==================== axi_llc_sram_port
### Signal metal coverage by tile, axi_llc_sram_port

The bar under the picture is 50 µm long. 24 x 24 tiles, from black (low) to pale yellow (high), scaled to the fullest tile. Values are wire area over tile area, all layers added.
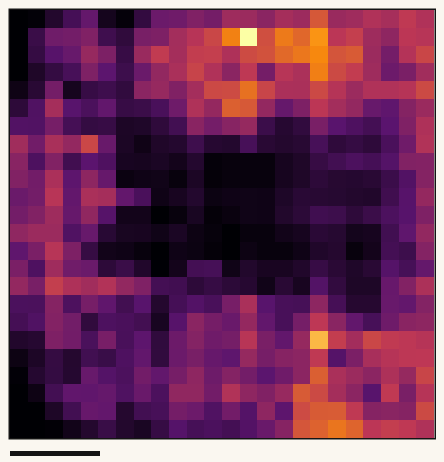

File: src/rtl/axi_llc_sram_port.sv
// axi_llc_sram_port: valid/ready request stream -> LLC SRAM req/gnt adapter.
// Read data is collected from the fixed-latency SRAM into an in-order response FIFO.
// A credit check reserves a FIFO slot for every read before it is issued, so a read
// is never lost.
// Optional ECC event counters are built when AXI_LLC_SRAM_PORT_ECC_CNT_EN is defined.
module axi_llc_sram_port #(
    parameter int unsigned NumWords  = 1024,
    parameter int unsigned DataWidth = 128,
    parameter int unsigned ByteWidth = 8,
    parameter int unsigned Latency   = 1,
    parameter int unsigned RspDepth  = 3,
    parameter int unsigned NumBanks  = 1,
    parameter int unsigned CntWidth  = 16,
    parameter int unsigned AddrWidth = $clog2(NumWords),
    parameter int unsigned BeWidth   = (DataWidth + ByteWidth - 1) / ByteWidth
) (
    input  logic                 clk_i,
    input  logic                 rst_ni,
    input  logic                 req_valid_i,
    output logic                 req_ready_o,
    input  logic                 req_we_i,
    input  logic [AddrWidth-1:0] req_addr_i,
    input  logic [DataWidth-1:0] req_wdata_i,
    input  logic [BeWidth-1:0]   req_be_i,
    output logic                 sram_req_o,
    output logic                 sram_we_o,
    output logic [AddrWidth-1:0] sram_addr_o,
    output logic [DataWidth-1:0] sram_wdata_o,
    output logic [BeWidth-1:0]   sram_be_o,
    input  logic                 sram_gnt_i,
    input  logic [DataWidth-1:0] sram_rdata_i,
    output logic                 rsp_valid_o,
    input  logic                 rsp_ready_i,
    output logic [DataWidth-1:0] rsp_rdata_o,
    input  logic [NumBanks-1:0]  single_error_i,
    input  logic [NumBanks-1:0]  multi_error_i,
    input  logic                 cnt_clr_i,
    output logic [CntWidth-1:0]  single_cnt_o,
    output logic [CntWidth-1:0]  multi_cnt_o
);

    localparam int unsigned PtrWidth = (RspDepth > 1) ? $clog2(RspDepth) : 1;
    localparam int unsigned OccWidth = $clog2(RspDepth + 1);
    localparam int unsigned OutWidth = $clog2(RspDepth + Latency + 1);

    logic [Latency-1:0]   pipe_q, pipe_d;
    logic [PtrWidth-1:0]  wr_ptr_q, wr_ptr_d, rd_ptr_q, rd_ptr_d;
    logic [OccWidth-1:0]  count_q, count_d;
    logic [DataWidth-1:0] mem_q [RspDepth];
    logic [OutWidth-1:0]  outstanding;
    logic                 credit_ok, rd_hs, push, pop, empty;

    // Reads owed a FIFO slot: in the latency pipe plus already stored (registered state only).
    always_comb begin
        outstanding = OutWidth'(count_q);
        for (int unsigned i = 0; i < Latency; i++) begin
            outstanding = outstanding + OutWidth'(pipe_q[i]);
        end
    end

    assign credit_ok    = req_we_i | (outstanding < OutWidth'(RspDepth));
    assign sram_req_o   = req_valid_i & credit_ok;
    assign req_ready_o  = sram_gnt_i & credit_ok;
    assign sram_we_o    = req_we_i;
    assign sram_addr_o  = req_addr_i;
    assign sram_wdata_o = req_wdata_i;
    assign sram_be_o    = req_be_i;

    assign rd_hs       = req_valid_i & req_ready_o & ~req_we_i;
    assign push        = pipe_q[Latency-1];
    assign empty       = (count_q == '0);
    assign pop         = ~empty & rsp_ready_i;
    assign rsp_valid_o = ~empty;
    assign rsp_rdata_o = empty ? '0 : mem_q[rd_ptr_q];

    // Next state of the latency pipe, FIFO pointers and occupancy.
    always_comb begin
        // Shift left by one; the oldest bit drops off the top.
        pipe_d   = Latency'({pipe_q, rd_hs});
        wr_ptr_d = wr_ptr_q;
        rd_ptr_d = rd_ptr_q;
        if (push) begin
            wr_ptr_d = (wr_ptr_q == PtrWidth'(RspDepth - 1)) ? '0 : wr_ptr_q + PtrWidth'(1);
        end
        if (pop) begin
            rd_ptr_d = (rd_ptr_q == PtrWidth'(RspDepth - 1)) ? '0 : rd_ptr_q + PtrWidth'(1);
        end
        count_d = count_q + OccWidth'(push) - OccWidth'(pop);
    end

    // Control state register; reset discards in-flight reads and stored responses.
    always_ff @(posedge clk_i or negedge rst_ni) begin
        if (!rst_ni) begin
            pipe_q   <= '0;
            wr_ptr_q <= '0;
            rd_ptr_q <= '0;
            count_q  <= '0;
        end else begin
            pipe_q   <= pipe_d;
            wr_ptr_q <= wr_ptr_d;
            rd_ptr_q <= rd_ptr_d;
            count_q  <= count_d;
        end
    end

    // FIFO storage; contents are only visible while occupied, so no reset is needed.
    always_ff @(posedge clk_i) begin
        if (push) begin
            mem_q[wr_ptr_q] <= sram_rdata_i;
        end
    end

`ifdef AXI_LLC_SRAM_PORT_ECC_CNT_EN
    logic [CntWidth-1:0] single_cnt_q, single_cnt_d, multi_cnt_q, multi_cnt_d;

    // Saturating event counters; clear wins over an increment.
    always_comb begin
        single_cnt_d = single_cnt_q;
        multi_cnt_d  = multi_cnt_q;
        if (cnt_clr_i) begin
            single_cnt_d = '0;
            multi_cnt_d  = '0;
        end else begin
            if ((|single_error_i) && !(&single_cnt_q)) single_cnt_d = single_cnt_q + 1'b1;
            if ((|multi_error_i) && !(&multi_cnt_q)) multi_cnt_d = multi_cnt_q + 1'b1;
        end
    end

    // Counter registers.
    always_ff @(posedge clk_i or negedge rst_ni) begin
        if (!rst_ni) begin
            single_cnt_q <= '0;
            multi_cnt_q  <= '0;
        end else begin
            single_cnt_q <= single_cnt_d;
            multi_cnt_q  <= multi_cnt_d;
        end
    end

    assign single_cnt_o = single_cnt_q;
    assign multi_cnt_o  = multi_cnt_q;
`else
    logic unused_ecc;
    assign unused_ecc   = ^{single_error_i, multi_error_i, cnt_clr_i};
    assign single_cnt_o = '0;
    assign multi_cnt_o  = '0;
`endif

endmodule

File: config.mk
export PLATFORM = sky130hd
export DESIGN_NAME = axi_llc_sram_port
export DESIGN_NICKNAME = d
export VERILOG_FILES = /design/src/rtl/axi_llc_sram_port.sv
export SDC_FILE = /design/constraint.sdc
export NUM_CORES = 1
export LEC_CHECK = 0
export ABC_AREA = 1
export CORE_AREA = 3 3 233 235
export DETAILED_ROUTE_END_ITERATION = 10
export DIE_AREA = 0 0 236 238
export GPL_TIMING_DRIVEN = 0
export HOLD_SLACK_MARGIN = 0.08
export PLACE_DENSITY = 0.69
export SLEW_MARGIN = 20
export SYNTH_ARGS = -nofsm -noshare
export SYNTH_HDL_FRONTEND = slang
export SYNTH_SLANG_ARGS = --single-unit
File: constraint.sdc
create_clock -name clk_i -period 19.1 [get_ports clk_i]
set_input_delay 3.82 -clock clk_i [delete_from_list [all_inputs] [get_ports clk_i]]
set_output_delay 3.82 -clock clk_i [all_outputs]
set_load 0.005 [all_outputs]
==================== serial_pattern_tx
## src/rtl/serial_pattern_tx.sv

```systemverilog
// Serial pattern transmitter: shifts a parallel word out MSB-first a programmable
// number of times, idle-high between repetitions, and counts emitted 0->1 transitions.
module serial_pattern_tx #(
  parameter int WIDTH = 8,
  parameter int REP_W = 4,
  parameter int GAP   = 1,
  parameter int CNT_W = 8
) (
  input  logic             clk,
  input  logic             rst,
  input  logic [WIDTH-1:0] din,
  input  logic [REP_W-1:0] rep,
  input  logic             din_valid,
  output logic             din_ready,
  output logic             sout,
  output logic             sout_valid,
  output logic             busy,
  output logic             done,
  output logic [CNT_W-1:0] hits
);

  localparam int BW = (WIDTH > 2) ? $clog2(WIDTH) : 1;
  localparam int GW = (GAP > 2) ? $clog2(GAP) : 1;
  localparam logic [BW-1:0]    BIT_LAST = BW'(WIDTH - 1);
  localparam logic [GW-1:0]    GAP_LAST = GW'((GAP > 0) ? (GAP - 1) : 0);
  localparam logic [CNT_W-1:0] HITS_MAX = {CNT_W{1'b1}};

  typedef enum logic [1:0] {ST_IDLE, ST_SHIFT, ST_GAP, ST_DONE} state_t;

  state_t             state_r, state_s;
  logic [WIDTH-1:0]   shreg_r, shreg_s;
  logic [WIDTH-1:0]   word_r, word_s;
  logic [REP_W-1:0]   rep_left_r, rep_left_s;
  logic [BW-1:0]      bit_idx_r, bit_idx_s;
  logic [GW-1:0]      gap_cnt_r, gap_cnt_s;
  logic               prev_bit_r, prev_bit_s;
  logic [CNT_W-1:0]   hits_r, hits_s;
  logic               sout_r, sout_s;
  logic               sout_valid_r, sout_valid_s;
  logic               done_r, done_s;
  logic               busy_r, busy_s;
  logic               din_ready_r, din_ready_s;

  // Saturating count of a rising transition on the line.
  function automatic logic [CNT_W-1:0] next_hits(input logic [CNT_W-1:0] h,
                                                 input logic b, input logic p);
    if (b && !p && (h != HITS_MAX)) begin
      return h + {{(CNT_W-1){1'b0}}, 1'b1};
    end else begin
      return h;
    end
  endfunction

  // Next-state and next-output logic; outputs are computed for the cycle after the edge.
  always_comb begin
    state_s      = state_r;
    shreg_s      = shreg_r;
    word_s       = word_r;
    rep_left_s   = rep_left_r;
    bit_idx_s    = bit_idx_r;
    gap_cnt_s    = gap_cnt_r;
    prev_bit_s   = prev_bit_r;
    hits_s       = hits_r;
    sout_s       = 1'b1;
    sout_valid_s = 1'b0;
    done_s       = 1'b0;
    case (state_r)
      ST_IDLE: begin
        if (din_valid) begin
          state_s      = ST_SHIFT;
          word_s       = din;
          shreg_s      = din << 1;
          sout_s       = din[WIDTH-1];
          sout_valid_s = 1'b1;
          rep_left_s   = (rep == '0) ? {{(REP_W-1){1'b0}}, 1'b1} : rep;
          bit_idx_s    = '0;
          hits_s       = '0;
          prev_bit_s   = din[WIDTH-1];
        end else begin
          state_s = ST_IDLE;
        end
      end
      ST_SHIFT: begin
        if (bit_idx_r == BIT_LAST) begin
          if (rep_left_r > {{(REP_W-1){1'b0}}, 1'b1}) begin
            rep_left_s = rep_left_r - {{(REP_W-1){1'b0}}, 1'b1};
            shreg_s    = word_r;
            bit_idx_s  = '0;
            if (GAP > 0) begin
              state_s    = ST_GAP;
              gap_cnt_s  = '0;
              prev_bit_s = 1'b1;
            end else begin
              // No bubble: the next repetition's MSB goes out immediately.
              sout_s       = word_r[WIDTH-1];
              sout_valid_s = 1'b1;
              shreg_s      = word_r << 1;
              hits_s       = next_hits(hits_r, word_r[WIDTH-1], prev_bit_r);
              prev_bit_s   = word_r[WIDTH-1];
            end
          end else begin
            state_s = ST_DONE;
            done_s  = 1'b1;
          end
        end else begin
          sout_s       = shreg_r[WIDTH-1];
          sout_valid_s = 1'b1;
          shreg_s      = shreg_r << 1;
          bit_idx_s    = bit_idx_r + {{(BW-1){1'b0}}, 1'b1};
          hits_s       = next_hits(hits_r, shreg_r[WIDTH-1], prev_bit_r);
          prev_bit_s   = shreg_r[WIDTH-1];
        end
      end
      ST_GAP: begin
        if (gap_cnt_r == GAP_LAST) begin
          state_s      = ST_SHIFT;
          sout_s       = shreg_r[WIDTH-1];
          sout_valid_s = 1'b1;
          shreg_s      = shreg_r << 1;
          hits_s       = next_hits(hits_r, shreg_r[WIDTH-1], prev_bit_r);
          prev_bit_s   = shreg_r[WIDTH-1];
        end else begin
          gap_cnt_s = gap_cnt_r + {{(GW-1){1'b0}}, 1'b1};
        end
      end
      ST_DONE: begin
        state_s = ST_IDLE;
      end
      default: begin
        state_s = ST_IDLE;
      end
    endcase
    busy_s      = (state_s != ST_IDLE);
    din_ready_s = (state_s == ST_IDLE);
  end

  // State and registered outputs; reset abandons any frame in flight.
  always_ff @(posedge clk or posedge rst) begin
    if (rst) begin
      state_r      <= ST_IDLE;
      shreg_r      <= '0;
      word_r       <= '0;
      rep_left_r   <= '0;
      bit_idx_r    <= '0;
      gap_cnt_r    <= '0;
      prev_bit_r   <= 1'b1;
      hits_r       <= '0;
      sout_r       <= 1'b1;
      sout_valid_r <= 1'b0;
      done_r       <= 1'b0;
      busy_r       <= 1'b0;
      din_ready_r  <= 1'b1;
    end else begin
      state_r      <= state_s;
      shreg_r      <= shreg_s;
      word_r       <= word_s;
      rep_left_r   <= rep_left_s;
      bit_idx_r    <= bit_idx_s;
      gap_cnt_r    <= gap_cnt_s;
      prev_bit_r   <= prev_bit_s;
      hits_r       <= hits_s;
      sout_r       <= sout_s;
      sout_valid_r <= sout_valid_s;
      done_r       <= done_s;
      busy_r       <= busy_s;
      din_ready_r  <= din_ready_s;
    end
  end

  assign din_ready  = din_ready_r;
  assign sout       = sout_r;
  assign sout_valid = sout_valid_r;
  assign busy       = busy_r;
  assign done       = done_r;
  assign hits       = hits_r;

endmodule

```

## config.mk

```make
export PLATFORM = sky130hd
export DESIGN_NAME = serial_pattern_tx
export DESIGN_NICKNAME = d
export VERILOG_FILES = /design/src/rtl/serial_pattern_tx.sv
export SDC_FILE = /design/constraint.sdc
export NUM_CORES = 1
export LEC_CHECK = 0
export CAP_MARGIN = 20
export CORE_MARGIN = 4
export CORE_UTILIZATION = 45
export CTS_BUF_LIST = sky130_fd_sc_hd__clkbuf_8
export DETAILED_ROUTE_END_ITERATION = 10
export PLACE_DENSITY_LB_ADDON = 0.1
export SYNTH_ARGS = -nofsm -noshare
export SYNTH_HDL_FRONTEND = slang
export SYNTH_SLANG_ARGS = --single-unit
```

## constraint.sdc

```tcl
create_clock -name clk -period 2.4 [get_ports clk]
set_input_delay 0.24 -clock clk [delete_from_list [all_inputs] [get_ports clk]]
set_output_delay 0.24 -clock clk [all_outputs]
set_load 0.03 [all_outputs]
```

==================== hazard_ctrl
**src/rtl/hazard_ctrl.sv**
```systemverilog
// hazard_ctrl
// Hazard and stall scheduler for the 5-stage pipeline. It produces the
// execute-stage forwarding selects, load-use bubbles and branch flushes. It
// holds the whole pipeline while a multi-cycle data-memory access is pending,
// with a timeout into a terminal ERROR state. It also keeps saturating
// stall/flush performance counters.
//
// Ports
//   clk, reset                    clock, async active-low reset
//   Rs1D/Rs2D, Rs1E/Rs2E          source registers in Decode / Execute
//   RdE/RdM/RdW                   destination registers in Execute/Memory/Writeback
//   RegWriteM/RegWriteW           write enables in Memory / Writeback
//   ResultSrcE                    Execute result select (2'b01 = load)
//   PCSrcE                        taken branch/jump resolved in Execute
//   mem_req_M, mem_ready          data-memory request / completion
//   perf_clr                      synchronous clear of both counters
//   StallF/D/E/M, FlushD/E        pipeline register controls
//   ForwardAE/BE                  00 regfile, 01 ResultW, 10 ALUResultM
//   mem_timeout_err               sticky memory timeout flag
//   state_o                       00 RUN, 01 MEM_WAIT, 10 ERROR
//   stall_cycles, flush_count     saturating performance counters
//
// state    | meaning
// RUN      | normal flow; single-cycle memory accesses complete here
// MEM_WAIT | data memory busy, whole pipeline held, waitCnt counts wait cycles
// ERROR    | memory timed out; pipeline held until reset
module hazard_ctrl #(
    parameter int REG_AW      = 5,
    parameter int MEM_TIMEOUT = 15,
    parameter int CNT_W       = 16
) (
    input  logic              clk,
    input  logic              reset,
    input  logic [REG_AW-1:0] Rs1D,
    input  logic [REG_AW-1:0] Rs2D,
    input  logic [REG_AW-1:0] Rs1E,
    input  logic [REG_AW-1:0] Rs2E,
    input  logic [REG_AW-1:0] RdE,
    input  logic [REG_AW-1:0] RdM,
    input  logic [REG_AW-1:0] RdW,
    input  logic              RegWriteM,
    input  logic              RegWriteW,
    input  logic [1:0]        ResultSrcE,
    input  logic              PCSrcE,
    input  logic              mem_req_M,
    input  logic              mem_ready,
    input  logic              perf_clr,
    output logic              StallF,
    output logic              StallD,
    output logic              StallE,
    output logic              StallM,
    output logic              FlushD,
    output logic              FlushE,
    output logic [1:0]        ForwardAE,
    output logic [1:0]        ForwardBE,
    output logic              mem_timeout_err,
    output logic [1:0]        state_o,
    output logic [CNT_W-1:0]  stall_cycles,
    output logic [CNT_W-1:0]  flush_count
);

    typedef enum logic [1:0] {
        RUN      = 2'b00,
        MEM_WAIT = 2'b01,
        ERROR    = 2'b10
    } state_t;

    localparam logic [7:0]       TIMEOUT_VAL = 8'(MEM_TIMEOUT);
    localparam logic [CNT_W-1:0] CNT_MAX     = '1;
    localparam logic [CNT_W-1:0] CNT_ONE     = CNT_W'(1);
    localparam logic [REG_AW-1:0] REG_ZERO   = '0;

    state_t     state, nextState;
    logic [7:0] waitCnt, nextWaitCnt;
    logic       setErr;
    logic       memHold;
    logic       loadUse;

    // Hold covers the first (RUN) cycle of a slow access as well, so the
    // request is held in Memory from the very cycle it is issued.
    always_comb begin
        memHold = 1'b0;
        case (state)
            RUN:      memHold = mem_req_M && !mem_ready;
            MEM_WAIT: memHold = !mem_ready;
            ERROR:    memHold = 1'b1;
            default:  memHold = 1'b0;
        endcase
    end

    assign loadUse = (ResultSrcE == 2'b01) && (RdE != REG_ZERO) &&
                     ((RdE == Rs1D) || (RdE == Rs2D));

    always_comb begin
        nextState   = state;
        nextWaitCnt = waitCnt;
        setErr      = 1'b0;
        case (state)
            RUN: begin
                if (mem_req_M && !mem_ready) begin
                    nextState   = MEM_WAIT;
                    nextWaitCnt = 8'd1;
                end
            end
            MEM_WAIT: begin
                if (mem_ready) begin
                    nextState   = RUN;
                    nextWaitCnt = 8'd0;
                end else if (waitCnt >= TIMEOUT_VAL) begin
                    nextState = ERROR;
                    setErr    = 1'b1;
                end else begin
                    nextWaitCnt = waitCnt + 8'd1;
                end
            end
            ERROR:   nextState = ERROR;
            default: begin
                nextState   = RUN;
                nextWaitCnt = 8'd0;
            end
        endcase
    end

    always_ff @(posedge clk or negedge reset) begin
        if (!reset) begin
            state           <= RUN;
            waitCnt         <= 8'd0;
            mem_timeout_err <= 1'b0;
        end else begin
            state   <= nextState;
            waitCnt <= nextWaitCnt;
            if (setErr) begin
                mem_timeout_err <= 1'b1;
            end
        end
    end

    assign state_o = state;

    // Control outputs are forced low while reset is held so the pipeline
    // registers see a clean, inactive control set during reset.
    always_comb begin
        StallF    = 1'b0;
        StallD    = 1'b0;
        StallE    = 1'b0;
        StallM    = 1'b0;
        FlushD    = 1'b0;
        FlushE    = 1'b0;
        ForwardAE = 2'b00;
        ForwardBE = 2'b00;
        if (reset) begin
            if (RegWriteM && (RdM != REG_ZERO) && (RdM == Rs1E)) begin
                ForwardAE = 2'b10;
            end else if (RegWriteW && (RdW != REG_ZERO) && (RdW == Rs1E)) begin
                ForwardAE = 2'b01;
            end
            if (RegWriteM && (RdM != REG_ZERO) && (RdM == Rs2E)) begin
                ForwardBE = 2'b10;
            end else if (RegWriteW && (RdW != REG_ZERO) && (RdW == Rs2E)) begin
                ForwardBE = 2'b01;
            end

            // A held pipeline must not flush: the branch and load-use terms
            // are simply re-evaluated once the memory access lets go.
            if (memHold) begin
                StallF = 1'b1;
                StallD = 1'b1;
                StallE = 1'b1;
                StallM = 1'b1;
            end else if (PCSrcE) begin
                FlushD = 1'b1;
                FlushE = 1'b1;
            end else if (loadUse) begin
                StallF = 1'b1;
                StallD = 1'b1;
                FlushE = 1'b1;
            end
        end
    end

    always_ff @(posedge clk or negedge reset) begin
        if (!reset) begin
            stall_cycles <= '0;
            flush_count  <= '0;
        end else if (perf_clr) begin
            stall_cycles <= '0;
            flush_count  <= '0;
        end else begin
            if (StallF && (stall_cycles != CNT_MAX)) begin
                stall_cycles <= stall_cycles + CNT_ONE;
            end
            if (FlushD && (flush_count != CNT_MAX)) begin
                flush_count <= flush_count + CNT_ONE;
            end
        end
    end

endmodule

```
**config.mk**
```make
export PLATFORM = sky130hd
export DESIGN_NAME = hazard_ctrl
export DESIGN_NICKNAME = d
export VERILOG_FILES = /design/src/rtl/hazard_ctrl.sv
export SDC_FILE = /design/constraint.sdc
export NUM_CORES = 1
export LEC_CHECK = 0
export ABC_AREA = 1
export CORE_ASPECT_RATIO = 1.25
export CORE_UTILIZATION = 52
export CTS_CLUSTER_DIAMETER = 50
export CTS_CLUSTER_SIZE = 14
export DETAILED_ROUTE_END_ITERATION = 8
export PLACE_DENSITY_LB_ADDON = 0.08
export SYNTH_ARGS = -nofsm -noshare
export SYNTH_HDL_FRONTEND = slang
export SYNTH_SLANG_ARGS = --single-unit
```
**constraint.sdc**
```tcl
create_clock -name clk -period 3.4 [get_ports clk]
set_input_delay 0.68 -clock clk [delete_from_list [all_inputs] [get_ports clk]]
set_output_delay 0.68 -clock clk [all_outputs]
set_load 0.01 [all_outputs]
```
### Zoomed window, serial_pattern_tx

The bar under the picture is 20 µm long. Region (0, 0) to (50, 50) µm. Cells in grey, sequential cells in the stronger grey; small squares are vias.
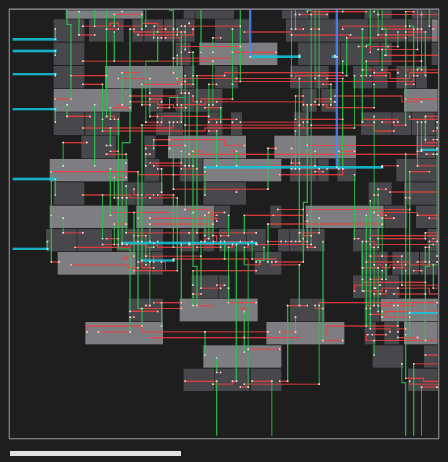
green -> M2
red -> M1
blue -> M4
cyan -> M3
cells with their middle in the window = 107
sequential cells in the window = 16
most frequent = dfrtp_1 (15), clkdlybuf4s50_1 (10)
netlist names of flops here include = shreg_r (8), word_r (6)

==> reports/metrics.csv, serial_pattern_tx <==
stage,metric,value,unit
outcome,status,finished clean,
place,io_buffers,27,
clock_tree,path_clk_slew,0.08,ns
logic_synthesis,ys_seq_frac,0.467,
drt,ant_nets,0,
critical_path,crit_path_start_kind,flip-flop,
logic_synthesis,logic_family,AND-OR/OR-AND gates,
final_timing,finalCritPeriodShare,0.866,
cells_and_area,final-instance-count-excl-fill,297,
final_timing,final-setup-viol-count,0,
power_and_ir_drop,switching_share,0.391,
power_and_ir_drop,peakVddDrop,0.541,mV
final_timing,finClkSkew,0.00498,ns
final_timing,hold_ws,0.367,ns
critical_path,slowest_delay,0.39,ns
clock_tree,cts_num_sinks,39,
place,dpl_worst_slack,0.324,ns
floorplan,fp_util,0.472,
cells_and_area,sh_seq_area,0.387,
cells_and_area,seq_area,980,µm²
power_and_ir_drop,pwr-share-clk,0.169,
critical_path,worst-path-buf-inv,0,
logic_synthesis,ys_sh_simple,0.161,
cells_and_area,drive_gt1_frac,0.135,
clock_tree,h-tree-depth,2,
clock_tree,clock_tree.root_cell,clkbuf_8,
clock_tree,clock_path_buffers,2,
logic_synthesis,synth_cells,212,
global_route,antenna_found_initial,0,
place,placedInstanceArea,2430,µm²
critical_path,crit_type,flip-flop to flip-flop,
floorplan,core,4440,µm²
clock_tree,cts_hold_buf,0,
logic_synthesis,yosysWarnings,0,
drt,drc,0,
cells_and_area,largest_cell_class,combinational gates,
cells_and_area,inverters_excl_clock,16,
cells_and_area,comb_area,1000,µm²
critical_path,worstPathCellList,"ha_1, ha_1, and2_1, nor3_2, o21a_1, o21ai_0",
cells_and_area,antenna_cells,0,
-- serial_pattern_tx: layout by cell type (no fill, tap or decap), drive strengths merged, types with 4 or more instances in the layout --
master / instances
dfrtp: 36
clkdlybuf4s50: 27
a21oi: 18
inv: 17
o21ai: 15
nand2: 14
nor2: 14
mux2: 9
ha: 9
and3: 8
nand3: 7
clkbuf: 7
buf: 7
a221oi: 6
nor3: 5
o2111ai: 4
nand4: 4
-- serial_pattern_tx: cell families after synthesis --
kind of cell	count (synthesis)
and+or+nand+nor	66
AOI/OAI and AO/OA	63
DFF	39
buffers and inverters	25
muxes	10
adders and majority gates	9
### Placement view, axi_llc_sram_port

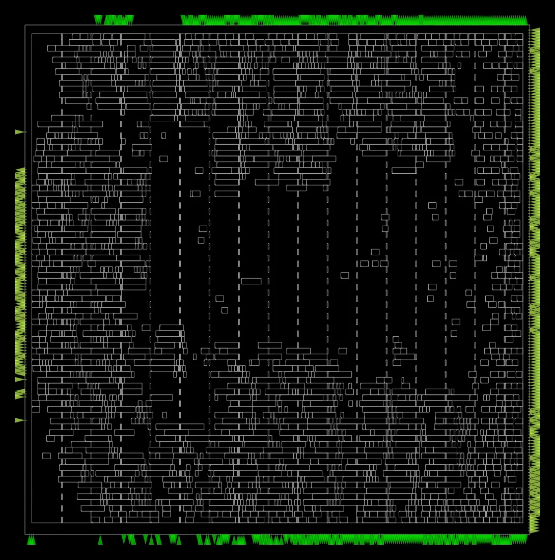
# rows: 84
core area: 52400 µm²

## Picture notes: 'Signal metal coverage by tile' of axi_llc_sram_port
tiles over half the peak = 9.9%
nearly empty tiles = 4.0%
mean over tiles = 0.18
fullest tile = 0.68
emptiest ninth of the die = middle
WL/cell: 23.2 µm
Routed WL: 62400 µm
Tot GR Track Use: 0.212
Vias: 12430

==> reports/metrics.csv, axi_llc_sram_port <==
stage,metric,value,unit
power_and_ir_drop,p_sw,0.00111,W
flow_run,warnings,29,
cells_and_area,comb_area,3020,µm²
clock_tree,cts_resized,0,
critical_path,worstPathCellList,"clkdlybuf4s50_1, inv_1, a21boi_0, clkdlybuf4s50_1",
logic_synthesis,ys_sh_xor,0.00104,
floorplan,die_x,236,µm
logic_synthesis,ys_cells,1462,
global_route,overflow,0,
cells_and_area,comb_cells,703,
power_and_ir_drop,maxPowerGroup,combinational logic,
final_timing,fin_crit,8.86,ns
place,dpl_worst_slack,10.24,ns
floorplan,fp_util,0.322,
logic_synthesis,ys_seq_frac,0.693,
logic_synthesis,syn_area_per_cell,11.6,µm²
cells_and_area,ff_count,391,
logic_synthesis,ys_sh_mux,0,
final_timing,max-slew-margin-rel,0.569,
power_and_ir_drop,peakVddDrop,0.0897,mV
logic_synthesis,edf_count,384,
cells_and_area,finish.instance_area,23500,µm²
place,dpl.cell_count,2608,
cells_and_area,areaGrowthSynthToFinish,39.3,%
global_route,antenna_found_initial,19,
final_timing,finClkSkew,0.0164,ns
hold_path,whs_path_depth,2,
cells_and_area,seq_area,11700,µm²
outcome,status,finished clean,
critical_path,worstSetupPathDepth,4,
critical_path,cp.arrival,5.04,ns
place,placedInstanceArea,22300,µm²
logic_synthesis,ys_sh_aoi,0.00133,
critical_path,cp_common_cell,clkdlybuf4s50_1,
final_timing,finalCritPeriodShare,0.464,
final_timing,tns,0,ns
hold_path,min_from,wr_ptr_q[1]$_DFFE_PN0P_,
logic_synthesis,yosys_area,16900,µm²
clock_tree,clock_path_buffers,3,
place,place_hpwl,47900,µm
cells_and_area,buffers_excl_clock,685,
place,io_buffers,419,
critical_path,reg2reg_depth,6,
==> axi_llc_sram_port: registers in the layout (all words and copies together) (netlist names) <==
signal / cells
mem_q: 384
count_q: 2
rd_ptr_q: 2
wr_ptr_q: 2
pipe_q: 1
==> axi_llc_sram_port: layer usage <==
layer / GRT usage / part of all wire / wire length (µm)
met1: 0.261 / 0.38 / 23800
met2: 0.371 / 0.51 / 31800
met3: 0.0603 / 0.085 / 5330
met4: 0.0496 / 0.022 / 1380
met5: 0 / 0.0014 / 87
### Routed metal, one colour a layer, hazard_ctrl

The bar under the picture is 20 µm long. Only two layers are drawn.
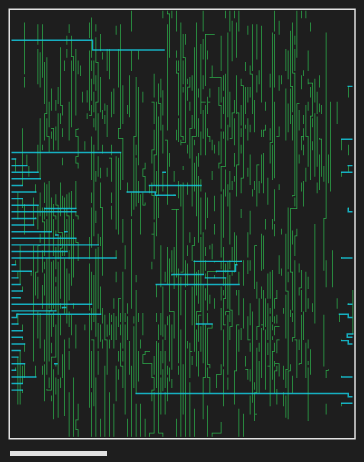
green -> M2  # wire length 4200 µm
cyan -> M3  # wire length 399 µm
WL/cell: 13.1 µm
Vias: 3152

==> reports/metrics.csv, hazard_ctrl <==
stage,metric,value,unit
drt,ant_nets,0,
place,place_hpwl,5950,µm
floorplan,row_count,31,
clock_tree,h-tree-depth,2,
global_route,grt_max_degree,31,
power_and_ir_drop,share_seq_of_total_power,0.469,
outcome,violations,design-rule violations,
flow_run,maxCapViolations,0,
logic_synthesis,edf_count,0,
cells_and_area,largest_cell_class,combinational gates,
logic_synthesis,synth.top_cells.by_count,"nand2_1 (99), nor2_1 (55), inv_1 (51)",
clock_tree,cts_num_sinks,43,
global_route,antenna_found_initial,0,
floorplan,die_area,6250,µm²
critical_path,path_max_fanout,3,
logic_synthesis,yosysMostFrequentCell,nand2_1,
cells_and_area,clk_share,0.0225,
clock_tree,worstSkewPairLatency,0.29,ns
floorplan,die.size.y,88.2,µm
final_timing,slew_violations,0,
critical_path,crit_path_start_kind,primary input,
cells_and_area,comb_cells,321,
logic_synthesis,synth_cell_types,36,
place,io_buffers,89,
power_and_ir_drop,combPwrFrac,0.246,
power_and_ir_drop,p_comb,0.000293,W
clock_tree,path_clk_slew,0.09,ns
logic_synthesis,yosysWarnings,0,
final_timing,rsz0062_at_grt,false,
cells_and_area,antenna_cells,1,
critical_path,rr_startpoint,flush_count[0]$_DFFE_PN0P_,
critical_path,reg2reg_slack,1.29,ns
power_and_ir_drop,peakVddDrop,0.213,mV
final_timing,tightest_slew,0.881,ns
place,place_congestion,0.887,
outcome,status,"finished, violations left",
global_route,grt_pass1_vias,3013,
critical_path,cp-end-kind,output pin,
logic_synthesis,syn-cell-area,3090,µm²
place,placedInstanceArea,4010,µm²
drt,drc,16,
==> hazard_ctrl: critical path: cells and delay by family <==
family                    cells  cell delay (ns)
xor gates and xnor gates      1             0.24
buffers and inverters         2             1.03
and+or+nand+nor               4             0.63
==> hazard_ctrl: per-stage QoR <==
step,power [W],util,hold slack (ns),cells,setup slack (ns)
CTS,0.00120,0.711,0.367,589,0.126
global placement,0.000852,0.695,0.446,581,0.177
floorplan,0.000721,-,0.384,434,0.934
global route,0.00125,0.711,0.386,589,0.0228
detailed placement,0.000862,0.695,0.450,581,0.149
finish,0.00119,0.711,0.358,590,0.131

==> screenshots <==
Register map, names as in the netlist.
Other sequential cells in the stronger grey, the rest of the logic in the fainter grey.
image #1
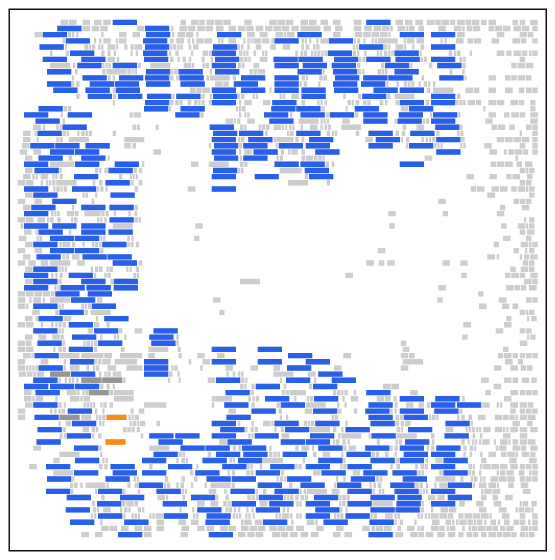
image #2
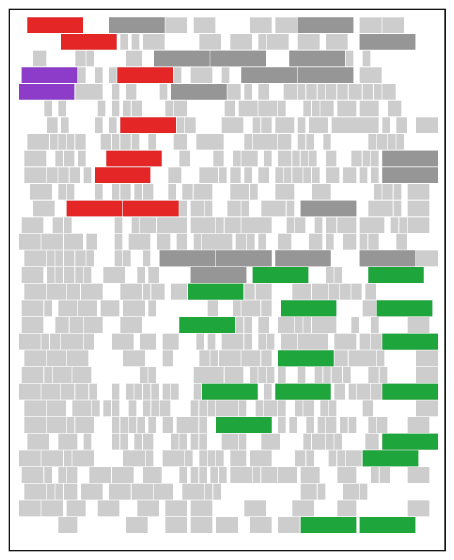
image #3
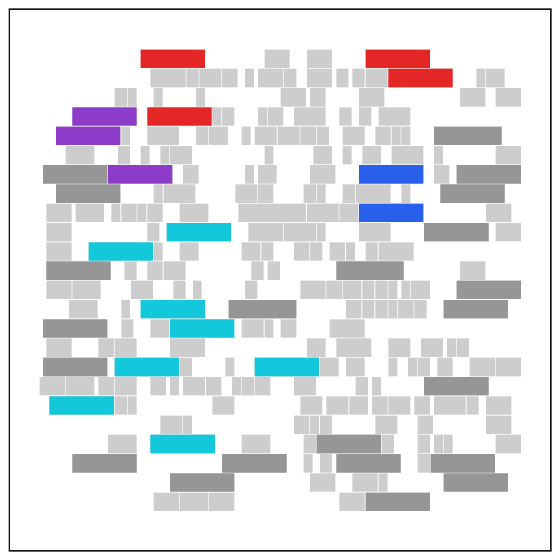
The one with the most cells is image #1.
serial_pattern_tx is image #3.
axi_llc_sram_port is image #1.
hazard_ctrl is image #2.


==================== card_round_ctrl
## src/rtl/card_game_pkg.sv

```systemverilog
// Shared definitions for the card round controller: FSM encoding, result codes,
// rank limits and the half-unit scoring helpers.
package card_game_pkg;

    typedef enum logic [2:0] {
        ST_IDLE    = 3'd0,
        ST_DEAL_P  = 3'd1,
        ST_DEAL_D  = 3'd2,
        ST_PLAYER  = 3'd3,
        ST_DEALER  = 3'd4,
        ST_COMPARE = 3'd5,
        ST_SHOW    = 3'd6,
        ST_DONE    = 3'd7
    } state_t;

    localparam logic [1:0] RES_NONE   = 2'b00;
    localparam logic [1:0] RES_PLAYER = 2'b01;
    localparam logic [1:0] RES_DEALER = 2'b10;

    localparam logic [3:0] RANK_MIN     = 4'd1;
    localparam logic [3:0] RANK_PIP_MAX = 4'd10;
    localparam logic [3:0] RANK_MAX     = 4'd13;

    localparam int         HALVES_PER_POINT = 2;
    localparam logic [4:0] FACE_HALVES      = 5'd1;

    // Pip cards count their face value, court cards count half a point.
    function automatic logic [4:0] card_halves(input logic [3:0] rank);
        if (rank <= RANK_PIP_MAX)
            return {rank, 1'b0};
        return FACE_HALVES;
    endfunction

    function automatic logic rank_legal(input logic [3:0] rank);
        return (rank >= RANK_MIN) && (rank <= RANK_MAX);
    endfunction

endpackage

```

## src/rtl/hand_accum.sv

```systemverilog
// One hand of cards: card count and running score in half-units, with
// bust/exact flags against the target score.
module hand_accum
    import card_game_pkg::*;
#(
    parameter int SW     = 7,
    parameter int TARGET = 21
) (
    input  logic          clk,
    input  logic          rst_n,
    input  logic          clear,
    input  logic          accept,
    input  logic [3:0]    rank,
    output logic [2:0]    cnt,
    output logic [SW-1:0] score,
    output logic          bust,
    output logic          exact
);

    always_ff @(posedge clk or negedge rst_n) begin
        if (!rst_n) begin
            cnt   <= '0;
            score <= '0;
        end else if (clear) begin
            cnt   <= '0;
            score <= '0;
        end else if (accept) begin
            cnt   <= cnt + 3'd1;
            score <= score + SW'(card_halves(rank));
        end
    end

    assign bust  = score > SW'(TARGET);
    assign exact = score == SW'(TARGET);

endmodule

```

## src/rtl/card_round_ctrl.sv

```systemverilog
// Round/game controller for a two-hand card game with a deck handshake.
// Define CARD_CHARLIE_EN to let a full, non-bust player hand win outright.
module card_round_ctrl
    import card_game_pkg::*;
#(
    parameter int MAX_CARDS    = 5,
    parameter int NUM_ROUNDS   = 4,
    parameter int LIMIT        = 10,
    parameter int DEALER_AUTO  = 1,
    parameter int DEALER_STAND = 14,
    localparam int SW          = $clog2(MAX_CARDS * 20 + 1)
) (
    input  logic          clk,
    input  logic          rst_n,
    input  logic          start,
    input  logic          hit,
    input  logic          stand,
    output logic          card_req,
    input  logic          card_valid,
    input  logic [3:0]    card_value,
    output logic [SW-1:0] player_score,
    output logic [SW-1:0] dealer_score,
    output logic [2:0]    player_cnt,
    output logic [2:0]    dealer_cnt,
    output logic [3:0]    last_card,
    output logic [2:0]    state,
    output logic [1:0]    result,
    output logic [3:0]    round,
    output logic [3:0]    p_wins,
    output logic [3:0]    d_wins,
    output logic          game_over,
    output logic          card_err
);

    localparam int            TARGET   = HALVES_PER_POINT * LIMIT + 1;
    localparam logic [2:0]    MAX_CNT  = 3'(MAX_CARDS);
    localparam logic [SW-1:0] STAND_TH = SW'(DEALER_STAND);

    state_t     cur_state, nxt_state;
    logic       hit_pending, legal, xfer, take_card;
    logic       new_round, new_game, p_accept, d_accept;
    logic       p_bust, p_exact, d_bust, d_exact;
    logic       manual_dealer, dealer_want, hit_acc;
    logic [1:0] cmp_result;

    assign manual_dealer = (DEALER_AUTO == 0);
    assign legal         = rank_legal(card_value);
    assign xfer          = card_req && card_valid;
    assign take_card     = xfer && legal;
    assign new_round     = start && (cur_state inside {ST_IDLE, ST_SHOW, ST_DONE});
    assign new_game      = start && (cur_state == ST_DONE);
    assign p_accept      = take_card && (cur_state inside {ST_DEAL_P, ST_PLAYER});
    assign d_accept      = take_card && (cur_state inside {ST_DEAL_D, ST_DEALER});
    assign dealer_want   = (dealer_score < STAND_TH) && !d_bust && (dealer_cnt < MAX_CNT);
    assign hit_acc       = hit && !stand && !hit_pending &&
                           (((cur_state == ST_PLAYER) && (player_cnt < MAX_CNT)) ||
                            ((cur_state == ST_DEALER) && manual_dealer && (dealer_cnt < MAX_CNT)));
    assign state         = cur_state;

    hand_accum #(.SW(SW), .TARGET(TARGET)) u_player (
        .clk(clk), .rst_n(rst_n), .clear(new_round), .accept(p_accept), .rank(card_value),
        .cnt(player_cnt), .score(player_score), .bust(p_bust), .exact(p_exact)
    );

    hand_accum #(.SW(SW), .TARGET(TARGET)) u_dealer (
        .clk(clk), .rst_n(rst_n), .clear(new_round), .accept(d_accept), .rank(card_value),
        .cnt(dealer_cnt), .score(dealer_score), .bust(d_bust), .exact(d_exact)
    );

    always_ff @(posedge clk or negedge rst_n) begin
        if (!rst_n) cur_state <= ST_IDLE;
        else        cur_state <= nxt_state;
    end

    always_comb begin
        nxt_state = cur_state;
        case (cur_state)
            ST_IDLE, ST_SHOW, ST_DONE: if (start) nxt_state = ST_DEAL_P;
            ST_DEAL_P:                 if (take_card) nxt_state = ST_DEAL_D;
            ST_DEAL_D:                 if (take_card) nxt_state = ST_PLAYER;
            ST_PLAYER: begin
                if (p_bust)
                    nxt_state = ST_COMPARE;
`ifdef CARD_CHARLIE_EN
                else if (player_cnt == MAX_CNT)
                    nxt_state = ST_COMPARE;
`endif
                else if (stand || p_exact || (player_cnt == MAX_CNT))
                    nxt_state = ST_DEALER;
            end
            ST_DEALER: begin
                if (manual_dealer) begin
                    if (stand || d_bust || d_exact || (dealer_cnt == MAX_CNT))
                        nxt_state = ST_COMPARE;
                end else if (!dealer_want) begin
                    nxt_state = ST_COMPARE;
                end
            end
            ST_COMPARE: nxt_state = (round == 4'(NUM_ROUNDS)) ? ST_DONE : ST_SHOW;
            default:    nxt_state = ST_IDLE;
        endcase
    end

    // The auto dealer requests purely from its hand, so no pending flag is needed there.
    always_comb begin
        card_req  = 1'b0;
        game_over = 1'b0;
        case (cur_state)
            ST_DEAL_P, ST_DEAL_D: card_req  = 1'b1;
            ST_PLAYER:            card_req  = hit_pending;
            ST_DEALER:            card_req  = manual_dealer ? hit_pending : dealer_want;
            ST_DONE:              game_over = 1'b1;
            default:              card_req  = 1'b0;
        endcase
    end

    always_comb begin
        cmp_result = RES_DEALER;
        if (p_bust)
            cmp_result = RES_DEALER;
`ifdef CARD_CHARLIE_EN
        else if (player_cnt == MAX_CNT)
            cmp_result = RES_PLAYER;
`endif
        else if (d_bust)
            cmp_result = RES_PLAYER;
        else if (player_score > dealer_score)
            cmp_result = RES_PLAYER;
    end

    // A pending hit is dropped whenever the turn ends.
    always_ff @(posedge clk or negedge rst_n) begin
        if (!rst_n)
            hit_pending <= 1'b0;
        else if ((nxt_state != cur_state) || take_card)
            hit_pending <= 1'b0;
        else if (hit_acc)
            hit_pending <= 1'b1;
    end

    always_ff @(posedge clk or negedge rst_n) begin
        if (!rst_n) begin
            round     <= '0;
            result    <= RES_NONE;
            p_wins    <= '0;
            d_wins    <= '0;
            card_err  <= 1'b0;
            last_card <= '0;
        end else begin
            if (new_round) begin
                round  <= new_game ? 4'd1 : round + 4'd1;
                result <= RES_NONE;
            end else if (cur_state == ST_COMPARE) begin
                result <= cmp_result;
            end
            if (new_game) begin
                p_wins <= '0;
                d_wins <= '0;
            end else if (cur_state == ST_COMPARE) begin
                if ((cmp_result == RES_PLAYER) && (p_wins != 4'd15)) p_wins <= p_wins + 4'd1;
                if ((cmp_result == RES_DEALER) && (d_wins != 4'd15)) d_wins <= d_wins + 4'd1;
            end
            if (new_game)
                card_err <= 1'b0;
            else if (xfer && !legal)
                card_err <= 1'b1;
            if (take_card)
                last_card <= card_value;
        end
    end

endmodule

```

## config.mk

```make
export PLATFORM = sky130hd
export DESIGN_NAME = card_round_ctrl
export DESIGN_NICKNAME = d
export VERILOG_FILES = /design/src/rtl/card_game_pkg.sv /design/src/rtl/hand_accum.sv /design/src/rtl/card_round_ctrl.sv
export SDC_FILE = /design/constraint.sdc
export NUM_CORES = 1
export LEC_CHECK = 0
export ABC_CLOCK_PERIOD_IN_PS = 5600
export CORE_ASPECT_RATIO = 0.7
export CORE_MARGIN = 2
export CORE_UTILIZATION = 40
export CTS_BUF_LIST = sky130_fd_sc_hd__clkbuf_8
export CTS_CLUSTER_SIZE = 14
export DETAILED_ROUTE_END_ITERATION = 10
export SETUP_SLACK_MARGIN = 0.5
export SLEW_MARGIN = 20
export SYNTH_ARGS = -nofsm -noshare
export SYNTH_HDL_FRONTEND = slang
export SYNTH_HIERARCHICAL = 1
export SYNTH_SLANG_ARGS = --single-unit
```

## constraint.sdc

```tcl
create_clock -name clk -period 5.6 [get_ports clk]
set_input_delay 1.12 -clock clk [delete_from_list [all_inputs] [get_ports clk]]
set_output_delay 1.12 -clock clk [all_outputs]
set_load 0.05 [all_outputs]
```

==================== pool_bin1
## src/rtl/pool_bin1_pkg.sv

```systemverilog
// Shared constants and types for the first binary 2x2 max-pool stage.
// Optional frame counter in pool_bin1 is enabled by POOL_BIN1_FRAMECNT_EN.
package pool_bin1_pkg;

  localparam int unsigned CH1 = 18;
  localparam int unsigned W1  = 24;
  localparam int unsigned H1  = 24;
  localparam int unsigned PW1 = W1 / 2;
  localparam int unsigned PH1 = H1 / 2;

  typedef enum logic {EVEN, ODD} pool_state_t;

  // Counter width that stays legal when only a single value is needed.
  function automatic int unsigned cnt_width(input int unsigned n);
    return (n > 1) ? $clog2(n) : 1;
  endfunction

endpackage

```

## src/rtl/pool_bin1_chan.sv

```systemverilog
// Combinational single-channel 2x2 binary max-pool: ORs each horizontal pixel
// pair across two consecutive rows. Bit 0 is the leftmost pixel.
module pool_bin1_chan #(
  parameter int unsigned W = 24
) (
  input  logic [0:W-1]   row_a,
  input  logic [0:W-1]   row_b,
  output logic [0:W/2-1] pooled
);

  always_comb begin
    pooled = '0;
    for (int p = 0; p < W / 2; p++) begin
      pooled[p] = row_a[2*p] | row_a[2*p+1] | row_b[2*p] | row_b[2*p+1];
    end
  end

endmodule

```

## src/rtl/pool_bin1.sv

```systemverilog
// Streaming 2x2 binary max-pool over CH channels, one input row per handshake.
// Define POOL_BIN1_FRAMECNT_EN to add the frame_count output.
module pool_bin1
  import pool_bin1_pkg::*;
#(
  parameter int unsigned CH = CH1,
  parameter int unsigned W  = W1,
  parameter int unsigned H  = H1
) (
  input  logic              clk,
  input  logic              rst_n,
  input  logic              in_valid,
  output logic              in_ready,
  input  logic [0:CH*W-1]   in_row,
  output logic              out_valid,
  input  logic              out_ready,
  output logic [0:CH*W/2-1] out_row,
  output logic              out_last
`ifdef POOL_BIN1_FRAMECNT_EN
  ,
  output logic [7:0]        frame_count
`endif
);

  localparam int unsigned PW   = W / 2;
  localparam int unsigned PH   = H / 2;
  localparam int unsigned CntW = cnt_width(PH);

  pool_state_t      state;
  logic [CntW-1:0]  pair_cnt;
  logic [0:CH*W-1]  row_buf;
  logic [0:CH*PW-1] pooled;
  logic             in_hs;
  logic             out_hs;

  for (genvar c = 0; c < CH; c++) begin : g_chan
    pool_bin1_chan #(
      .W(W)
    ) u_chan (
      .row_a (row_buf[c*W +: W]),
      .row_b (in_row[c*W +: W]),
      .pooled(pooled[c*PW +: PW])
    );
  end

  // The odd row may only land once the output register is free or draining.
  assign in_ready = (state == EVEN) | ~out_valid | out_ready;
  assign in_hs    = in_valid & in_ready;
  assign out_hs   = out_valid & out_ready;

  always_ff @(posedge clk or negedge rst_n) begin
    if (!rst_n) begin
      state     <= EVEN;
      pair_cnt  <= '0;
      row_buf   <= '0;
      out_valid <= 1'b0;
      out_row   <= '0;
      out_last  <= 1'b0;
    end else begin
      if (out_hs) begin
        out_valid <= 1'b0;
      end
      if (in_hs) begin
        case (state)
          EVEN: begin
            row_buf <= in_row;
            state   <= ODD;
          end
          ODD: begin
            out_row   <= pooled;
            out_valid <= 1'b1;
            out_last  <= (pair_cnt == CntW'(PH - 1));
            pair_cnt  <= (pair_cnt == CntW'(PH - 1)) ? '0 : pair_cnt + CntW'(1);
            state     <= EVEN;
          end
          default: state <= EVEN;
        endcase
      end
    end
  end

`ifdef POOL_BIN1_FRAMECNT_EN
  always_ff @(posedge clk or negedge rst_n) begin
    if (!rst_n) begin
      frame_count <= '0;
    end else if (out_hs && out_last) begin
      frame_count <= frame_count + 8'd1;
    end
  end
`endif

endmodule

```

## config.mk

```make
export PLATFORM = sky130hd
export DESIGN_NAME = pool_bin1
export DESIGN_NICKNAME = d
export VERILOG_FILES = /design/src/rtl/pool_bin1_pkg.sv /design/src/rtl/pool_bin1_chan.sv /design/src/rtl/pool_bin1.sv
export SDC_FILE = /design/constraint.sdc
export NUM_CORES = 1
export LEC_CHECK = 0
export ABC_AREA = 1
export CAP_MARGIN = 20
export CORE_ASPECT_RATIO = 1.1
export CORE_UTILIZATION = 40
export CTS_CLUSTER_DIAMETER = 50
export DETAILED_ROUTE_END_ITERATION = 7
export PLACE_DENSITY = 0.66
export SLEW_MARGIN = 10
export SYNTH_ARGS = -nofsm -noshare
export SYNTH_HDL_FRONTEND = slang
export SYNTH_HIERARCHICAL = 1
export SYNTH_SLANG_ARGS = --single-unit
export TNS_END_PERCENT = 5
```

## constraint.sdc

```tcl
create_clock -name clk -period 1.5 [get_ports clk]
set_input_delay 0.15 -clock clk [delete_from_list [all_inputs] [get_ports clk]]
set_output_delay 0.15 -clock clk [all_outputs]
set_load 0.02 [all_outputs]
```

==================== tms9918_vga_encoder_flat
===== config.mk =====
export PLATFORM = sky130hd
export DESIGN_NAME = tms9918_vga_encoder_flat
export DESIGN_NICKNAME = d
export VERILOG_FILES = /design/src/rtl/tms9918_vga_encoder_if.sv /design/src/rtl/tms9918_vga_encoder.sv /design/src/flat_wrapper.sv
export SDC_FILE = /design/constraint.sdc
export NUM_CORES = 1
export LEC_CHECK = 0
export CAP_MARGIN = 20
export CORE_ASPECT_RATIO = 0.5
export CORE_MARGIN = 3
export CORE_UTILIZATION = 40
export CTS_CLUSTER_DIAMETER = 100
export DETAILED_ROUTE_END_ITERATION = 8
export PLACE_DENSITY = 0.6
export SLEW_MARGIN = 20
export SYNTH_ARGS = -nofsm -noshare
export SYNTH_HDL_FRONTEND = slang
export SYNTH_SLANG_ARGS = --single-unit

===== constraint.sdc =====
create_clock -name clk -period 3.7 [get_ports clk]
set_clock_uncertainty 0.1 [all_clocks]
set_input_delay 0.74 -clock clk [delete_from_list [all_inputs] [get_ports clk]]
set_output_delay 0.74 -clock clk [all_outputs]
set_load 0.05 [all_outputs]

===== src/rtl/tms9918_vga_encoder_if.sv =====
// Video stream bundle between the scan doubler side and the VGA encoder.
// The master drives the doubled-rate pixel stream and VDP vertical sync;
// the slave (the encoder) returns VGA-style sync, data enable and RGB.
interface tms9918_vga_encoder_if;
    logic       clk_en;
    logic       sync_h_in;
    logic       cburst_in;
    logic [3:0] color_in;
    logic       sync_v_in;
    logic       hsync_n;
    logic       vsync_n;
    logic       de;
    logic [7:0] red;
    logic [7:0] green;
    logic [7:0] blue;

    modport master (
        output clk_en,
        output sync_h_in,
        output cburst_in,
        output color_in,
        output sync_v_in,
        input  hsync_n,
        input  vsync_n,
        input  de,
        input  red,
        input  green,
        input  blue
    );

    modport slave (
        input  clk_en,
        input  sync_h_in,
        input  cburst_in,
        input  color_in,
        input  sync_v_in,
        output hsync_n,
        output vsync_n,
        output de,
        output red,
        output green,
        output blue
    );
endinterface


===== src/rtl/tms9918_vga_encoder.sv =====
// TMS9918A to VGA output encoder.
// Positions are derived purely from sync edges in the incoming doubled-rate
// stream: h_pos restarts on each sync_h rise, v_pos restarts on each sync_v
// rise and advances on sync_h rises. Both counters saturate so that a missing
// sync leaves the outputs idle. A two-stage pipeline (capture, then decode)
// produces active-low syncs, data enable and palette RGB one enable later.
module tms9918_vga_encoder #(
    parameter int HSYNC_LEN   = 96,
    parameter int H_START     = 144,
    parameter int H_ACTIVE    = 512,
    parameter int VSYNC_LINES = 2,
    parameter int V_START     = 35,
    parameter int V_ACTIVE    = 384
) (
    input  logic                  clk,
    input  logic                  reset,
    tms9918_vga_encoder_if.slave  vid
);

    localparam logic [10:0] H_MAX      = 11'd2047;
    localparam logic [9:0]  V_MAX      = 10'd1023;
    localparam logic [10:0] HSYNC_END  = 11'(HSYNC_LEN);
    localparam logic [10:0] H_FIRST    = 11'(H_START);
    localparam logic [10:0] H_END      = 11'(H_START + H_ACTIVE);
    localparam logic [9:0]  VSYNC_END  = 10'(VSYNC_LINES);
    localparam logic [9:0]  V_FIRST    = 10'(V_START);
    localparam logic [9:0]  V_END      = 10'(V_START + V_ACTIVE);

    // Fixed TMS9918A palette; index 0 (transparent) is shown as black.
    function automatic logic [23:0] palette_lookup(input logic [3:0] idx);
        logic [23:0] rgb;
        case (idx)
            4'd0:    rgb = 24'h000000;
            4'd1:    rgb = 24'h000000;
            4'd2:    rgb = 24'h21C842;
            4'd3:    rgb = 24'h5EDC78;
            4'd4:    rgb = 24'h5455ED;
            4'd5:    rgb = 24'h7D76FC;
            4'd6:    rgb = 24'hD4524D;
            4'd7:    rgb = 24'h42EBF5;
            4'd8:    rgb = 24'hFC5554;
            4'd9:    rgb = 24'hFF7978;
            4'd10:   rgb = 24'hD4C154;
            4'd11:   rgb = 24'hE6CE80;
            4'd12:   rgb = 24'h21B03B;
            4'd13:   rgb = 24'hC95BBA;
            4'd14:   rgb = 24'hCCCCCC;
            default: rgb = 24'hFFFFFF;
        endcase
        return rgb;
    endfunction

    // Edge detectors and position counters
    logic        last_h_q, last_v_q;
    logic [10:0] h_pos_q, h_pos_d;
    logic [9:0]  v_pos_q, v_pos_d;
    logic        rise_h, rise_v;

    // Stage 1: captured sample
    logic        s1_valid_q;
    logic [3:0]  s1_color_q;
    logic        s1_cburst_q;
    logic [10:0] s1_h_q;
    logic [9:0]  s1_v_q;

    // Stage 2: decoded outputs
    logic        hsync_n_q, hsync_n_d;
    logic        vsync_n_q, vsync_n_d;
    logic        de_q, de_d;
    logic [7:0]  red_q, green_q, blue_q;
    logic [23:0] pal_rgb;
    logic [7:0]  chan_d [3];
    logic        h_win, v_win;

    // Sync edge detection and next sample position (committed only on clk_en)
    always_comb begin
        rise_h  = vid.sync_h_in & ~last_h_q;
        rise_v  = vid.sync_v_in & ~last_v_q;
        h_pos_d = h_pos_q;
        v_pos_d = v_pos_q;
        if (rise_h) begin
            h_pos_d = 11'd0;
        end else if (h_pos_q != H_MAX) begin
            h_pos_d = h_pos_q + 11'd1;
        end
        // A vertical sync edge wins over a coincident horizontal one so the
        // first line of the frame is line 0, not line 1.
        if (rise_v) begin
            v_pos_d = 10'd0;
        end else if (rise_h && (v_pos_q != V_MAX)) begin
            v_pos_d = v_pos_q + 10'd1;
        end
    end

    // Edge history, position counters and stage-1 capture
    always_ff @(posedge clk or posedge reset) begin
        if (reset) begin
            // Edge history starts high so a sync held through reset release
            // is not mistaken for a fresh edge.
            last_h_q    <= 1'b1;
            last_v_q    <= 1'b1;
            h_pos_q     <= H_MAX;
            v_pos_q     <= V_MAX;
            s1_valid_q  <= 1'b0;
            s1_color_q  <= 4'd0;
            s1_cburst_q <= 1'b0;
            s1_h_q      <= 11'd0;
            s1_v_q      <= 10'd0;
        end else if (vid.clk_en) begin
            last_h_q    <= vid.sync_h_in;
            last_v_q    <= vid.sync_v_in;
            h_pos_q     <= h_pos_d;
            v_pos_q     <= v_pos_d;
            // The valid flag keeps the all-zero reset contents of stage 1
            // from being decoded as position (0,0), which would emit a
            // spurious sync pulse on the first enable after reset.
            s1_valid_q  <= 1'b1;
            s1_color_q  <= vid.color_in;
            s1_cburst_q <= vid.cburst_in;
            s1_h_q      <= h_pos_d;
            s1_v_q      <= v_pos_d;
        end
    end

    // Decode of the captured sample into sync, enable and palette colour
    always_comb begin
        h_win     = (s1_h_q >= H_FIRST) && (s1_h_q < H_END);
        v_win     = (s1_v_q >= V_FIRST) && (s1_v_q < V_END);
        hsync_n_d = ~(s1_valid_q & (s1_h_q < HSYNC_END));
        vsync_n_d = ~(s1_valid_q & (s1_v_q < VSYNC_END));
        de_d      = s1_valid_q & h_win & v_win & ~s1_cburst_q;
        pal_rgb   = palette_lookup(s1_color_q);
    end

    // Per-channel blanking: channel 0 is blue, 1 green, 2 red
    generate
        for (genvar gi = 0; gi < 3; gi++) begin : g_chan
            assign chan_d[gi] = pal_rgb[gi*8 +: 8] & {8{de_d}};
        end
    endgenerate

    // Stage-2 output registers, updated once per pixel enable
    always_ff @(posedge clk or posedge reset) begin
        if (reset) begin
            hsync_n_q <= 1'b1;
            vsync_n_q <= 1'b1;
            de_q      <= 1'b0;
            red_q     <= 8'd0;
            green_q   <= 8'd0;
            blue_q    <= 8'd0;
        end else if (vid.clk_en) begin
            hsync_n_q <= hsync_n_d;
            vsync_n_q <= vsync_n_d;
            de_q      <= de_d;
            red_q     <= chan_d[2];
            green_q   <= chan_d[1];
            blue_q    <= chan_d[0];
        end
    end

    assign vid.hsync_n = hsync_n_q;
    assign vid.vsync_n = vsync_n_q;
    assign vid.de      = de_q;
    assign vid.red     = red_q;
    assign vid.green   = green_q;
    assign vid.blue    = blue_q;

endmodule

===== src/flat_wrapper.sv =====
// flat-port wrapper written by rule: the top's interface ports become plain ports
module tms9918_vga_encoder_flat 
#(
    parameter int HSYNC_LEN   = 96,
    parameter int H_START     = 144,
    parameter int H_ACTIVE    = 512,
    parameter int VSYNC_LINES = 2,
    parameter int V_START     = 35,
    parameter int V_ACTIVE    = 384
)
  (clk, reset, vid_clk_en, vid_sync_h_in, vid_cburst_in, vid_color_in, vid_sync_v_in, vid_hsync_n, vid_vsync_n, vid_de, vid_red, vid_green, vid_blue);
  tms9918_vga_encoder_if vid_i ();
  input  logic clk;
  input  logic reset;
  input wire logic [$bits(vid_i.clk_en)-1:0] vid_clk_en;
  input wire logic [$bits(vid_i.sync_h_in)-1:0] vid_sync_h_in;
  input wire logic [$bits(vid_i.cburst_in)-1:0] vid_cburst_in;
  input wire logic [$bits(vid_i.color_in)-1:0] vid_color_in;
  input wire logic [$bits(vid_i.sync_v_in)-1:0] vid_sync_v_in;
  output wire logic [$bits(vid_i.hsync_n)-1:0] vid_hsync_n;
  output wire logic [$bits(vid_i.vsync_n)-1:0] vid_vsync_n;
  output wire logic [$bits(vid_i.de)-1:0] vid_de;
  output wire logic [$bits(vid_i.red)-1:0] vid_red;
  output wire logic [$bits(vid_i.green)-1:0] vid_green;
  output wire logic [$bits(vid_i.blue)-1:0] vid_blue;
  assign vid_i.clk_en = vid_clk_en;
  assign vid_i.sync_h_in = vid_sync_h_in;
  assign vid_i.cburst_in = vid_cburst_in;
  assign vid_i.color_in = vid_color_in;
  assign vid_i.sync_v_in = vid_sync_v_in;
  assign vid_hsync_n = vid_i.hsync_n;
  assign vid_vsync_n = vid_i.vsync_n;
  assign vid_de = vid_i.de;
  assign vid_red = vid_i.red;
  assign vid_green = vid_i.green;
  assign vid_blue = vid_i.blue;
  tms9918_vga_encoder #(.HSYNC_LEN(HSYNC_LEN), .H_START(H_START), .H_ACTIVE(H_ACTIVE), .VSYNC_LINES(VSYNC_LINES), .V_START(V_START), .V_ACTIVE(V_ACTIVE)) u_core (.clk(clk), .reset(reset), .vid(vid_i));
endmodule

### Placement by cell class, card_round_ctrl

Fill, decap, tap and diode cells in grey.
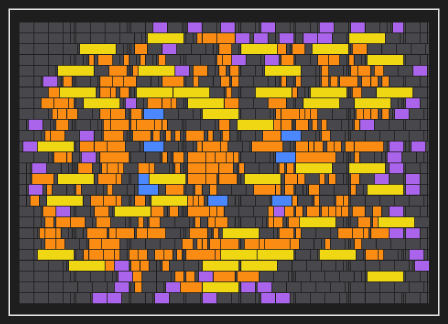
yellow -> registers  # cells 43
purple -> remaining buffers and delay cells  # cells 55
orange -> remaining logic cells  # cells 259
blue -> clock drivers and dummy loads  # cells 8
sequential cell area share: 0.290
core area: 7290 µm²
fin util: 0.510
# rows: 26
Final Cell Area: 3720 µm²

### Signal metal coverage by tile, card_round_ctrl

The bar under the picture is 20 µm long. 22 x 15 tiles, from black (low) to pale yellow (high), scaled to the fullest tile. Values are wire area over tile area, all layers added.
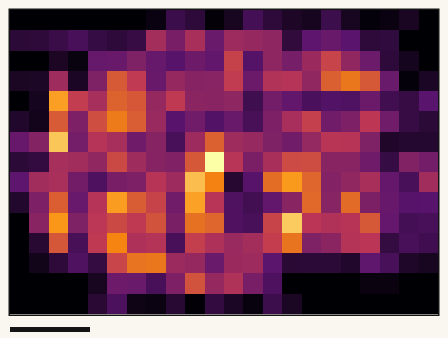
emptiest ninth of the die = bottom right
fullest tile = 0.46
nearly empty tiles = 13%
mean over tiles = 0.14
tiles over half the peak = 17%
WL/cell: 15.7 µm
Tot GR Track Use: 0.186
Routed WL: 7290 µm
Vias: 2494

==> reports/metrics.csv, card_round_ctrl <==
stage,metric,value,unit
hold_path,hold_path_class,flip-flop to flip-flop,
cells_and_area,buffers_excl_clock,55,
critical_path,cp-end-kind,output pin,
final_timing,finalCritPeriodShare,0.672,
critical_path,worstPathCellList,"a21oi_1, o21ai_0, nor4_4, nand4_2, o32ai_4, clkdlybuf4s50_1",
critical_path,reg2reg_depth,10,
final_timing,finalHoldViolations,0,
final_timing,rsz0062_at_grt,false,
critical_path,slowest_delay,0.88,ns
final_timing,finClkSkew,0.00620,ns
outcome,status,finished clean,
cells_and_area,drive_gt1_frac,0.0767,
cells_and_area,nNetsFinal,399,
critical_path,r2r-end,u_dealer/score[4]$_DFFE_PN0P_,
floorplan,die_x,108,µm
logic_synthesis,yosysWarnings,6,
critical_path,crit_family,buffers and inverters,
drt,dr.first_iter.drc_count,106,
critical_path,rr_startpoint,u_dealer/score[1]$_DFFE_PN0P_,
final_timing,tns,0,ns
clock_tree,h-tree-depth,2,
cells_and_area,comb_cells,236,
clock_tree,path_clk_slew,0.09,ns
cells_and_area,ff_count,43,
hold_path,whs_path_depth,2,
final_timing,hold_ws,0.507,ns
clock_tree,numCtsBuffers,5,
logic_synthesis,synth_cells,311,
place,place_congestion,0.845,
floorplan,taps,98,
## card_round_ctrl: layer usage
layer / share of wire / up-vias / wire (µm) / GRT usage
li1: - / 1237 / - / -
met1: 0.52 / 1204 / 3790 / 0.285
met2: 0.43 / 51 / 3110 / 0.272
met3: 0.047 / 2 / 343 / 0.0376
met4: 0.0055 / 0 / 40 / 0.0346
met5: 0 / - / 0 / 0
## card_round_ctrl: report_power, final
group | switching [W] | internal [W]
Sequential | 0.000178 | 0.000421
Clock | 0.000111 | 0.000112
Combinational | 0.000804 | 0.000472
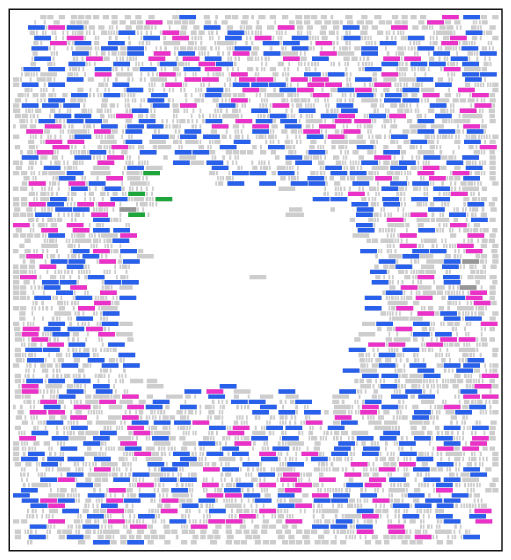
*Register map, names as in the netlist, pool_bin1*
Other sequential cells in the stronger grey, the rest of the logic in the fainter grey.
blue -> row_buf  # placed flops 432, where widely spread
green -> pair_cnt  # placed flops 4
magenta -> out_row  # placed flops 216, where widely spread
not coloured = 3
Reg area: 16400 µm²
sequential cell power: 0.0284 W
fin util: 0.553
sequential cell area share: 0.420

### Zoomed window, pool_bin1

The bar under the picture is 20 µm long. Region (39, 46) to (89, 96) µm. Cells in grey, sequential cells in the stronger grey; small squares are vias.
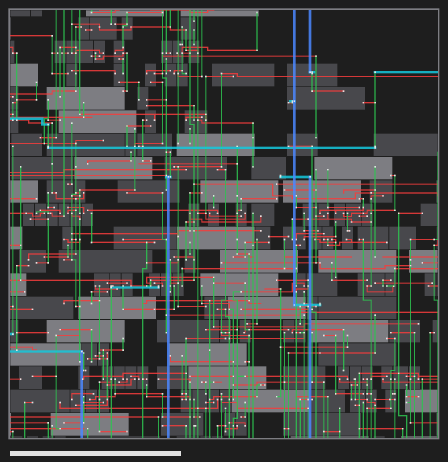
red -> M1
cyan -> M3
blue -> M4
green -> M2
most frequent = nand2_1 (45), dfrtp_1 (20)
sequential cells in the window = 20
netlist names of flops here include = row_buf (12), out_row (8)
cells with their middle in the window = 143

==> reports/metrics.csv, pool_bin1 <==
stage,metric,value,unit
drt,firstDrtPassIters,5,
clock_tree,numCtsBuffers,77,
cells_and_area,finish.instance_area,39000,µm²
critical_path,cp-end-kind,output pin,
logic_synthesis,ff_type,dfrtp_1,
final_timing,max_freq,0.671,GHz
logic_synthesis,ys_seq_elements,655,
logic_synthesis,logic_family,simple AND/OR/NAND/NOR gates,
clock_tree,h-tree-depth,3,
critical_path,crit_path_start_kind,flip-flop,
logic_synthesis,top_cells_by_area,"dfrtp_1 (57%), nand2_1 (17%), inv_1 (5.8%), nor2_1 (5.7%), o21ai_1 (5.1%)",
cells_and_area,final_common_cell,nand2_1,
critical_path,worstPathCellList,"nand2_2, inv_2, nand2_2, buf_6",
drt,drc,0,
floorplan,core,70600,µm²
critical_path,cp_common_cell,nand2_2,
place,dpl_worst_slack,-0.213,ns
logic_synthesis,yosysTopAreaCell,dfrtp_1,
drt,route.met3.wl,4240,µm
clock_tree,worstSkewPairLatency,0.60,ns
clock_tree,cts_resized,438,
clock_tree,clock_path_buffers,3,
global_route,overflow,0,
hold_path,hold_end,row_buf[75]$_DFFE_PN0P_,
critical_path,crit_end,in_ready,
final_timing,final-setup-viol-count,0,
cells_and_area,nFillCells,6468,
outcome,status,finished clean,
logic_synthesis,ys_sh_simple,0.231,
flow_run,warnings,28,
critical_path,slowest_delay,0.41,ns
place,io_buffers,654,
hold_path,min_from,in_row[75],
power_and_ir_drop,p_comb,0.0217,W
## pool_bin1: registers in the layout (all words and copies together), names as in the netlist
register   flops
row_buf      432
state          1
out_valid      1
out_last       1
pair_cnt       4
out_row      216
## pool_bin1: cell type report
type	count	share of cell area
Antenna cell	16	0.00103
Clock buffer	102	0.0554
Clock inverter	35	0.0101
Inverter	440	0.0427
Multi-Input combinational cell	2190	0.239
Sequential cell	655	0.420
Tap cell	936	0.0300
Timing Repair Buffer	762	0.201
## pool_bin1: critical path: cells and delay by family, from the launching register on
kind                   cells  cell delay, ns
DFF                        1            0.41
and+or+nand+nor            2            0.18
buffers and inverters      2            0.16
### Placement by cell class, tms9918_vga_encoder_flat

Fill, decap, tap and diode cells in grey.
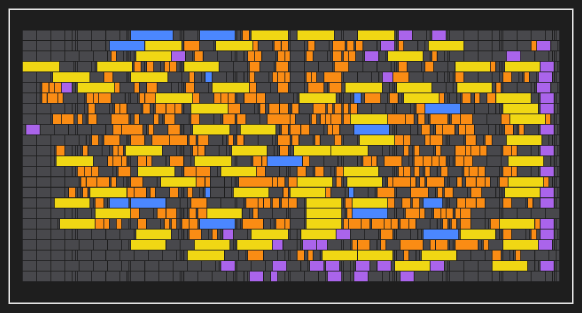
blue -> clock drivers and dummy loads  # cells 16
yellow -> registers  # cells 73
orange -> remaining logic cells  # cells 321
purple -> remaining buffers and delay cells  # cells 41
Final Cell Area: 4650 µm²
# rows: 24
fin util: 0.511
sequential cell area share: 0.400

### Signal metal coverage by tile, tms9918_vga_encoder_flat

The bar under the picture is 50 µm long. 29 x 15 tiles, from black (low) to pale yellow (high), scaled to the fullest tile. Values are wire area over tile area, all layers added.
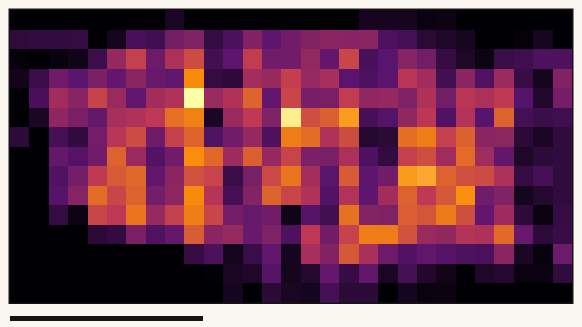
nearly empty tiles = 20%
emptiest ninth of the die = bottom left
mean over tiles = 0.12
WL/cell: 14.2 µm
Routed WL: 8230 µm
Tot GR Track Use: 0.157

==> reports/metrics.csv, tms9918_vga_encoder_flat <==
stage,metric,value,unit
outcome,status,finished clean,
hold_path,hold_path_class,flip-flop to flip-flop,
drt,firstDrtPassIters,4,
drt,dr.first_iter.drc_count,121,
critical_path,reg2reg_slack,1.44,ns
critical_path,r2r-end,u_core.vid.blue[7]$_DFFE_PP0P_,
floorplan,die_x,146,µm
clock_tree,h-tree-depth,3,
critical_path,setup.worst_path.start,u_core.vid.hsync_n$_DFFE_PP1P_,
final_timing,tns,0,ns
floorplan,pin_count,37,
clock_tree,cts_num_sinks,73,
critical_path,worst-path-buf-inv,1,
logic_synthesis,syn_area_per_cell,9.33,µm²
clock_tree,cts_tree,done,
power_and_ir_drop,leakage,1.83,nW
logic_synthesis,fp_nets,438,
final_timing,tightest_slew,1.01,ns
flow_run,maxCapViolations,0,
critical_path,worstPathCellList,clkdlybuf4s50_1,
floorplan,die_area,11100,µm²
floorplan,fp_util,0.430,
power_and_ir_drop,combPwrFrac,0.115,
drt,ant_nets,0,
drt,via_count,3016,
flow_run,warnings,32,
logic_synthesis,top_cells_by_area,"dfrtp_1 (31%), dfstp_2 (17%), o22ai_1 (5.3%), inv_1 (5.1%), a21oi_1 (3.6%)",
logic_synthesis,ys_sh_aoi,0.227,
global_route,overflow,0,
cells_and_area,nNetsFinal,465,
global_route,antenna_found_initial,0,
logic_synthesis,adder_share,0.0288,
final_timing,max-slew-margin-rel,0.326,
drt,avgViaCountPerCell,5.19,
final_timing,fin_crit,2.50,ns
logic_synthesis,yosysTopAreaCellShare,0.307,
cells_and_area,drive_gt1_frac,0.146,
logic_synthesis,yosysWarnings,0,
logic_synthesis,yosysTopAreaCell,dfrtp_1,
place,dpl_worst_slack,1.15,ns
place,io_buffers,36,
critical_path,critPathSlowestCell,clkdlybuf4s50_1,
critical_path,cp.required,2.86,ns
hold_path,hold_end,u_core.s1_valid_q$_DFFE_PP0P_,
logic_synthesis,ys_seq_elements,73,
-- tms9918_vga_encoder_flat: final cells by class --
cell class	count	area, µm²
Tap cell	130	163
Timing Repair Buffer	41	393
Multi-Input combinational cell	268	1730
Sequential cell	73	1860
Fill cell	875	4450
Clock inverter	3	40.0
Clock buffer	13	260
Inverter	53	199
-- tms9918_vga_encoder_flat: routing by layer --
metal / part of all wire / wire (µm) / track usage
met5: 0 / 0 / 0
met4: 0.015 / 123 / 0.0530
met3: 0.036 / 292 / 0.0489
met2: 0.44 / 3640 / 0.235
met1: 0.51 / 4170 / 0.216

==================== rb_pattern_gen
### Signal metal coverage by tile, rb_pattern_gen

The bar under the picture is 10 µm long. 8 x 9 tiles, from black (low) to pale yellow (high), scaled to the fullest tile. Values are wire area over tile area, all layers added.
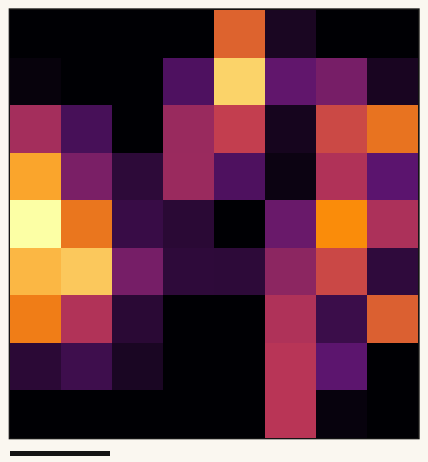

==> config.mk <==
export PLATFORM = sky130hd
export DESIGN_NAME = rb_pattern_gen
export DESIGN_NICKNAME = d
export VERILOG_FILES = /design/src/rtl/menu_pkg.sv /design/src/rtl/rb_pattern_gen.sv
export SDC_FILE = /design/constraint.sdc
export NUM_CORES = 1
export LEC_CHECK = 0
export CORE_AREA = 2 2 39 41
export DETAILED_ROUTE_END_ITERATION = 12
export DIE_AREA = 0 0 41 43
export GPL_TIMING_DRIVEN = 0
export PLACE_DENSITY_LB_ADDON = 0.05
export SLEW_MARGIN = 10
export SYNTH_ARGS = -nofsm -noshare
export SYNTH_HDL_FRONTEND = slang
export SYNTH_SLANG_ARGS = --single-unit
export TNS_END_PERCENT = 10
==> constraint.sdc <==
create_clock -name vclk -period 0.8
set_clock_uncertainty 0.15 [all_clocks]
set_input_delay 0.2 -clock vclk [all_inputs]
set_output_delay 0.2 -clock vclk [all_outputs]
set_load 0.02 [all_outputs]
==> src/rtl/menu_pkg.sv <==
// Shared MENU-core definitions: read-back FSM states, SDRAM geometry and the
// fill-pattern encoding used by both the fill and the read-back logic.
package menu_pkg;

  typedef enum logic [1:0] {StIdle, StIssue, StWait, StFin} rb_state_e;

  localparam int unsigned MEM_ADDR_W = 25;
  localparam int unsigned MEM_DATA_W = 16;

  localparam logic PAT_ZERO = 1'b0;
  localparam logic PAT_ADDR = 1'b1;

endpackage

==> src/rtl/rb_pattern_gen.sv <==
// Expected fill word for a given address: all-zero or the low address bits.
module rb_pattern_gen import menu_pkg::*; #(
  parameter int unsigned DATA_W = MEM_DATA_W
) (
  input  logic              pattern_i,
  input  logic [DATA_W-1:0] addr_i,
  output logic [DATA_W-1:0] exp_o
);
  always_comb begin
    exp_o = '0;
    if (pattern_i == PAT_ADDR) exp_o = addr_i;
  end
endmodule

==================== uart_tx_arbiter
--- src/rtl/uart_tx_arbiter.sv ---
// ============================================================================
// Module   : uart_tx_arbiter
// Purpose  : Packet-granular round-robin arbiter sharing one uart_tx among
//            NUM_REQ valid/ready requesters, with optional requester-index header.
// Revision : 1.0 - initial release
// ============================================================================
`default_nettype none

module uart_tx_arbiter #(
    parameter int NUM_REQ    = 4,
    parameter int DATA_WIDTH = 8,
    parameter int HEADER_EN  = 1,
    parameter int MAX_BURST  = 16
) (
    input  logic                            clk,
    input  logic                            rst,
    input  logic [NUM_REQ-1:0]              s_vld,
    input  logic [NUM_REQ*DATA_WIDTH-1:0]   s_data,
    input  logic [NUM_REQ-1:0]              s_last,
    output logic [NUM_REQ-1:0]              s_rdy,
    output logic                            m_vld,
    output logic [DATA_WIDTH-1:0]           m_data,
    input  logic                            m_rdy,
    output logic [NUM_REQ-1:0]              grant,
    output logic                            busy
);

    localparam int c_IDX_W = $clog2(NUM_REQ);
    localparam int c_CNT_W = (MAX_BURST == 0) ? 1 : $clog2(MAX_BURST + 1);
    localparam logic [c_CNT_W-1:0] c_BURST_LAST =
        (MAX_BURST == 0) ? '0 : c_CNT_W'(MAX_BURST - 1);
    localparam logic [c_IDX_W-1:0] c_LAST_IDX = c_IDX_W'(NUM_REQ - 1);

    generate
        if (DATA_WIDTH < $clog2(NUM_REQ)) begin : g_width_check
            $fatal(1, "uart_tx_arbiter: DATA_WIDTH too small to carry requester index");
        end
    endgenerate

    typedef enum logic [1:0] {
        S_IDLE   = 2'd0,
        S_HEADER = 2'd1,
        S_DATA   = 2'd2
    } state_t;

    state_t                  r_state;
    state_t                  w_state_nxt;
    logic [c_IDX_W-1:0]      r_ptr;
    logic [c_IDX_W-1:0]      r_owner;
    logic [c_CNT_W-1:0]      r_cnt;
    logic [NUM_REQ-1:0]      r_grant;

    logic [c_IDX_W-1:0]      w_sel;
    logic [c_IDX_W-1:0]      w_cand;
    logic                    w_found;
    logic                    w_any;
    logic                    w_start;
    logic                    w_data_xfer;
    logic                    w_burst_end;
    logic                    w_exit;
    logic [DATA_WIDTH-1:0]   w_owner_data;
    logic [c_IDX_W-1:0]      w_ptr_nxt;

    assign w_any        = |s_vld;
    assign w_start      = (r_state == S_IDLE) && w_any;
    assign w_owner_data = s_data[r_owner*DATA_WIDTH +: DATA_WIDTH];
    assign w_data_xfer  = (r_state == S_DATA) && s_vld[r_owner] && m_rdy;
    assign w_burst_end  = (MAX_BURST != 0) && (r_cnt == c_BURST_LAST);
    assign w_ptr_nxt    = (r_owner == c_LAST_IDX) ? '0 : r_owner + 1'b1;

    // First requesting index at or above ptr, wrapping around.
    always_comb begin
        w_sel   = r_ptr;
        w_cand  = r_ptr;
        w_found = 1'b0;
        for (int i = 0; i < NUM_REQ; i++) begin
            w_cand = c_IDX_W'((int'(r_ptr) + i) % NUM_REQ);
            if (!w_found && s_vld[w_cand]) begin
                w_sel   = w_cand;
                w_found = 1'b1;
            end
        end
    end

    always_comb begin
        w_state_nxt = r_state;
        m_vld       = 1'b0;
        m_data      = '0;
        s_rdy       = '0;
        w_exit      = 1'b0;
        case (r_state)
            S_IDLE: begin
                if (w_any) begin
                    w_state_nxt = (HEADER_EN != 0) ? S_HEADER : S_DATA;
                end
            end
            S_HEADER: begin
                m_vld  = 1'b1;
                m_data = DATA_WIDTH'(r_owner);
                if (m_rdy) begin
                    w_state_nxt = S_DATA;
                end
            end
            S_DATA: begin
                m_vld          = s_vld[r_owner];
                m_data         = w_owner_data;
                s_rdy[r_owner] = m_rdy;
                // Packet end and burst limit share one exit path.
                if (w_data_xfer && (s_last[r_owner] || w_burst_end)) begin
                    w_exit      = 1'b1;
                    w_state_nxt = S_IDLE;
                end
            end
            default: begin
                w_state_nxt = S_IDLE;
            end
        endcase
    end

    always_ff @(posedge clk or negedge rst) begin
        if (!rst) begin
            r_state <= S_IDLE;
            r_ptr   <= '0;
            r_owner <= '0;
            r_cnt   <= '0;
            r_grant <= '0;
        end else begin
            r_state <= w_state_nxt;
            if (w_start) begin
                r_owner <= w_sel;
                r_grant <= NUM_REQ'(1) << w_sel;
                r_cnt   <= '0;
            end else if (w_data_xfer) begin
                r_cnt <= r_cnt + 1'b1;
            end
            if (w_exit) begin
                r_ptr   <= w_ptr_nxt;
                r_grant <= '0;
            end
        end
    end

    assign grant = r_grant;
    assign busy  = (r_state != S_IDLE);

endmodule

`default_nettype wire
--- config.mk ---
export PLATFORM = sky130hd
export DESIGN_NAME = uart_tx_arbiter
export DESIGN_NICKNAME = d
export VERILOG_FILES = /design/src/rtl/uart_tx_arbiter.sv
export SDC_FILE = /design/constraint.sdc
export NUM_CORES = 1
export LEC_CHECK = 0
export ABC_CLOCK_PERIOD_IN_PS = 2500
export CORE_ASPECT_RATIO = 0.8
export CORE_MARGIN = 3
export CORE_UTILIZATION = 30
export CTS_BUF_LIST = sky130_fd_sc_hd__clkbuf_16
export CTS_CLUSTER_SIZE = 8
export DETAILED_ROUTE_END_ITERATION = 6
export HOLD_SLACK_MARGIN = 0.08
export PLACE_DENSITY = 0.71
export SYNTH_ARGS = -nofsm -noshare
export SYNTH_HDL_FRONTEND = slang
export SYNTH_SLANG_ARGS = --single-unit
export TNS_END_PERCENT = 100
--- constraint.sdc ---
create_clock -name clk -period 2.5 [get_ports clk]
set_input_delay 0.25 -clock clk [delete_from_list [all_inputs] [get_ports clk]]
set_output_delay 0.25 -clock clk [all_outputs]
set_load 0.01 [all_outputs]
==================== operand_scoreboard
===== src/rtl/operand_scoreboard.sv =====
// Issue-side register scoreboard: per-register pending/countdown tracking, RAW/WAW/full stalls.
// Optional SCOREBOARD_PERF_COUNTER_EN adds saturating stall counters.
module operand_scoreboard #(
  parameter  int LAT_W           = 3,
  parameter  int MAX_OUTSTANDING = 8,
  localparam int OUT_W           = $clog2(MAX_OUTSTANDING + 1)
) (
  input  logic             clk_i,
  input  logic             rst_n_i,
  input  logic             flush_i,
  input  logic             issue_valid_i,
  input  logic [4:0]       issue_reg_src_A_i,
  input  logic [4:0]       issue_reg_src_B_i,
  input  logic [4:0]       issue_reg_dest_i,
  input  logic             issue_writes_i,
  input  logic [LAT_W-1:0] issue_latency_i,
  input  logic             writeback_valid_i,
  input  logic [4:0]       writeback_reg_dest_i,
  output logic             issue_stall_o,
  output logic [OUT_W-1:0] outstanding_o
`ifdef SCOREBOARD_PERF_COUNTER_EN
  ,
  output logic [31:0]      stall_cycles_o,
  output logic [31:0]      raw_stall_cycles_o
`endif
);

  logic [31:0]      pending_q, pending_d;
  logic [LAT_W-1:0] cnt_q [32];
  logic [LAT_W-1:0] cnt_d [32];
  logic [OUT_W-1:0] out_q, out_d;

  logic raw_a, raw_b, waw, full;
  logic accept, acc_wr, wb_hit;

  // A pending register with an expired countdown is served by the bypass path.
  assign raw_a  = pending_q[issue_reg_src_A_i] && (cnt_q[issue_reg_src_A_i] != '0);
  assign raw_b  = pending_q[issue_reg_src_B_i] && (cnt_q[issue_reg_src_B_i] != '0);
  assign waw    = issue_writes_i && pending_q[issue_reg_dest_i];
  assign full   = issue_writes_i && (issue_reg_dest_i != 5'd0) &&
                  (out_q == OUT_W'(MAX_OUTSTANDING));

  assign issue_stall_o = flush_i || (issue_valid_i && (raw_a || raw_b || waw || full));
  assign accept        = issue_valid_i && !issue_stall_o;
  assign acc_wr        = accept && issue_writes_i && (issue_reg_dest_i != 5'd0);
  assign wb_hit        = writeback_valid_i && (writeback_reg_dest_i != 5'd0) &&
                         pending_q[writeback_reg_dest_i];
  assign outstanding_o = out_q;

  always_comb begin
    pending_d = pending_q;
    out_d     = out_q;
    for (int r = 0; r < 32; r++) cnt_d[r] = cnt_q[r];

    if (flush_i) begin
      pending_d = '0;
      out_d     = '0;
      for (int r = 0; r < 32; r++) cnt_d[r] = '0;
    end else begin
      for (int r = 1; r < 32; r++) begin
        if (pending_q[r] && (cnt_q[r] != '0)) cnt_d[r] = cnt_q[r] - LAT_W'(1);
      end
      if (wb_hit) begin
        pending_d[writeback_reg_dest_i] = 1'b0;
        cnt_d[writeback_reg_dest_i]     = '0;
      end
      // WAW stall keeps the accepted destination distinct from any writeback hit.
      if (acc_wr) begin
        pending_d[issue_reg_dest_i] = 1'b1;
        cnt_d[issue_reg_dest_i]     = issue_latency_i;
      end
      case ({acc_wr, wb_hit})
        2'b10:   out_d = out_q + OUT_W'(1);
        2'b01:   out_d = out_q - OUT_W'(1);
        default: out_d = out_q;
      endcase
    end
    pending_d[0] = 1'b0;
    cnt_d[0]     = '0;
  end

  always_ff @(posedge clk_i or negedge rst_n_i) begin
    if (!rst_n_i) begin
      pending_q <= '0;
      out_q     <= '0;
      for (int r = 0; r < 32; r++) cnt_q[r] <= '0;
    end else begin
      pending_q <= pending_d;
      out_q     <= out_d;
      for (int r = 0; r < 32; r++) cnt_q[r] <= cnt_d[r];
    end
  end

`ifdef SCOREBOARD_PERF_COUNTER_EN
  function automatic logic [31:0] sat_inc(input logic [31:0] v);
    return (v == '1) ? v : v + 32'd1;
  endfunction

  logic [31:0] stall_cnt_q, raw_cnt_q;

  // Counters survive flush; only reset clears them.
  always_ff @(posedge clk_i or negedge rst_n_i) begin
    if (!rst_n_i) begin
      stall_cnt_q <= '0;
      raw_cnt_q   <= '0;
    end else begin
      if (issue_valid_i && issue_stall_o && !flush_i) stall_cnt_q <= sat_inc(stall_cnt_q);
      if (issue_valid_i && (raw_a || raw_b) && !flush_i) raw_cnt_q <= sat_inc(raw_cnt_q);
    end
  end

  assign stall_cycles_o     = stall_cnt_q;
  assign raw_stall_cycles_o = raw_cnt_q;
`endif

endmodule


===== config.mk =====
export PLATFORM = sky130hd
export DESIGN_NAME = operand_scoreboard
export DESIGN_NICKNAME = d
export VERILOG_FILES = /design/src/rtl/operand_scoreboard.sv
export SDC_FILE = /design/constraint.sdc
export NUM_CORES = 1
export LEC_CHECK = 0
export CAP_MARGIN = 10
export CELL_PAD_IN_SITES_DETAIL_PLACEMENT = 1
export CELL_PAD_IN_SITES_GLOBAL_PLACEMENT = 1
export CORE_MARGIN = 8
export CORE_UTILIZATION = 53
export DETAILED_ROUTE_END_ITERATION = 12
export PLACE_DENSITY = 0.95
export REMOVE_ABC_BUFFERS = 1
export SLEW_MARGIN = 20
export SYNTH_ARGS = -nofsm -noshare
export SYNTH_HDL_FRONTEND = slang
export SYNTH_SLANG_ARGS = --single-unit

===== constraint.sdc =====
create_clock -name clk_i -period 8.1 [get_ports clk_i]
set_input_delay 1.62 -clock clk_i [delete_from_list [all_inputs] [get_ports clk_i]]
set_output_delay 1.62 -clock clk_i [all_outputs]
set_load 0.02 [all_outputs]

==================== int_res_mem_arbiter_flat
[config.mk]
export PLATFORM = sky130hd
export DESIGN_NAME = int_res_mem_arbiter_flat
export DESIGN_NICKNAME = d
export VERILOG_FILES = /design/src/rtl/int_res_mem_arbiter_pkg.sv /design/src/rtl/int_res_mem_arbiter_if.sv /design/src/rtl/int_res_addr_decode.sv /design/src/rtl/int_res_mem_arbiter.sv /design/src/flat_wrapper.sv
export SDC_FILE = /design/constraint.sdc
export NUM_CORES = 1
export LEC_CHECK = 0
export CAP_MARGIN = 10
export CORE_ASPECT_RATIO = 1.25
export CORE_MARGIN = 2
export CORE_UTILIZATION = 43
export CTS_CLUSTER_SIZE = 8
export DETAILED_ROUTE_END_ITERATION = 12
export GPL_TIMING_DRIVEN = 0
export PLACE_DENSITY = 0.81
export REMOVE_ABC_BUFFERS = 1
export SKIP_LAST_GASP = 1
export SLEW_MARGIN = 40
export SYNTH_ARGS = -nofsm -noshare
export SYNTH_HDL_FRONTEND = slang
export SYNTH_HIERARCHICAL = 1
export SYNTH_SLANG_ARGS = --single-unit
[constraint.sdc]
create_clock -name clk -period 4.89 [get_ports clk]
set_input_delay 0.978 -clock clk [delete_from_list [all_inputs] [get_ports clk]]
set_output_delay 0.978 -clock clk [all_outputs]
set_load 0.005 [all_outputs]
[src/rtl/int_res_mem_arbiter_pkg.sv]
// Shared types and sizing for the intermediate-result memory arbiter.
package int_res_mem_arbiter_pkg;

  localparam int CIM_INT_RES_NUM_BANKS          = 4;
  localparam int CIM_INT_RES_BANK_SIZE_NUM_WORD = 14336;
  localparam int N_STO_INT_RES                  = 15;
  localparam int NUM_INT_RES_WORDS = CIM_INT_RES_NUM_BANKS * CIM_INT_RES_BANK_SIZE_NUM_WORD;

  typedef logic [$clog2(NUM_INT_RES_WORDS)-1:0]              IntResAddr_t;
  typedef logic [$clog2(CIM_INT_RES_BANK_SIZE_NUM_WORD)-1:0] IntResBankAddr_t;

  typedef enum logic {
    SINGLE_WIDTH = 1'b0,
    DOUBLE_WIDTH = 1'b1
  } DataWidth_t;

  typedef struct packed {
    logic                         write;
    DataWidth_t                   width;
    IntResAddr_t                  addr;
    logic [2*N_STO_INT_RES-1:0]   wdata;
  } MemReq_t;

  typedef enum logic [1:0] {
    IDLE = 2'd0,
    ACC1 = 2'd1,
    ACC2 = 2'd2,
    RESP = 2'd3
  } arb_state_t;

endpackage

[src/rtl/int_res_mem_arbiter_if.sv]
// Requester-side bus of the arbiter: per-requester request lanes plus a shared response.
interface int_res_mem_arbiter_if
  import int_res_mem_arbiter_pkg::*;
#(
  parameter int NUM_REQ = 4,
  parameter int N_STO   = N_STO_INT_RES
);
  logic        [NUM_REQ-1:0]              req_valid;
  logic        [NUM_REQ-1:0]              req_ready;
  logic        [NUM_REQ-1:0]              req_write;
  DataWidth_t  [NUM_REQ-1:0]              req_width;
  IntResAddr_t [NUM_REQ-1:0]              req_addr;
  logic        [NUM_REQ-1:0][2*N_STO-1:0] req_wdata;
  logic        [NUM_REQ-1:0]              rsp_valid;
  logic        [2*N_STO-1:0]              rsp_rdata;
  logic                                   rsp_err;

  modport master (
    output req_valid, req_write, req_width, req_addr, req_wdata,
    input  req_ready, rsp_valid, rsp_rdata, rsp_err
  );

  modport slave (
    input  req_valid, req_write, req_width, req_addr, req_wdata,
    output req_ready, rsp_valid, rsp_rdata, rsp_err
  );
endinterface

[src/rtl/int_res_addr_decode.sv]
// Flat word address -> one-hot bank, address within bank, out-of-range flag.
module int_res_addr_decode
  import int_res_mem_arbiter_pkg::*;
#(
  parameter int NUM_BANKS  = CIM_INT_RES_NUM_BANKS,
  parameter int BANK_WORDS = CIM_INT_RES_BANK_SIZE_NUM_WORD
) (
  input  IntResAddr_t           addr,
  output logic [NUM_BANKS-1:0]  bank_oh,
  output IntResBankAddr_t       bank_addr,
  output logic                  oor
);

  IntResBankAddr_t offset [NUM_BANKS];

  // Range compare against constant bank boundaries instead of dividing.
  generate
    for (genvar gi = 0; gi < NUM_BANKS; gi++) begin : g_bank
      localparam int LO = gi * BANK_WORDS;
      localparam int HI = (gi + 1) * BANK_WORDS;
      assign bank_oh[gi] = (int'(addr) >= LO) && (int'(addr) < HI);
      assign offset[gi]  = IntResBankAddr_t'(int'(addr) - LO);
    end
  endgenerate

  always_comb begin
    bank_addr = '0;
    for (int i = 0; i < NUM_BANKS; i++) begin
      if (bank_oh[i]) bank_addr = offset[i];
    end
  end

  assign oor = ~|bank_oh;

endmodule

[src/rtl/int_res_mem_arbiter.sv]
// Round-robin arbiter sharing the banked intermediate-result memory; double words take two bank accesses.
module int_res_mem_arbiter
  import int_res_mem_arbiter_pkg::*;
#(
  parameter int NUM_REQ    = 4,
  parameter int NUM_BANKS  = CIM_INT_RES_NUM_BANKS,
  parameter int BANK_WORDS = CIM_INT_RES_BANK_SIZE_NUM_WORD,
  parameter int N_STO      = N_STO_INT_RES
) (
  input  logic                               clk,
  input  logic                               rst_n,
  int_res_mem_arbiter_if.slave               bus,
  output logic [NUM_BANKS-1:0]               bank_en,
  output logic                               bank_we,
  output IntResBankAddr_t                    bank_addr,
  output logic [N_STO-1:0]                   bank_wdata,
  input  logic [NUM_BANKS-1:0][N_STO-1:0]    bank_rdata
);

  localparam int PW = (NUM_REQ > 1) ? $clog2(NUM_REQ) : 1;

  arb_state_t         state_reg, state_next;
  logic [PW-1:0]      ptr_reg, ptr_next;
  logic [PW-1:0]      owner_reg, owner_next;
  MemReq_t            cur_reg, cur_next;
  logic [N_STO-1:0]   upper_reg, upper_next;

  logic [NUM_REQ-1:0] grant;
  logic [PW-1:0]      winner;

  logic [NUM_BANKS-1:0] dec_a_oh, dec_b_oh;
  IntResBankAddr_t      dec_a_addr, dec_b_addr;
  logic                 dec_a_oor, dec_b_oor;
  logic                 is_double, err;
  logic [N_STO-1:0]     word_a, word_b;

  int_res_addr_decode #(.NUM_BANKS(NUM_BANKS), .BANK_WORDS(BANK_WORDS)) u_dec_a (
    .addr(cur_reg.addr), .bank_oh(dec_a_oh), .bank_addr(dec_a_addr), .oor(dec_a_oor)
  );

  int_res_addr_decode #(.NUM_BANKS(NUM_BANKS), .BANK_WORDS(BANK_WORDS)) u_dec_b (
    .addr(cur_reg.addr + IntResAddr_t'(1)), .bank_oh(dec_b_oh), .bank_addr(dec_b_addr), .oor(dec_b_oor)
  );

  assign is_double = (cur_reg.width == DOUBLE_WIDTH);
  assign err       = dec_a_oor | (is_double & dec_b_oor);

  // First valid requester at or after the pointer; grant is held off during reset.
  always_comb begin
    logic found;
    logic [PW-1:0] idx;
    grant  = '0;
    winner = ptr_reg;
    found  = 1'b0;
    idx    = '0;
    for (int k = 0; k < NUM_REQ; k++) begin
      idx = PW'((int'(ptr_reg) + k) % NUM_REQ);
      if (!found && bus.req_valid[idx]) begin
        found  = 1'b1;
        winner = idx;
      end
    end
    if (state_reg == IDLE && rst_n && found) grant[winner] = 1'b1;
  end

  always_comb begin
    word_a = '0;
    word_b = '0;
    for (int i = 0; i < NUM_BANKS; i++) begin
      if (dec_a_oh[i]) word_a = bank_rdata[i];
      if (dec_b_oh[i]) word_b = bank_rdata[i];
    end
  end

  always_comb begin
    state_next    = state_reg;
    ptr_next      = ptr_reg;
    owner_next    = owner_reg;
    cur_next      = cur_reg;
    upper_next    = upper_reg;
    bank_en       = '0;
    bank_we       = 1'b0;
    bank_addr     = '0;
    bank_wdata    = '0;
    bus.req_ready = grant;
    bus.rsp_valid = '0;
    bus.rsp_rdata = '0;
    bus.rsp_err   = 1'b0;
    unique case (state_reg)
      IDLE: begin
        if (|grant) begin
          owner_next = winner;
          ptr_next   = (int'(winner) == NUM_REQ - 1) ? '0 : winner + 1'b1;
          cur_next   = '{write: bus.req_write[winner], width: bus.req_width[winner],
                         addr:  bus.req_addr[winner],  wdata: bus.req_wdata[winner]};
          state_next = ACC1;
        end
      end
      ACC1: begin
        bank_en    = err ? '0 : dec_a_oh;
        bank_we    = cur_reg.write & ~err;
        bank_addr  = dec_a_addr;
        bank_wdata = is_double ? cur_reg.wdata[2*N_STO-1:N_STO] : cur_reg.wdata[N_STO-1:0];
        state_next = is_double ? ACC2 : RESP;
      end
      ACC2: begin
        bank_en    = err ? '0 : dec_b_oh;
        bank_we    = cur_reg.write & ~err;
        bank_addr  = dec_b_addr;
        bank_wdata = cur_reg.wdata[N_STO-1:0];
        upper_next = word_a;
        state_next = RESP;
      end
      RESP: begin
        bus.rsp_valid[owner_reg] = 1'b1;
        bus.rsp_err              = err;
        if (!err && !cur_reg.write) begin
          bus.rsp_rdata = is_double ? {upper_reg, word_b} : {{N_STO{word_a[N_STO-1]}}, word_a};
        end
        state_next = IDLE;
      end
    endcase
  end

  always_ff @(posedge clk) begin
    if (!rst_n) begin
      state_reg <= IDLE;
      ptr_reg   <= '0;
      owner_reg <= '0;
      cur_reg   <= '0;
      upper_reg <= '0;
    end else begin
      state_reg <= state_next;
      ptr_reg   <= ptr_next;
      owner_reg <= owner_next;
      cur_reg   <= cur_next;
      upper_reg <= upper_next;
    end
  end

endmodule

[src/flat_wrapper.sv]
// flat-port wrapper written by rule: the top's interface ports become plain ports
module int_res_mem_arbiter_flat import int_res_mem_arbiter_pkg::*;
#(
  parameter int NUM_REQ    = 4,
  parameter int NUM_BANKS  = CIM_INT_RES_NUM_BANKS,
  parameter int BANK_WORDS = CIM_INT_RES_BANK_SIZE_NUM_WORD,
  parameter int N_STO      = N_STO_INT_RES
)
  (clk, rst_n, bank_en, bank_we, bank_addr, bank_wdata, bank_rdata, bus_req_valid, bus_req_write, bus_req_width, bus_req_addr, bus_req_wdata, bus_req_ready, bus_rsp_valid, bus_rsp_rdata, bus_rsp_err);
  int_res_mem_arbiter_if #(.NUM_REQ(NUM_REQ), .N_STO(N_STO)) bus_i ();
  input  logic clk;
  input  logic rst_n;
  output logic [NUM_BANKS-1:0] bank_en;
  output logic bank_we;
  output IntResBankAddr_t bank_addr;
  output logic [N_STO-1:0] bank_wdata;
  input  logic [NUM_BANKS-1:0][N_STO-1:0] bank_rdata;
  input wire logic [$bits(bus_i.req_valid)-1:0] bus_req_valid;
  input wire logic [$bits(bus_i.req_write)-1:0] bus_req_write;
  input wire logic [$bits(bus_i.req_width)-1:0] bus_req_width;
  input wire logic [$bits(bus_i.req_addr)-1:0] bus_req_addr;
  input wire logic [$bits(bus_i.req_wdata)-1:0] bus_req_wdata;
  output wire logic [$bits(bus_i.req_ready)-1:0] bus_req_ready;
  output wire logic [$bits(bus_i.rsp_valid)-1:0] bus_rsp_valid;
  output wire logic [$bits(bus_i.rsp_rdata)-1:0] bus_rsp_rdata;
  output wire logic [$bits(bus_i.rsp_err)-1:0] bus_rsp_err;
  assign bus_i.req_valid = bus_req_valid;
  assign bus_i.req_write = bus_req_write;
  assign bus_i.req_width = bus_req_width;
  assign bus_i.req_addr = bus_req_addr;
  assign bus_i.req_wdata = bus_req_wdata;
  assign bus_req_ready = bus_i.req_ready;
  assign bus_rsp_valid = bus_i.rsp_valid;
  assign bus_rsp_rdata = bus_i.rsp_rdata;
  assign bus_rsp_err = bus_i.rsp_err;
  int_res_mem_arbiter #(.NUM_REQ(NUM_REQ), .NUM_BANKS(NUM_BANKS), .BANK_WORDS(BANK_WORDS), .N_STO(N_STO)) u_core (.clk(clk), .rst_n(rst_n), .bus(bus_i), .bank_en(bank_en), .bank_we(bank_we), .bank_addr(bank_addr), .bank_wdata(bank_wdata), .bank_rdata(bank_rdata));
endmodule

==> notes/layouts.md <==
Pictures saved along the way, in no particular order.

Signal metal coverage by tile.
Plate I
The bar under the picture is 20 µm long. 24 x 30 tiles, from black (low) to pale yellow (high), scaled to the fullest tile. Values are wire area over tile area, all layers added.
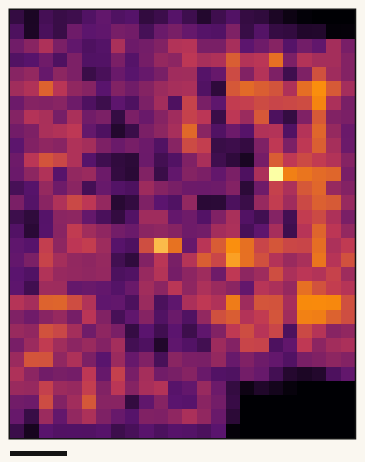
Plate II
The bar under the picture is 50 µm long. 31 x 31 tiles, from black (low) to pale yellow (high), scaled to the fullest tile. Values are wire area over tile area, all layers added.
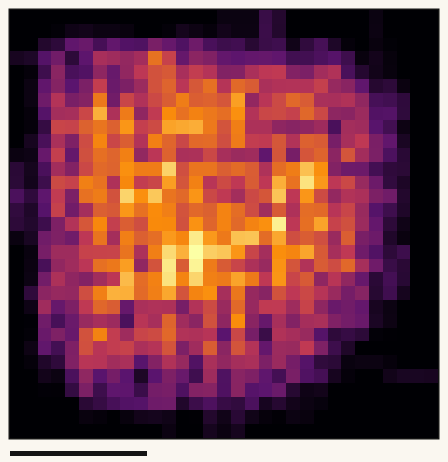
Plate III
The bar under the picture is 20 µm long. 16 x 13 tiles, from black (low) to pale yellow (high), scaled to the fullest tile. Values are wire area over tile area, all layers added.
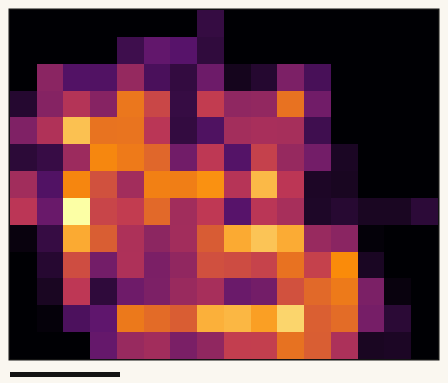
Of these, smallest die: Plate III
Of these, largest die: Plate II
Plate I: int_res_mem_arbiter_flat
Plate III: uart_tx_arbiter
Plate II: operand_scoreboard

Key to Plate II:
mean over tiles = 0.28
densest ninth of the die = middle
emptiest ninth of the die = bottom right
nearly empty tiles = 22%
tiles over half the peak = 28%
fullest tile = 0.86

### Register map, names as in the netlist, operand_scoreboard

Other cells in grey.
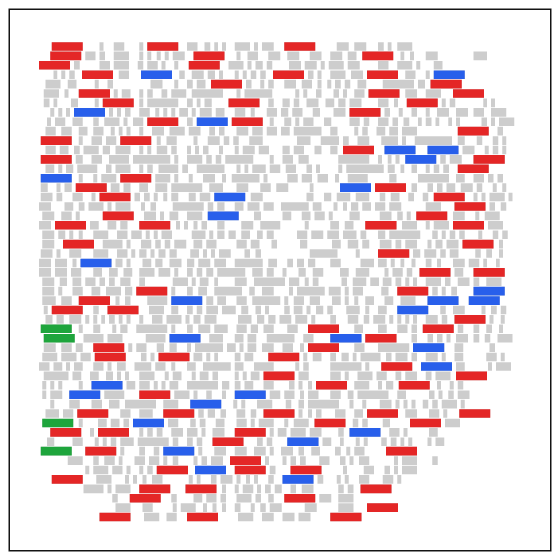
blue -> pending_q  # placed flops 31
green -> outstanding_o  # placed flops 4
red -> cnt_q  # placed flops 93, where widely spread
sequential cell area share: 0.282
sequential cell power: 0.000643 W
Reg area: 3200 µm²
fin util: 0.587

### Placement by cell class, operand_scoreboard

Fill, decap, tap and diode cells in grey.
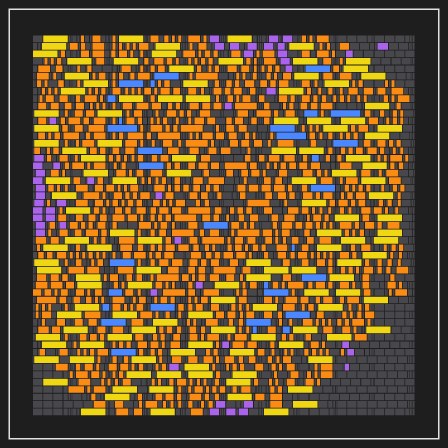
purple -> remaining buffers and delay cells  # cells 48
yellow -> registers  # cells 128
orange -> remaining logic cells  # cells 978
blue -> clock drivers and dummy loads  # cells 31
# rows: 51
Final Cell Area: 11400 µm²

==> reports/metrics.csv, operand_scoreboard <==
stage,metric,value,unit
clock_tree,clock_path_buffers,2,
global_route,overflow,0,
drt,via_count,10057,
critical_path,cp.arrival,5.15,ns
global_route,grt_max_degree,67,
power_and_ir_drop,p_comb,0.000160,W
power_and_ir_drop,peakVddDrop,0.154,mV
logic_synthesis,top_cells_by_area,"dfrtp_1 (31%), ha_1 (7.7%), mux2i_1 (7.0%), nand2_1 (4.9%), o21ai_0 (4.3%)",
clock_tree,cts_tree,done,
floorplan,die_x,156,µm
clock_tree,cts_resized,0,
cells_and_area,lay_top_cells,"nand2_1 (135), dfrtp_1 (128), inv_1 (109)",
drt,dr.first_iter.drc_count,794,
outcome,status,finished clean,
clock_tree,path_clk_slew,0.06,ns
critical_path,critPathSlowestCell,clkdlybuf4s50_1,
global_route,met3_usage,0.0748,
critical_path,crit_path_start_kind,primary input,
power_and_ir_drop,cellInternalPower,0.00118,W
clock_tree,cts_hold_buf,0,
power_and_ir_drop,combPwrFrac,0.099,
clock_tree,h-tree-depth,4,
logic_synthesis,ys_seq_frac,0.308,
drt,firstDrtPassIters,6,
final_timing,finalHoldViolations,0,
clock_tree,worstSkewPairLatency,0.44,ns
logic_synthesis,ys_seq_elements,128,
global_route,use_met2,0.520,
floorplan,die.size.y,156,µm
power_and_ir_drop,maxPowerGroup,clock,
final_timing,slew_violations,0,
cells_and_area,combAreaFraction,0.560,
global_route,gr-usage-met1,0.381,
clock_tree,numCtsBuffers,17,
logic_synthesis,yosysWarnings,0,
floorplan,pin_count,34,
clock_tree,cts_num_sinks,128,
cells_and_area,nClkBuffers,21,
drt,wl_met1,14600,µm
cells_and_area,largest_cell_class,combinational gates,
final_timing,fin_crit,6.77,ns
cells_and_area,areaGrowthSynthToFinish,9.18,%
## operand_scoreboard: worst paths after layout
kind                                           endpoint  slack, ns  cells past startpoint
min in group asynchronous        pending_q[1]$_DFF_PN0_       1.16                      1
min                        outstanding_o[2]$_DFFE_PN0P_       0.63                      2
max in group asynchronous        pending_q[4]$_DFF_PN0_       5.56                      2
min reg2reg                outstanding_o[2]$_DFFE_PN0P_       0.63                      2
max                                       issue_stall_o       1.33                     11
max reg2reg                outstanding_o[3]$_DFFE_PN0P_       3.98                     13
## operand_scoreboard: registers in the layout, summed over array words and instances, names as in the netlist
signal and cells:
pending_q 31, cnt_q 93, outstanding_o 4
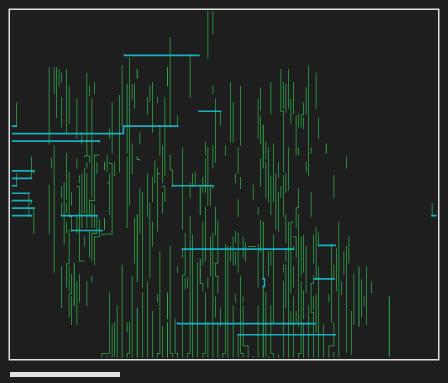
*Routed metal, one colour a layer, uart_tx_arbiter*
The bar under the picture is 20 µm long. Only two layers are drawn.
green -> M2  # wire length 2020 µm
cyan -> M3  # wire length 179 µm
Vias: 1202
WL/cell: 15.8 µm
Tot GR Track Use: 0.157
Routed WL: 3800 µm

==> reports/metrics.csv, uart_tx_arbiter <==
stage,metric,value,unit
final_timing,final.setup.worst_slack,0.157,ns
global_route,grt_pass1_wl,6110,µm
floorplan,row_count,20,
logic_synthesis,edf_count,0,
place,dpl.cell_count,236,
logic_synthesis,adder_share,0.110,
drt,ant_nets,0,
final_timing,finClkSkew,0.00291,ns
clock_tree,cts_hold_buf,0,
global_route,antenna_found_initial,0,
final_timing,rsz0062_at_grt,false,
cells_and_area,drive_gt1_frac,0.124,
logic_synthesis,synth-async-reset-ratio,1.00,
floorplan,core,3900,µm²
final_timing,slew_violations,0,
power_and_ir_drop,peakVddDrop,0.356,mV
cells_and_area,largest_cell_class,combinational gates,
final_timing,max-slew-margin-rel,0.561,
cells_and_area,seq_area,377,µm²
cells_and_area,nNetsFinal,240,
final_timing,finalCritPeriodShare,0.937,
drt,wl_met2,2020,µm
logic_synthesis,synth_cell_types,34,
critical_path,reg2reg_slack,0.37,ns
critical_path,cp-end-kind,output pin,
cells_and_area,buffers_excl_clock,67,
logic_synthesis,yosysMostFrequentCell,dfrtp_1,
outcome,status,finished clean,
flow_run,maxCapViolations,0,
drt,firstDrtPassIters,5,
floorplan,fp_util,0.320,
hold_path,hold_path_class,primary input to async pin,
[uart_tx_arbiter: worst max-delay path: stages, from the launching register on]
cell and delay, ns:
dfrtp_2 0.45, buf_4 0.20, mux4_2 0.51, and3_1 0.20, clkdlybuf4s50_1 0.48
[uart_tx_arbiter: report_power, final]
part           switching, W  total [W]  internal (W)
Combinational      0.000465    0.00100      0.000538
Clock             0.0000911   0.000302      0.000211
Sequential        0.0000851   0.000410      0.000325
Total              0.000641    0.00172       0.00107
[uart_tx_arbiter: registers in the layout, indices dropped and copies added (netlist names)]
signal	flops
r_owner	2
r_cnt	5
r_ptr	2
r_state	2
grant	4
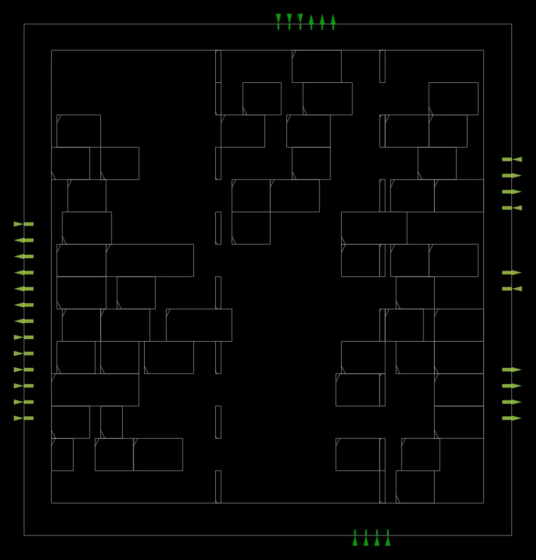
*Placement view, rb_pattern_gen*
tap cells: 16
Non-Filler Instances: 68
FF+latch count: 0
fill count: 145
# rows: 14

### Placement by cell class, rb_pattern_gen

Fill, decap, tap and diode cells in grey.
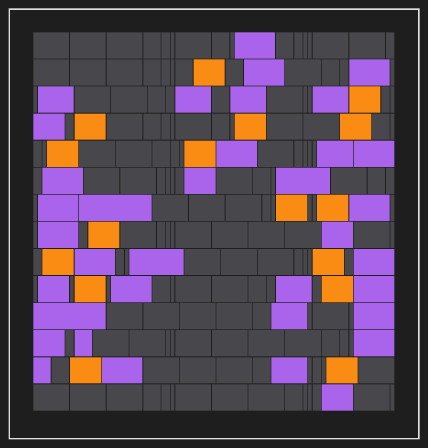
orange -> remaining logic cells  # cells 16
purple -> remaining buffers and delay cells  # cells 36
fin util: 0.400
sequential cell area share: 0
core area: 1380 µm²
Final Cell Area: 553 µm²

About 'Signal metal coverage by tile' of rb_pattern_gen:
mean over tiles = 0.062
nearly empty tiles = 31%
tiles over half the peak = 19%
WL/cell: 9.44 µm
Routed WL: 642 µm
Vias: 244
Tot GR Track Use: 0.0699

==> reports/metrics.csv, rb_pattern_gen <==
stage,metric,value,unit
final_timing,finalCritPeriodShare,1.31,
power_and_ir_drop,switching_share,0.358,
logic_synthesis,top_cells_by_area,"and2_2 (71%), and2_1 (20%), buf_6 (8.9%)",
power_and_ir_drop,powerClk,0,W
drt,ant_nets,0,
power_and_ir_drop,p_sw,0.000114,W
floorplan,die.size.y,43,µm
final_timing,finalHoldViolations,0,
global_route,gr-usage-met1,0.0696,
cells_and_area,largest_cell_class,non-clock buffers,
logic_synthesis,synth.top_cells.by_count,"and2_2 (12), and2_1 (4), buf_6 (1)",
final_timing,final-setup-viol-count,16,
flow_run,warnings,36,
logic_synthesis,ys_seq_frac,0,
final_timing,tns,-3.58,ns
final_timing,rsz0062_at_grt,true,
drt,firstDrtPassIters,1,
global_route,busiest_layer,met2,
outcome,status,"finished, violations left",
logic_synthesis,synth_cells,17,
clock_tree,post_cts_buffers,1,
place,place_hpwl,530,µm
final_timing,hold_ws,0.552,ns
global_route,met3_usage,0.00524,
power_and_ir_drop,pg_seq,0,W
power_and_ir_drop,power.density,575,nW/µm²
critical_path,critPathSlowestCell,and2_4,
drt,avgViaCountPerCell,3.59,
cells_and_area,combAreaFraction,0.253,
logic_synthesis,yosys_area,126,µm²
outcome,violations,negative setup slack,
logic_synthesis,syn_area_per_cell,7.43,µm²
place,dpl_worst_slack,-1.22,ns
drt,drc,0,
final_timing,final.setup.worst_slack,-0.248,ns
power_and_ir_drop,pwr-share-clk,0,
clock_tree,cts_resized,131,
floorplan,fp_util,0.0913,
## rb_pattern_gen: worst paths after layout
| path | startpoint | endpoint | slack [ns] | cells past startpoint |
|---|---|---|---|---|
| max | pattern_i | exp_o[3] | -0.25 | 4 |
| min | addr_i[0] | exp_o[0] | 0.55 | 3 |
## rb_pattern_gen: cell families after synthesis
logic type    synth area share
simple gates             0.911
buf+inv                 0.0891
## rb_pattern_gen: tightest hold or removal path: stages
cell and delay, ns:
buf_2 0.07, and2_4 0.12, buf_6 0.11
### Zoomed window, int_res_mem_arbiter_flat

The bar under the picture is 20 µm long. Region (5, 12) to (55, 62) µm. Cells in grey, sequential cells in the stronger grey; small squares are vias.
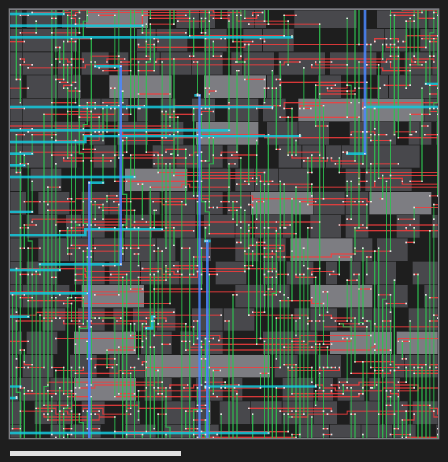
red -> M1
cyan -> M3
blue -> M4
green -> M2
most frequent = clkdlybuf4s50_1 (51)
netlist names of flops here include = u_core/cur_reg (18)
cells with their middle in the window = 201
sequential cells in the window = 18

==> reports/metrics.csv, int_res_mem_arbiter_flat <==
stage,metric,value,unit
outcome,status,finished clean,
drt,routed_wl,29700,µm
final_timing,tns,0,ns
logic_synthesis,synth_cells,950,
final_timing,fin_crit,4.84,ns
logic_synthesis,yosysTopAreaCell,dfxtp_1,
logic_synthesis,ys_cells,950,
final_timing,final.setup.worst_slack,0.0502,ns
power_and_ir_drop,cellInternalPower,0.00332,W
critical_path,crit_type,flip-flop to output pin,
power_and_ir_drop,combPwrFrac,0.710,
critical_path,setup.worst_path.start,u_core/cur_reg[35]$_SDFFE_PN0P_,
clock_tree,h-tree-depth,3,
cells_and_area,largest_reg_flops,47,
drt,avgViaCountPerCell,5.90,
clock_tree,cts_tree,done,
clock_tree,clock_tree.root_cell,clkbuf_16,
floorplan,die.size.y,150,µm
clock_tree,post_cts_buffers,28,
place,dpl.cell_count,1419,
cells_and_area,antenna_cells,1,
power_and_ir_drop,switching_share,0.477,
critical_path,cp-end-kind,output pin,
final_timing,hold_ws,0.482,ns
critical_path,reg2reg_slack,1.32,ns
power_and_ir_drop,pwr-share-clk,0.101,
global_route,overflow,0,
clock_tree,cts_num_sinks,69,
floorplan,pin_count,331,
clock_tree,worstSkewPairLatency,0.34,ns
cells_and_area,lay_top_cells,"clkdlybuf4s50_1 (310), inv_1 (64), dfxtp_1 (59)",
## int_res_mem_arbiter_flat: routing by layer
metal  GRT usage  wire (µm)  up-vias
met5           0         10        -
met3      0.0774       2350       59
met2       0.556      15200      390
li1            -          -     4163
met1       0.338      11200     4114
met4       0.119        895        2
## int_res_mem_arbiter_flat: power by group through the flow
stage | Sequential [W] | Combinational, W | Clock, W
after floorplan | 0.00107 | 0.00261 | 0
after global placement | 0.00115 | 0.00365 | 0
final | 0.00120 | 0.00450 | 0.000641
after detailed placement | 0.00117 | 0.00382 | 0
after global routing | 0.00125 | 0.00484 | 0.000676
after CTS | 0.00120 | 0.00423 | 0.000651

==================== uat_hex_formatter_flat
===== config.mk =====
export PLATFORM = sky130hd
export DESIGN_NAME = uat_hex_formatter_flat
export DESIGN_NICKNAME = d
export VERILOG_FILES = /design/src/rtl/uat_hex_formatter_if.sv /design/src/rtl/uat_hex_formatter.sv /design/src/flat_wrapper.sv
export SDC_FILE = /design/constraint.sdc
export NUM_CORES = 1
export LEC_CHECK = 0
export CAP_MARGIN = 25
export CORE_UTILIZATION = 40
export DETAILED_ROUTE_END_ITERATION = 12
export PLACE_DENSITY_LB_ADDON = 0.3
export SYNTH_ARGS = -nofsm -noshare
export SYNTH_HDL_FRONTEND = slang
export SYNTH_SLANG_ARGS = --single-unit

===== constraint.sdc =====
create_clock -name clk -period 4.11 [get_ports clk]
set_clock_uncertainty 0.05 [all_clocks]
set_input_delay 0.822 -clock clk [delete_from_list [all_inputs] [get_ports clk]]
set_output_delay 0.822 -clock clk [all_outputs]
set_load 0.02 [all_outputs]

===== src/rtl/uat_hex_formatter_if.sv =====
// Handshake bundle for uat_hex_formatter: 32-bit word input port and the byte
// port toward the uat transmitter (data/valid/busy).
interface uat_hex_formatter_if;
    logic [31:0] in_data;
    logic        in_valid;
    logic        in_ready;
    logic [7:0]  tx_data;
    logic        tx_valid;
    logic        tx_busy;

    modport master (
        output in_data, in_valid, tx_busy,
        input  in_ready, tx_data, tx_valid
    );

    modport slave (
        input  in_data, in_valid, tx_busy,
        output in_ready, tx_data, tx_valid
    );
endinterface


===== src/rtl/uat_hex_formatter.sv =====
// Queues 32-bit words and streams each one to uat as 8 ASCII hex digits plus a
// terminator, one byte per uat frame.
//
// state  | meaning
// S_IDLE | waiting for a queued word and a free uat
// S_SEND | tx_valid high for this single cycle
// S_WAIT | uat is framing the byte; advance to the next char once busy drops
module uat_hex_formatter #(
    parameter int DEPTH     = 16,
    parameter bit NEWLINE   = 1'b1,
    parameter bit UPPERCASE = 1'b1
) (
    input  logic                   clk,
    input  logic                   resetn,
    uat_hex_formatter_if.slave     bus,
    output logic [$clog2(DEPTH):0] level,
    output logic                   idle
);
    localparam int            AW   = $clog2(DEPTH);
    localparam logic [AW:0]   FULL = (AW + 1)'(DEPTH);
    localparam logic [3:0]    LAST = NEWLINE ? 4'd9 : 4'd8;

    typedef enum logic [1:0] {S_IDLE, S_SEND, S_WAIT} state_t;

    logic [31:0]   mem [DEPTH];
    logic [AW-1:0] wr_ptr;
    logic [AW-1:0] rd_ptr;
    logic [AW:0]   count;
    state_t        state;
    state_t        state_nxt;
    logic [31:0]   word_q;
    logic [31:0]   word_nxt;
    logic [3:0]    idx_q;
    logic [3:0]    idx_nxt;
    logic [7:0]    data_q;
    logic [7:0]    data_nxt;
    logic          valid_q;
    logic          valid_nxt;
    logic          push;
    logic          pop;

    // chars 0..7 are the nibbles MS first; 8 and 9 are the terminator bytes
    function automatic logic [7:0] hex_char(input logic [31:0] w, input logic [3:0] i);
        logic [31:0] sh;
        logic [3:0]  nib;
        sh  = w << {i[2:0], 2'b00};
        nib = sh[31:28];
        if (i == 4'd9)
            return 8'h0A;
        if (i == 4'd8)
            return NEWLINE ? 8'h0D : 8'h20;
        if (nib < 4'd10)
            return 8'h30 + {4'h0, nib};
        return (UPPERCASE ? 8'h41 : 8'h61) + {4'h0, nib} - 8'd10;
    endfunction

    assign bus.in_ready = (count != FULL);
    assign push         = bus.in_valid && bus.in_ready;
    assign pop          = (state == S_IDLE) && (count != '0) && !bus.tx_busy;

    always_ff @(posedge clk) begin
        if (push)
            mem[wr_ptr] <= bus.in_data;
    end

    always_ff @(posedge clk or negedge resetn) begin
        if (!resetn) begin
            wr_ptr <= '0;
            rd_ptr <= '0;
            count  <= '0;
        end else begin
            if (push)
                wr_ptr <= wr_ptr + AW'(1);
            if (pop)
                rd_ptr <= rd_ptr + AW'(1);
            case ({push, pop})
                2'b10:   count <= count + (AW + 1)'(1);
                2'b01:   count <= count - (AW + 1)'(1);
                default: count <= count;
            endcase
        end
    end

    always_ff @(posedge clk or negedge resetn) begin
        if (!resetn) begin
            state   <= S_IDLE;
            word_q  <= '0;
            idx_q   <= '0;
            data_q  <= 8'h00;
            valid_q <= 1'b0;
        end else begin
            state   <= state_nxt;
            word_q  <= word_nxt;
            idx_q   <= idx_nxt;
            data_q  <= data_nxt;
            valid_q <= valid_nxt;
        end
    end

    always_comb begin
        state_nxt = state;
        word_nxt  = word_q;
        idx_nxt   = idx_q;
        data_nxt  = data_q;
        valid_nxt = 1'b0;
        unique case (state)
            S_IDLE: begin
                if (pop) begin
                    word_nxt  = mem[rd_ptr];
                    idx_nxt   = 4'd0;
                    data_nxt  = hex_char(mem[rd_ptr], 4'd0);
                    valid_nxt = 1'b1;
                    state_nxt = S_SEND;
                end
            end
            S_SEND: state_nxt = S_WAIT;
            S_WAIT: begin
                if (!bus.tx_busy) begin
                    if (idx_q != LAST) begin
                        idx_nxt   = idx_q + 4'd1;
                        data_nxt  = hex_char(word_q, idx_q + 4'd1);
                        valid_nxt = 1'b1;
                        state_nxt = S_SEND;
                    end else begin
                        state_nxt = S_IDLE;
                    end
                end
            end
            default: state_nxt = S_IDLE;
        endcase
    end

    assign bus.tx_data  = data_q;
    assign bus.tx_valid = valid_q;
    assign level        = count;
    assign idle         = (state == S_IDLE) && (count == '0);
endmodule


===== src/flat_wrapper.sv =====
// flat-port wrapper written by rule: the top's interface ports become plain ports
module uat_hex_formatter_flat 
#(
    parameter int DEPTH     = 16,
    parameter bit NEWLINE   = 1'b1,
    parameter bit UPPERCASE = 1'b1
)
  (clk, resetn, level, idle, bus_in_data, bus_in_valid, bus_tx_busy, bus_in_ready, bus_tx_data, bus_tx_valid);
  uat_hex_formatter_if bus_i ();
  input  logic clk;
  input  logic resetn;
  output logic [$clog2(DEPTH):0] level;
  output logic idle;
  input wire logic [$bits(bus_i.in_data)-1:0] bus_in_data;
  input wire logic [$bits(bus_i.in_valid)-1:0] bus_in_valid;
  input wire logic [$bits(bus_i.tx_busy)-1:0] bus_tx_busy;
  output wire logic [$bits(bus_i.in_ready)-1:0] bus_in_ready;
  output wire logic [$bits(bus_i.tx_data)-1:0] bus_tx_data;
  output wire logic [$bits(bus_i.tx_valid)-1:0] bus_tx_valid;
  assign bus_i.in_data = bus_in_data;
  assign bus_i.in_valid = bus_in_valid;
  assign bus_i.tx_busy = bus_tx_busy;
  assign bus_in_ready = bus_i.in_ready;
  assign bus_tx_data = bus_i.tx_data;
  assign bus_tx_valid = bus_i.tx_valid;
  uat_hex_formatter #(.DEPTH(DEPTH), .NEWLINE(NEWLINE), .UPPERCASE(UPPERCASE)) u_core (.clk(clk), .resetn(resetn), .bus(bus_i), .level(level), .idle(idle));
endmodule

==> reports/metrics.csv <==
stage,metric,value,unit
drt,firstDrtPassIters,5,
clock_tree,h-tree-depth,2,
global_route,overflow,0,
logic_synthesis,ys_seq_frac,0.734,
final_timing,fin_crit,3.36,ns
cells_and_area,inverters_excl_clock,14,
place,dpl_worst_slack,0.587,ns
drt,via_count,10484,
critical_path,crit_type,flip-flop to output pin,
power_and_ir_drop,switching_share,0.296,
place,place_hpwl,28700,µm
power_and_ir_drop,peakVddDrop,0.341,mV
final_timing,tightest_slew,0.707,ns
power_and_ir_drop,p_comb,0.00544,W
cells_and_area,nFillCells,4678,
critical_path,path_max_fanout,5,
logic_synthesis,yosysTopAreaCellShare,0.669,
cells_and_area,lay_top_cells,"edfxtp_1 (512), mux4_2 (89), mux4_1 (74)",
cells_and_area,largest_cell_class,registers,
flow_run,warnings,32,
logic_synthesis,top_cells_by_area,"edfxtp_1 (67%), mux4_2 (8.7%), mux4_1 (8.5%), dfrtp_1 (6.4%), mux2_4 (1.8%)",
final_timing,max_freq,0.298,GHz
cells_and_area,nNetsFinal,1167,
floorplan,die.size.y,242,µm
outcome,status,finished clean,
cells_and_area,areaGrowthSynthToFinish,14.8,%
clock_tree,clock_path_buffers,3,
power_and_ir_drop,maxPowerGroup,sequential cells,
## critical path: stages (launching register included)
cell and delay, ns:
dfrtp_1 0.44, nor3_1 0.48, nand3b_1 0.22, nor2_1 0.14, clkdlybuf4s50_1 0.62
## cells by family after synthesis
group                      after synthesis  synth area share
DFF                                    571             0.734
muxes                                  208             0.198
and+or+nand+nor                        101            0.0208
buffers and inverters                   71            0.0197
AOI/OAI and AO/OA                       44            0.0124
xor gates and xnor gates                19           0.00757
adders and majority gates               14           0.00763
other                                    1          0.000163
### Zoomed window, uat_hex_formatter_flat

The bar under the picture is 20 µm long. Region (35, 35) to (85, 85) µm. Cells in grey, sequential cells in the stronger grey; small squares are vias.
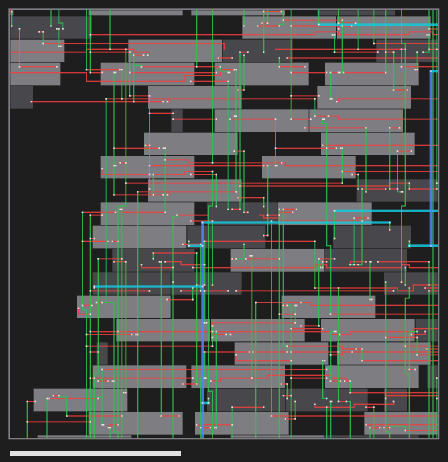
red -> M1
cyan -> M3
green -> M2
blue -> M4
netlist names of flops here include = u_core.mem (35)
most frequent = edfxtp_1 (35), mux4_1 (6)
cells with their middle in the window = 53
sequential cells in the window = 35



==> notes/layouts.md <==
Pictures saved along the way, in no particular order.

Placement by cell class.
Fill, decap, tap and diode cells in grey.
shot_01.png
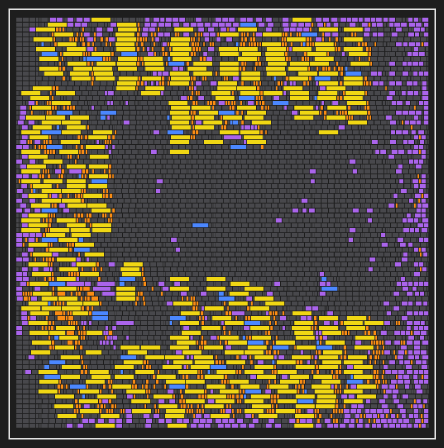
shot_02.png
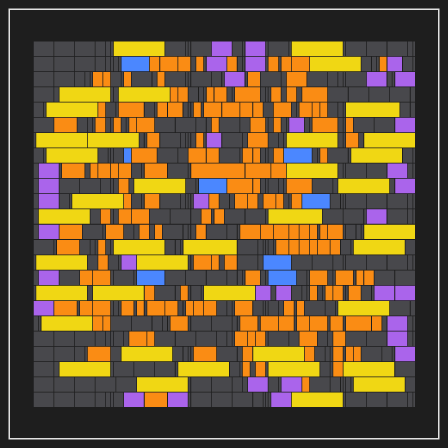
shot_03.png
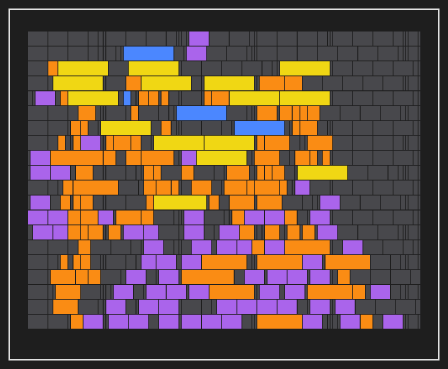
shot_04.png
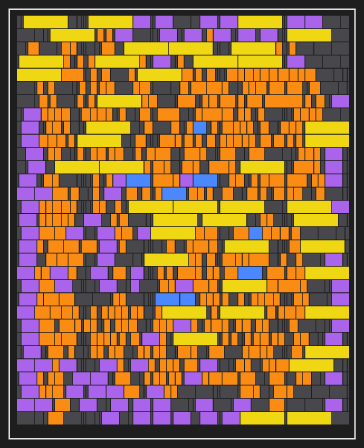
shot_05.png
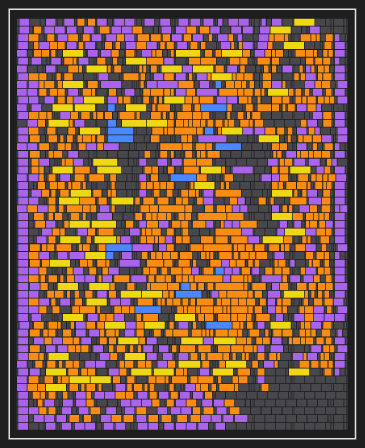
shot_06.png
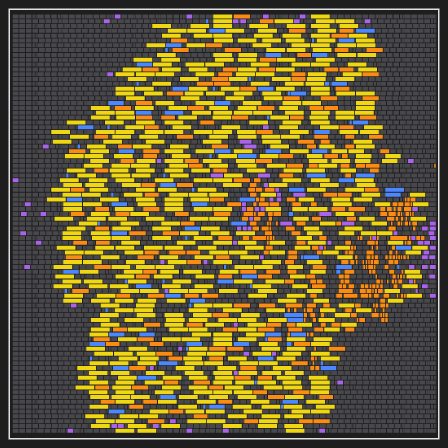
shot_01.png: axi_llc_sram_port
shot_06.png: uat_hex_formatter_flat
shot_02.png: serial_pattern_tx
shot_03.png: uart_tx_arbiter
shot_04.png: hazard_ctrl
shot_05.png: int_res_mem_arbiter_flat


==> screenshots <==
Signal metal coverage by tile.
panel A
The bar under the picture is 50 µm long. 24 x 24 tiles, from black (low) to pale yellow (high), scaled to the fullest tile. Values are wire area over tile area, all layers added.
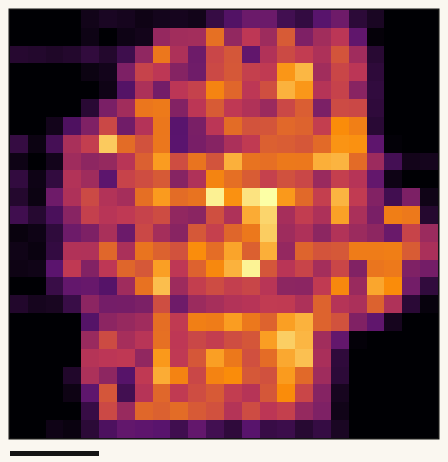
panel B
The bar under the picture is 20 µm long. 14 x 18 tiles, from black (low) to pale yellow (high), scaled to the fullest tile. Values are wire area over tile area, all layers added.
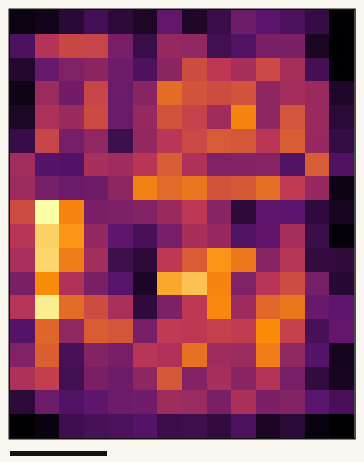
panel C
The bar under the picture is 20 µm long. 15 x 15 tiles, from black (low) to pale yellow (high), scaled to the fullest tile. Values are wire area over tile area, all layers added.
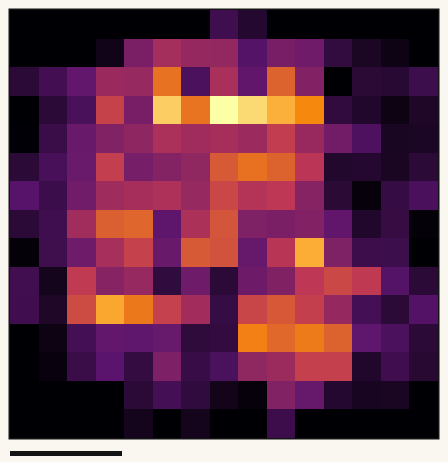
panel D
The bar under the picture is 100 µm long. 26 x 28 tiles, from black (low) to pale yellow (high), scaled to the fullest tile. Values are wire area over tile area, all layers added.
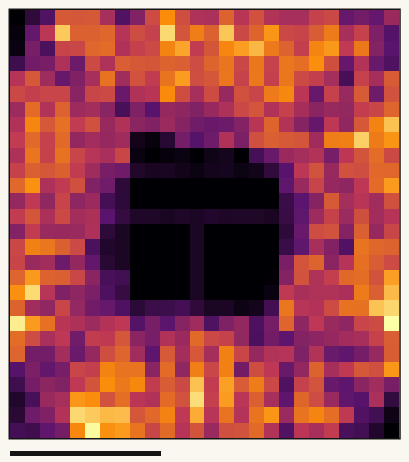
uat_hex_formatter_flat: panel A
hazard_ctrl: panel B
serial_pattern_tx: panel C
pool_bin1: panel D

Key to panel D:
nearly empty tiles = 9.9%
tiles over half the peak = 42%
fullest tile = 0.41
mean over tiles = 0.17
emptiest ninth of the die = middle

Power figures rest on the tool's default switching activity, not on a simulated workload.
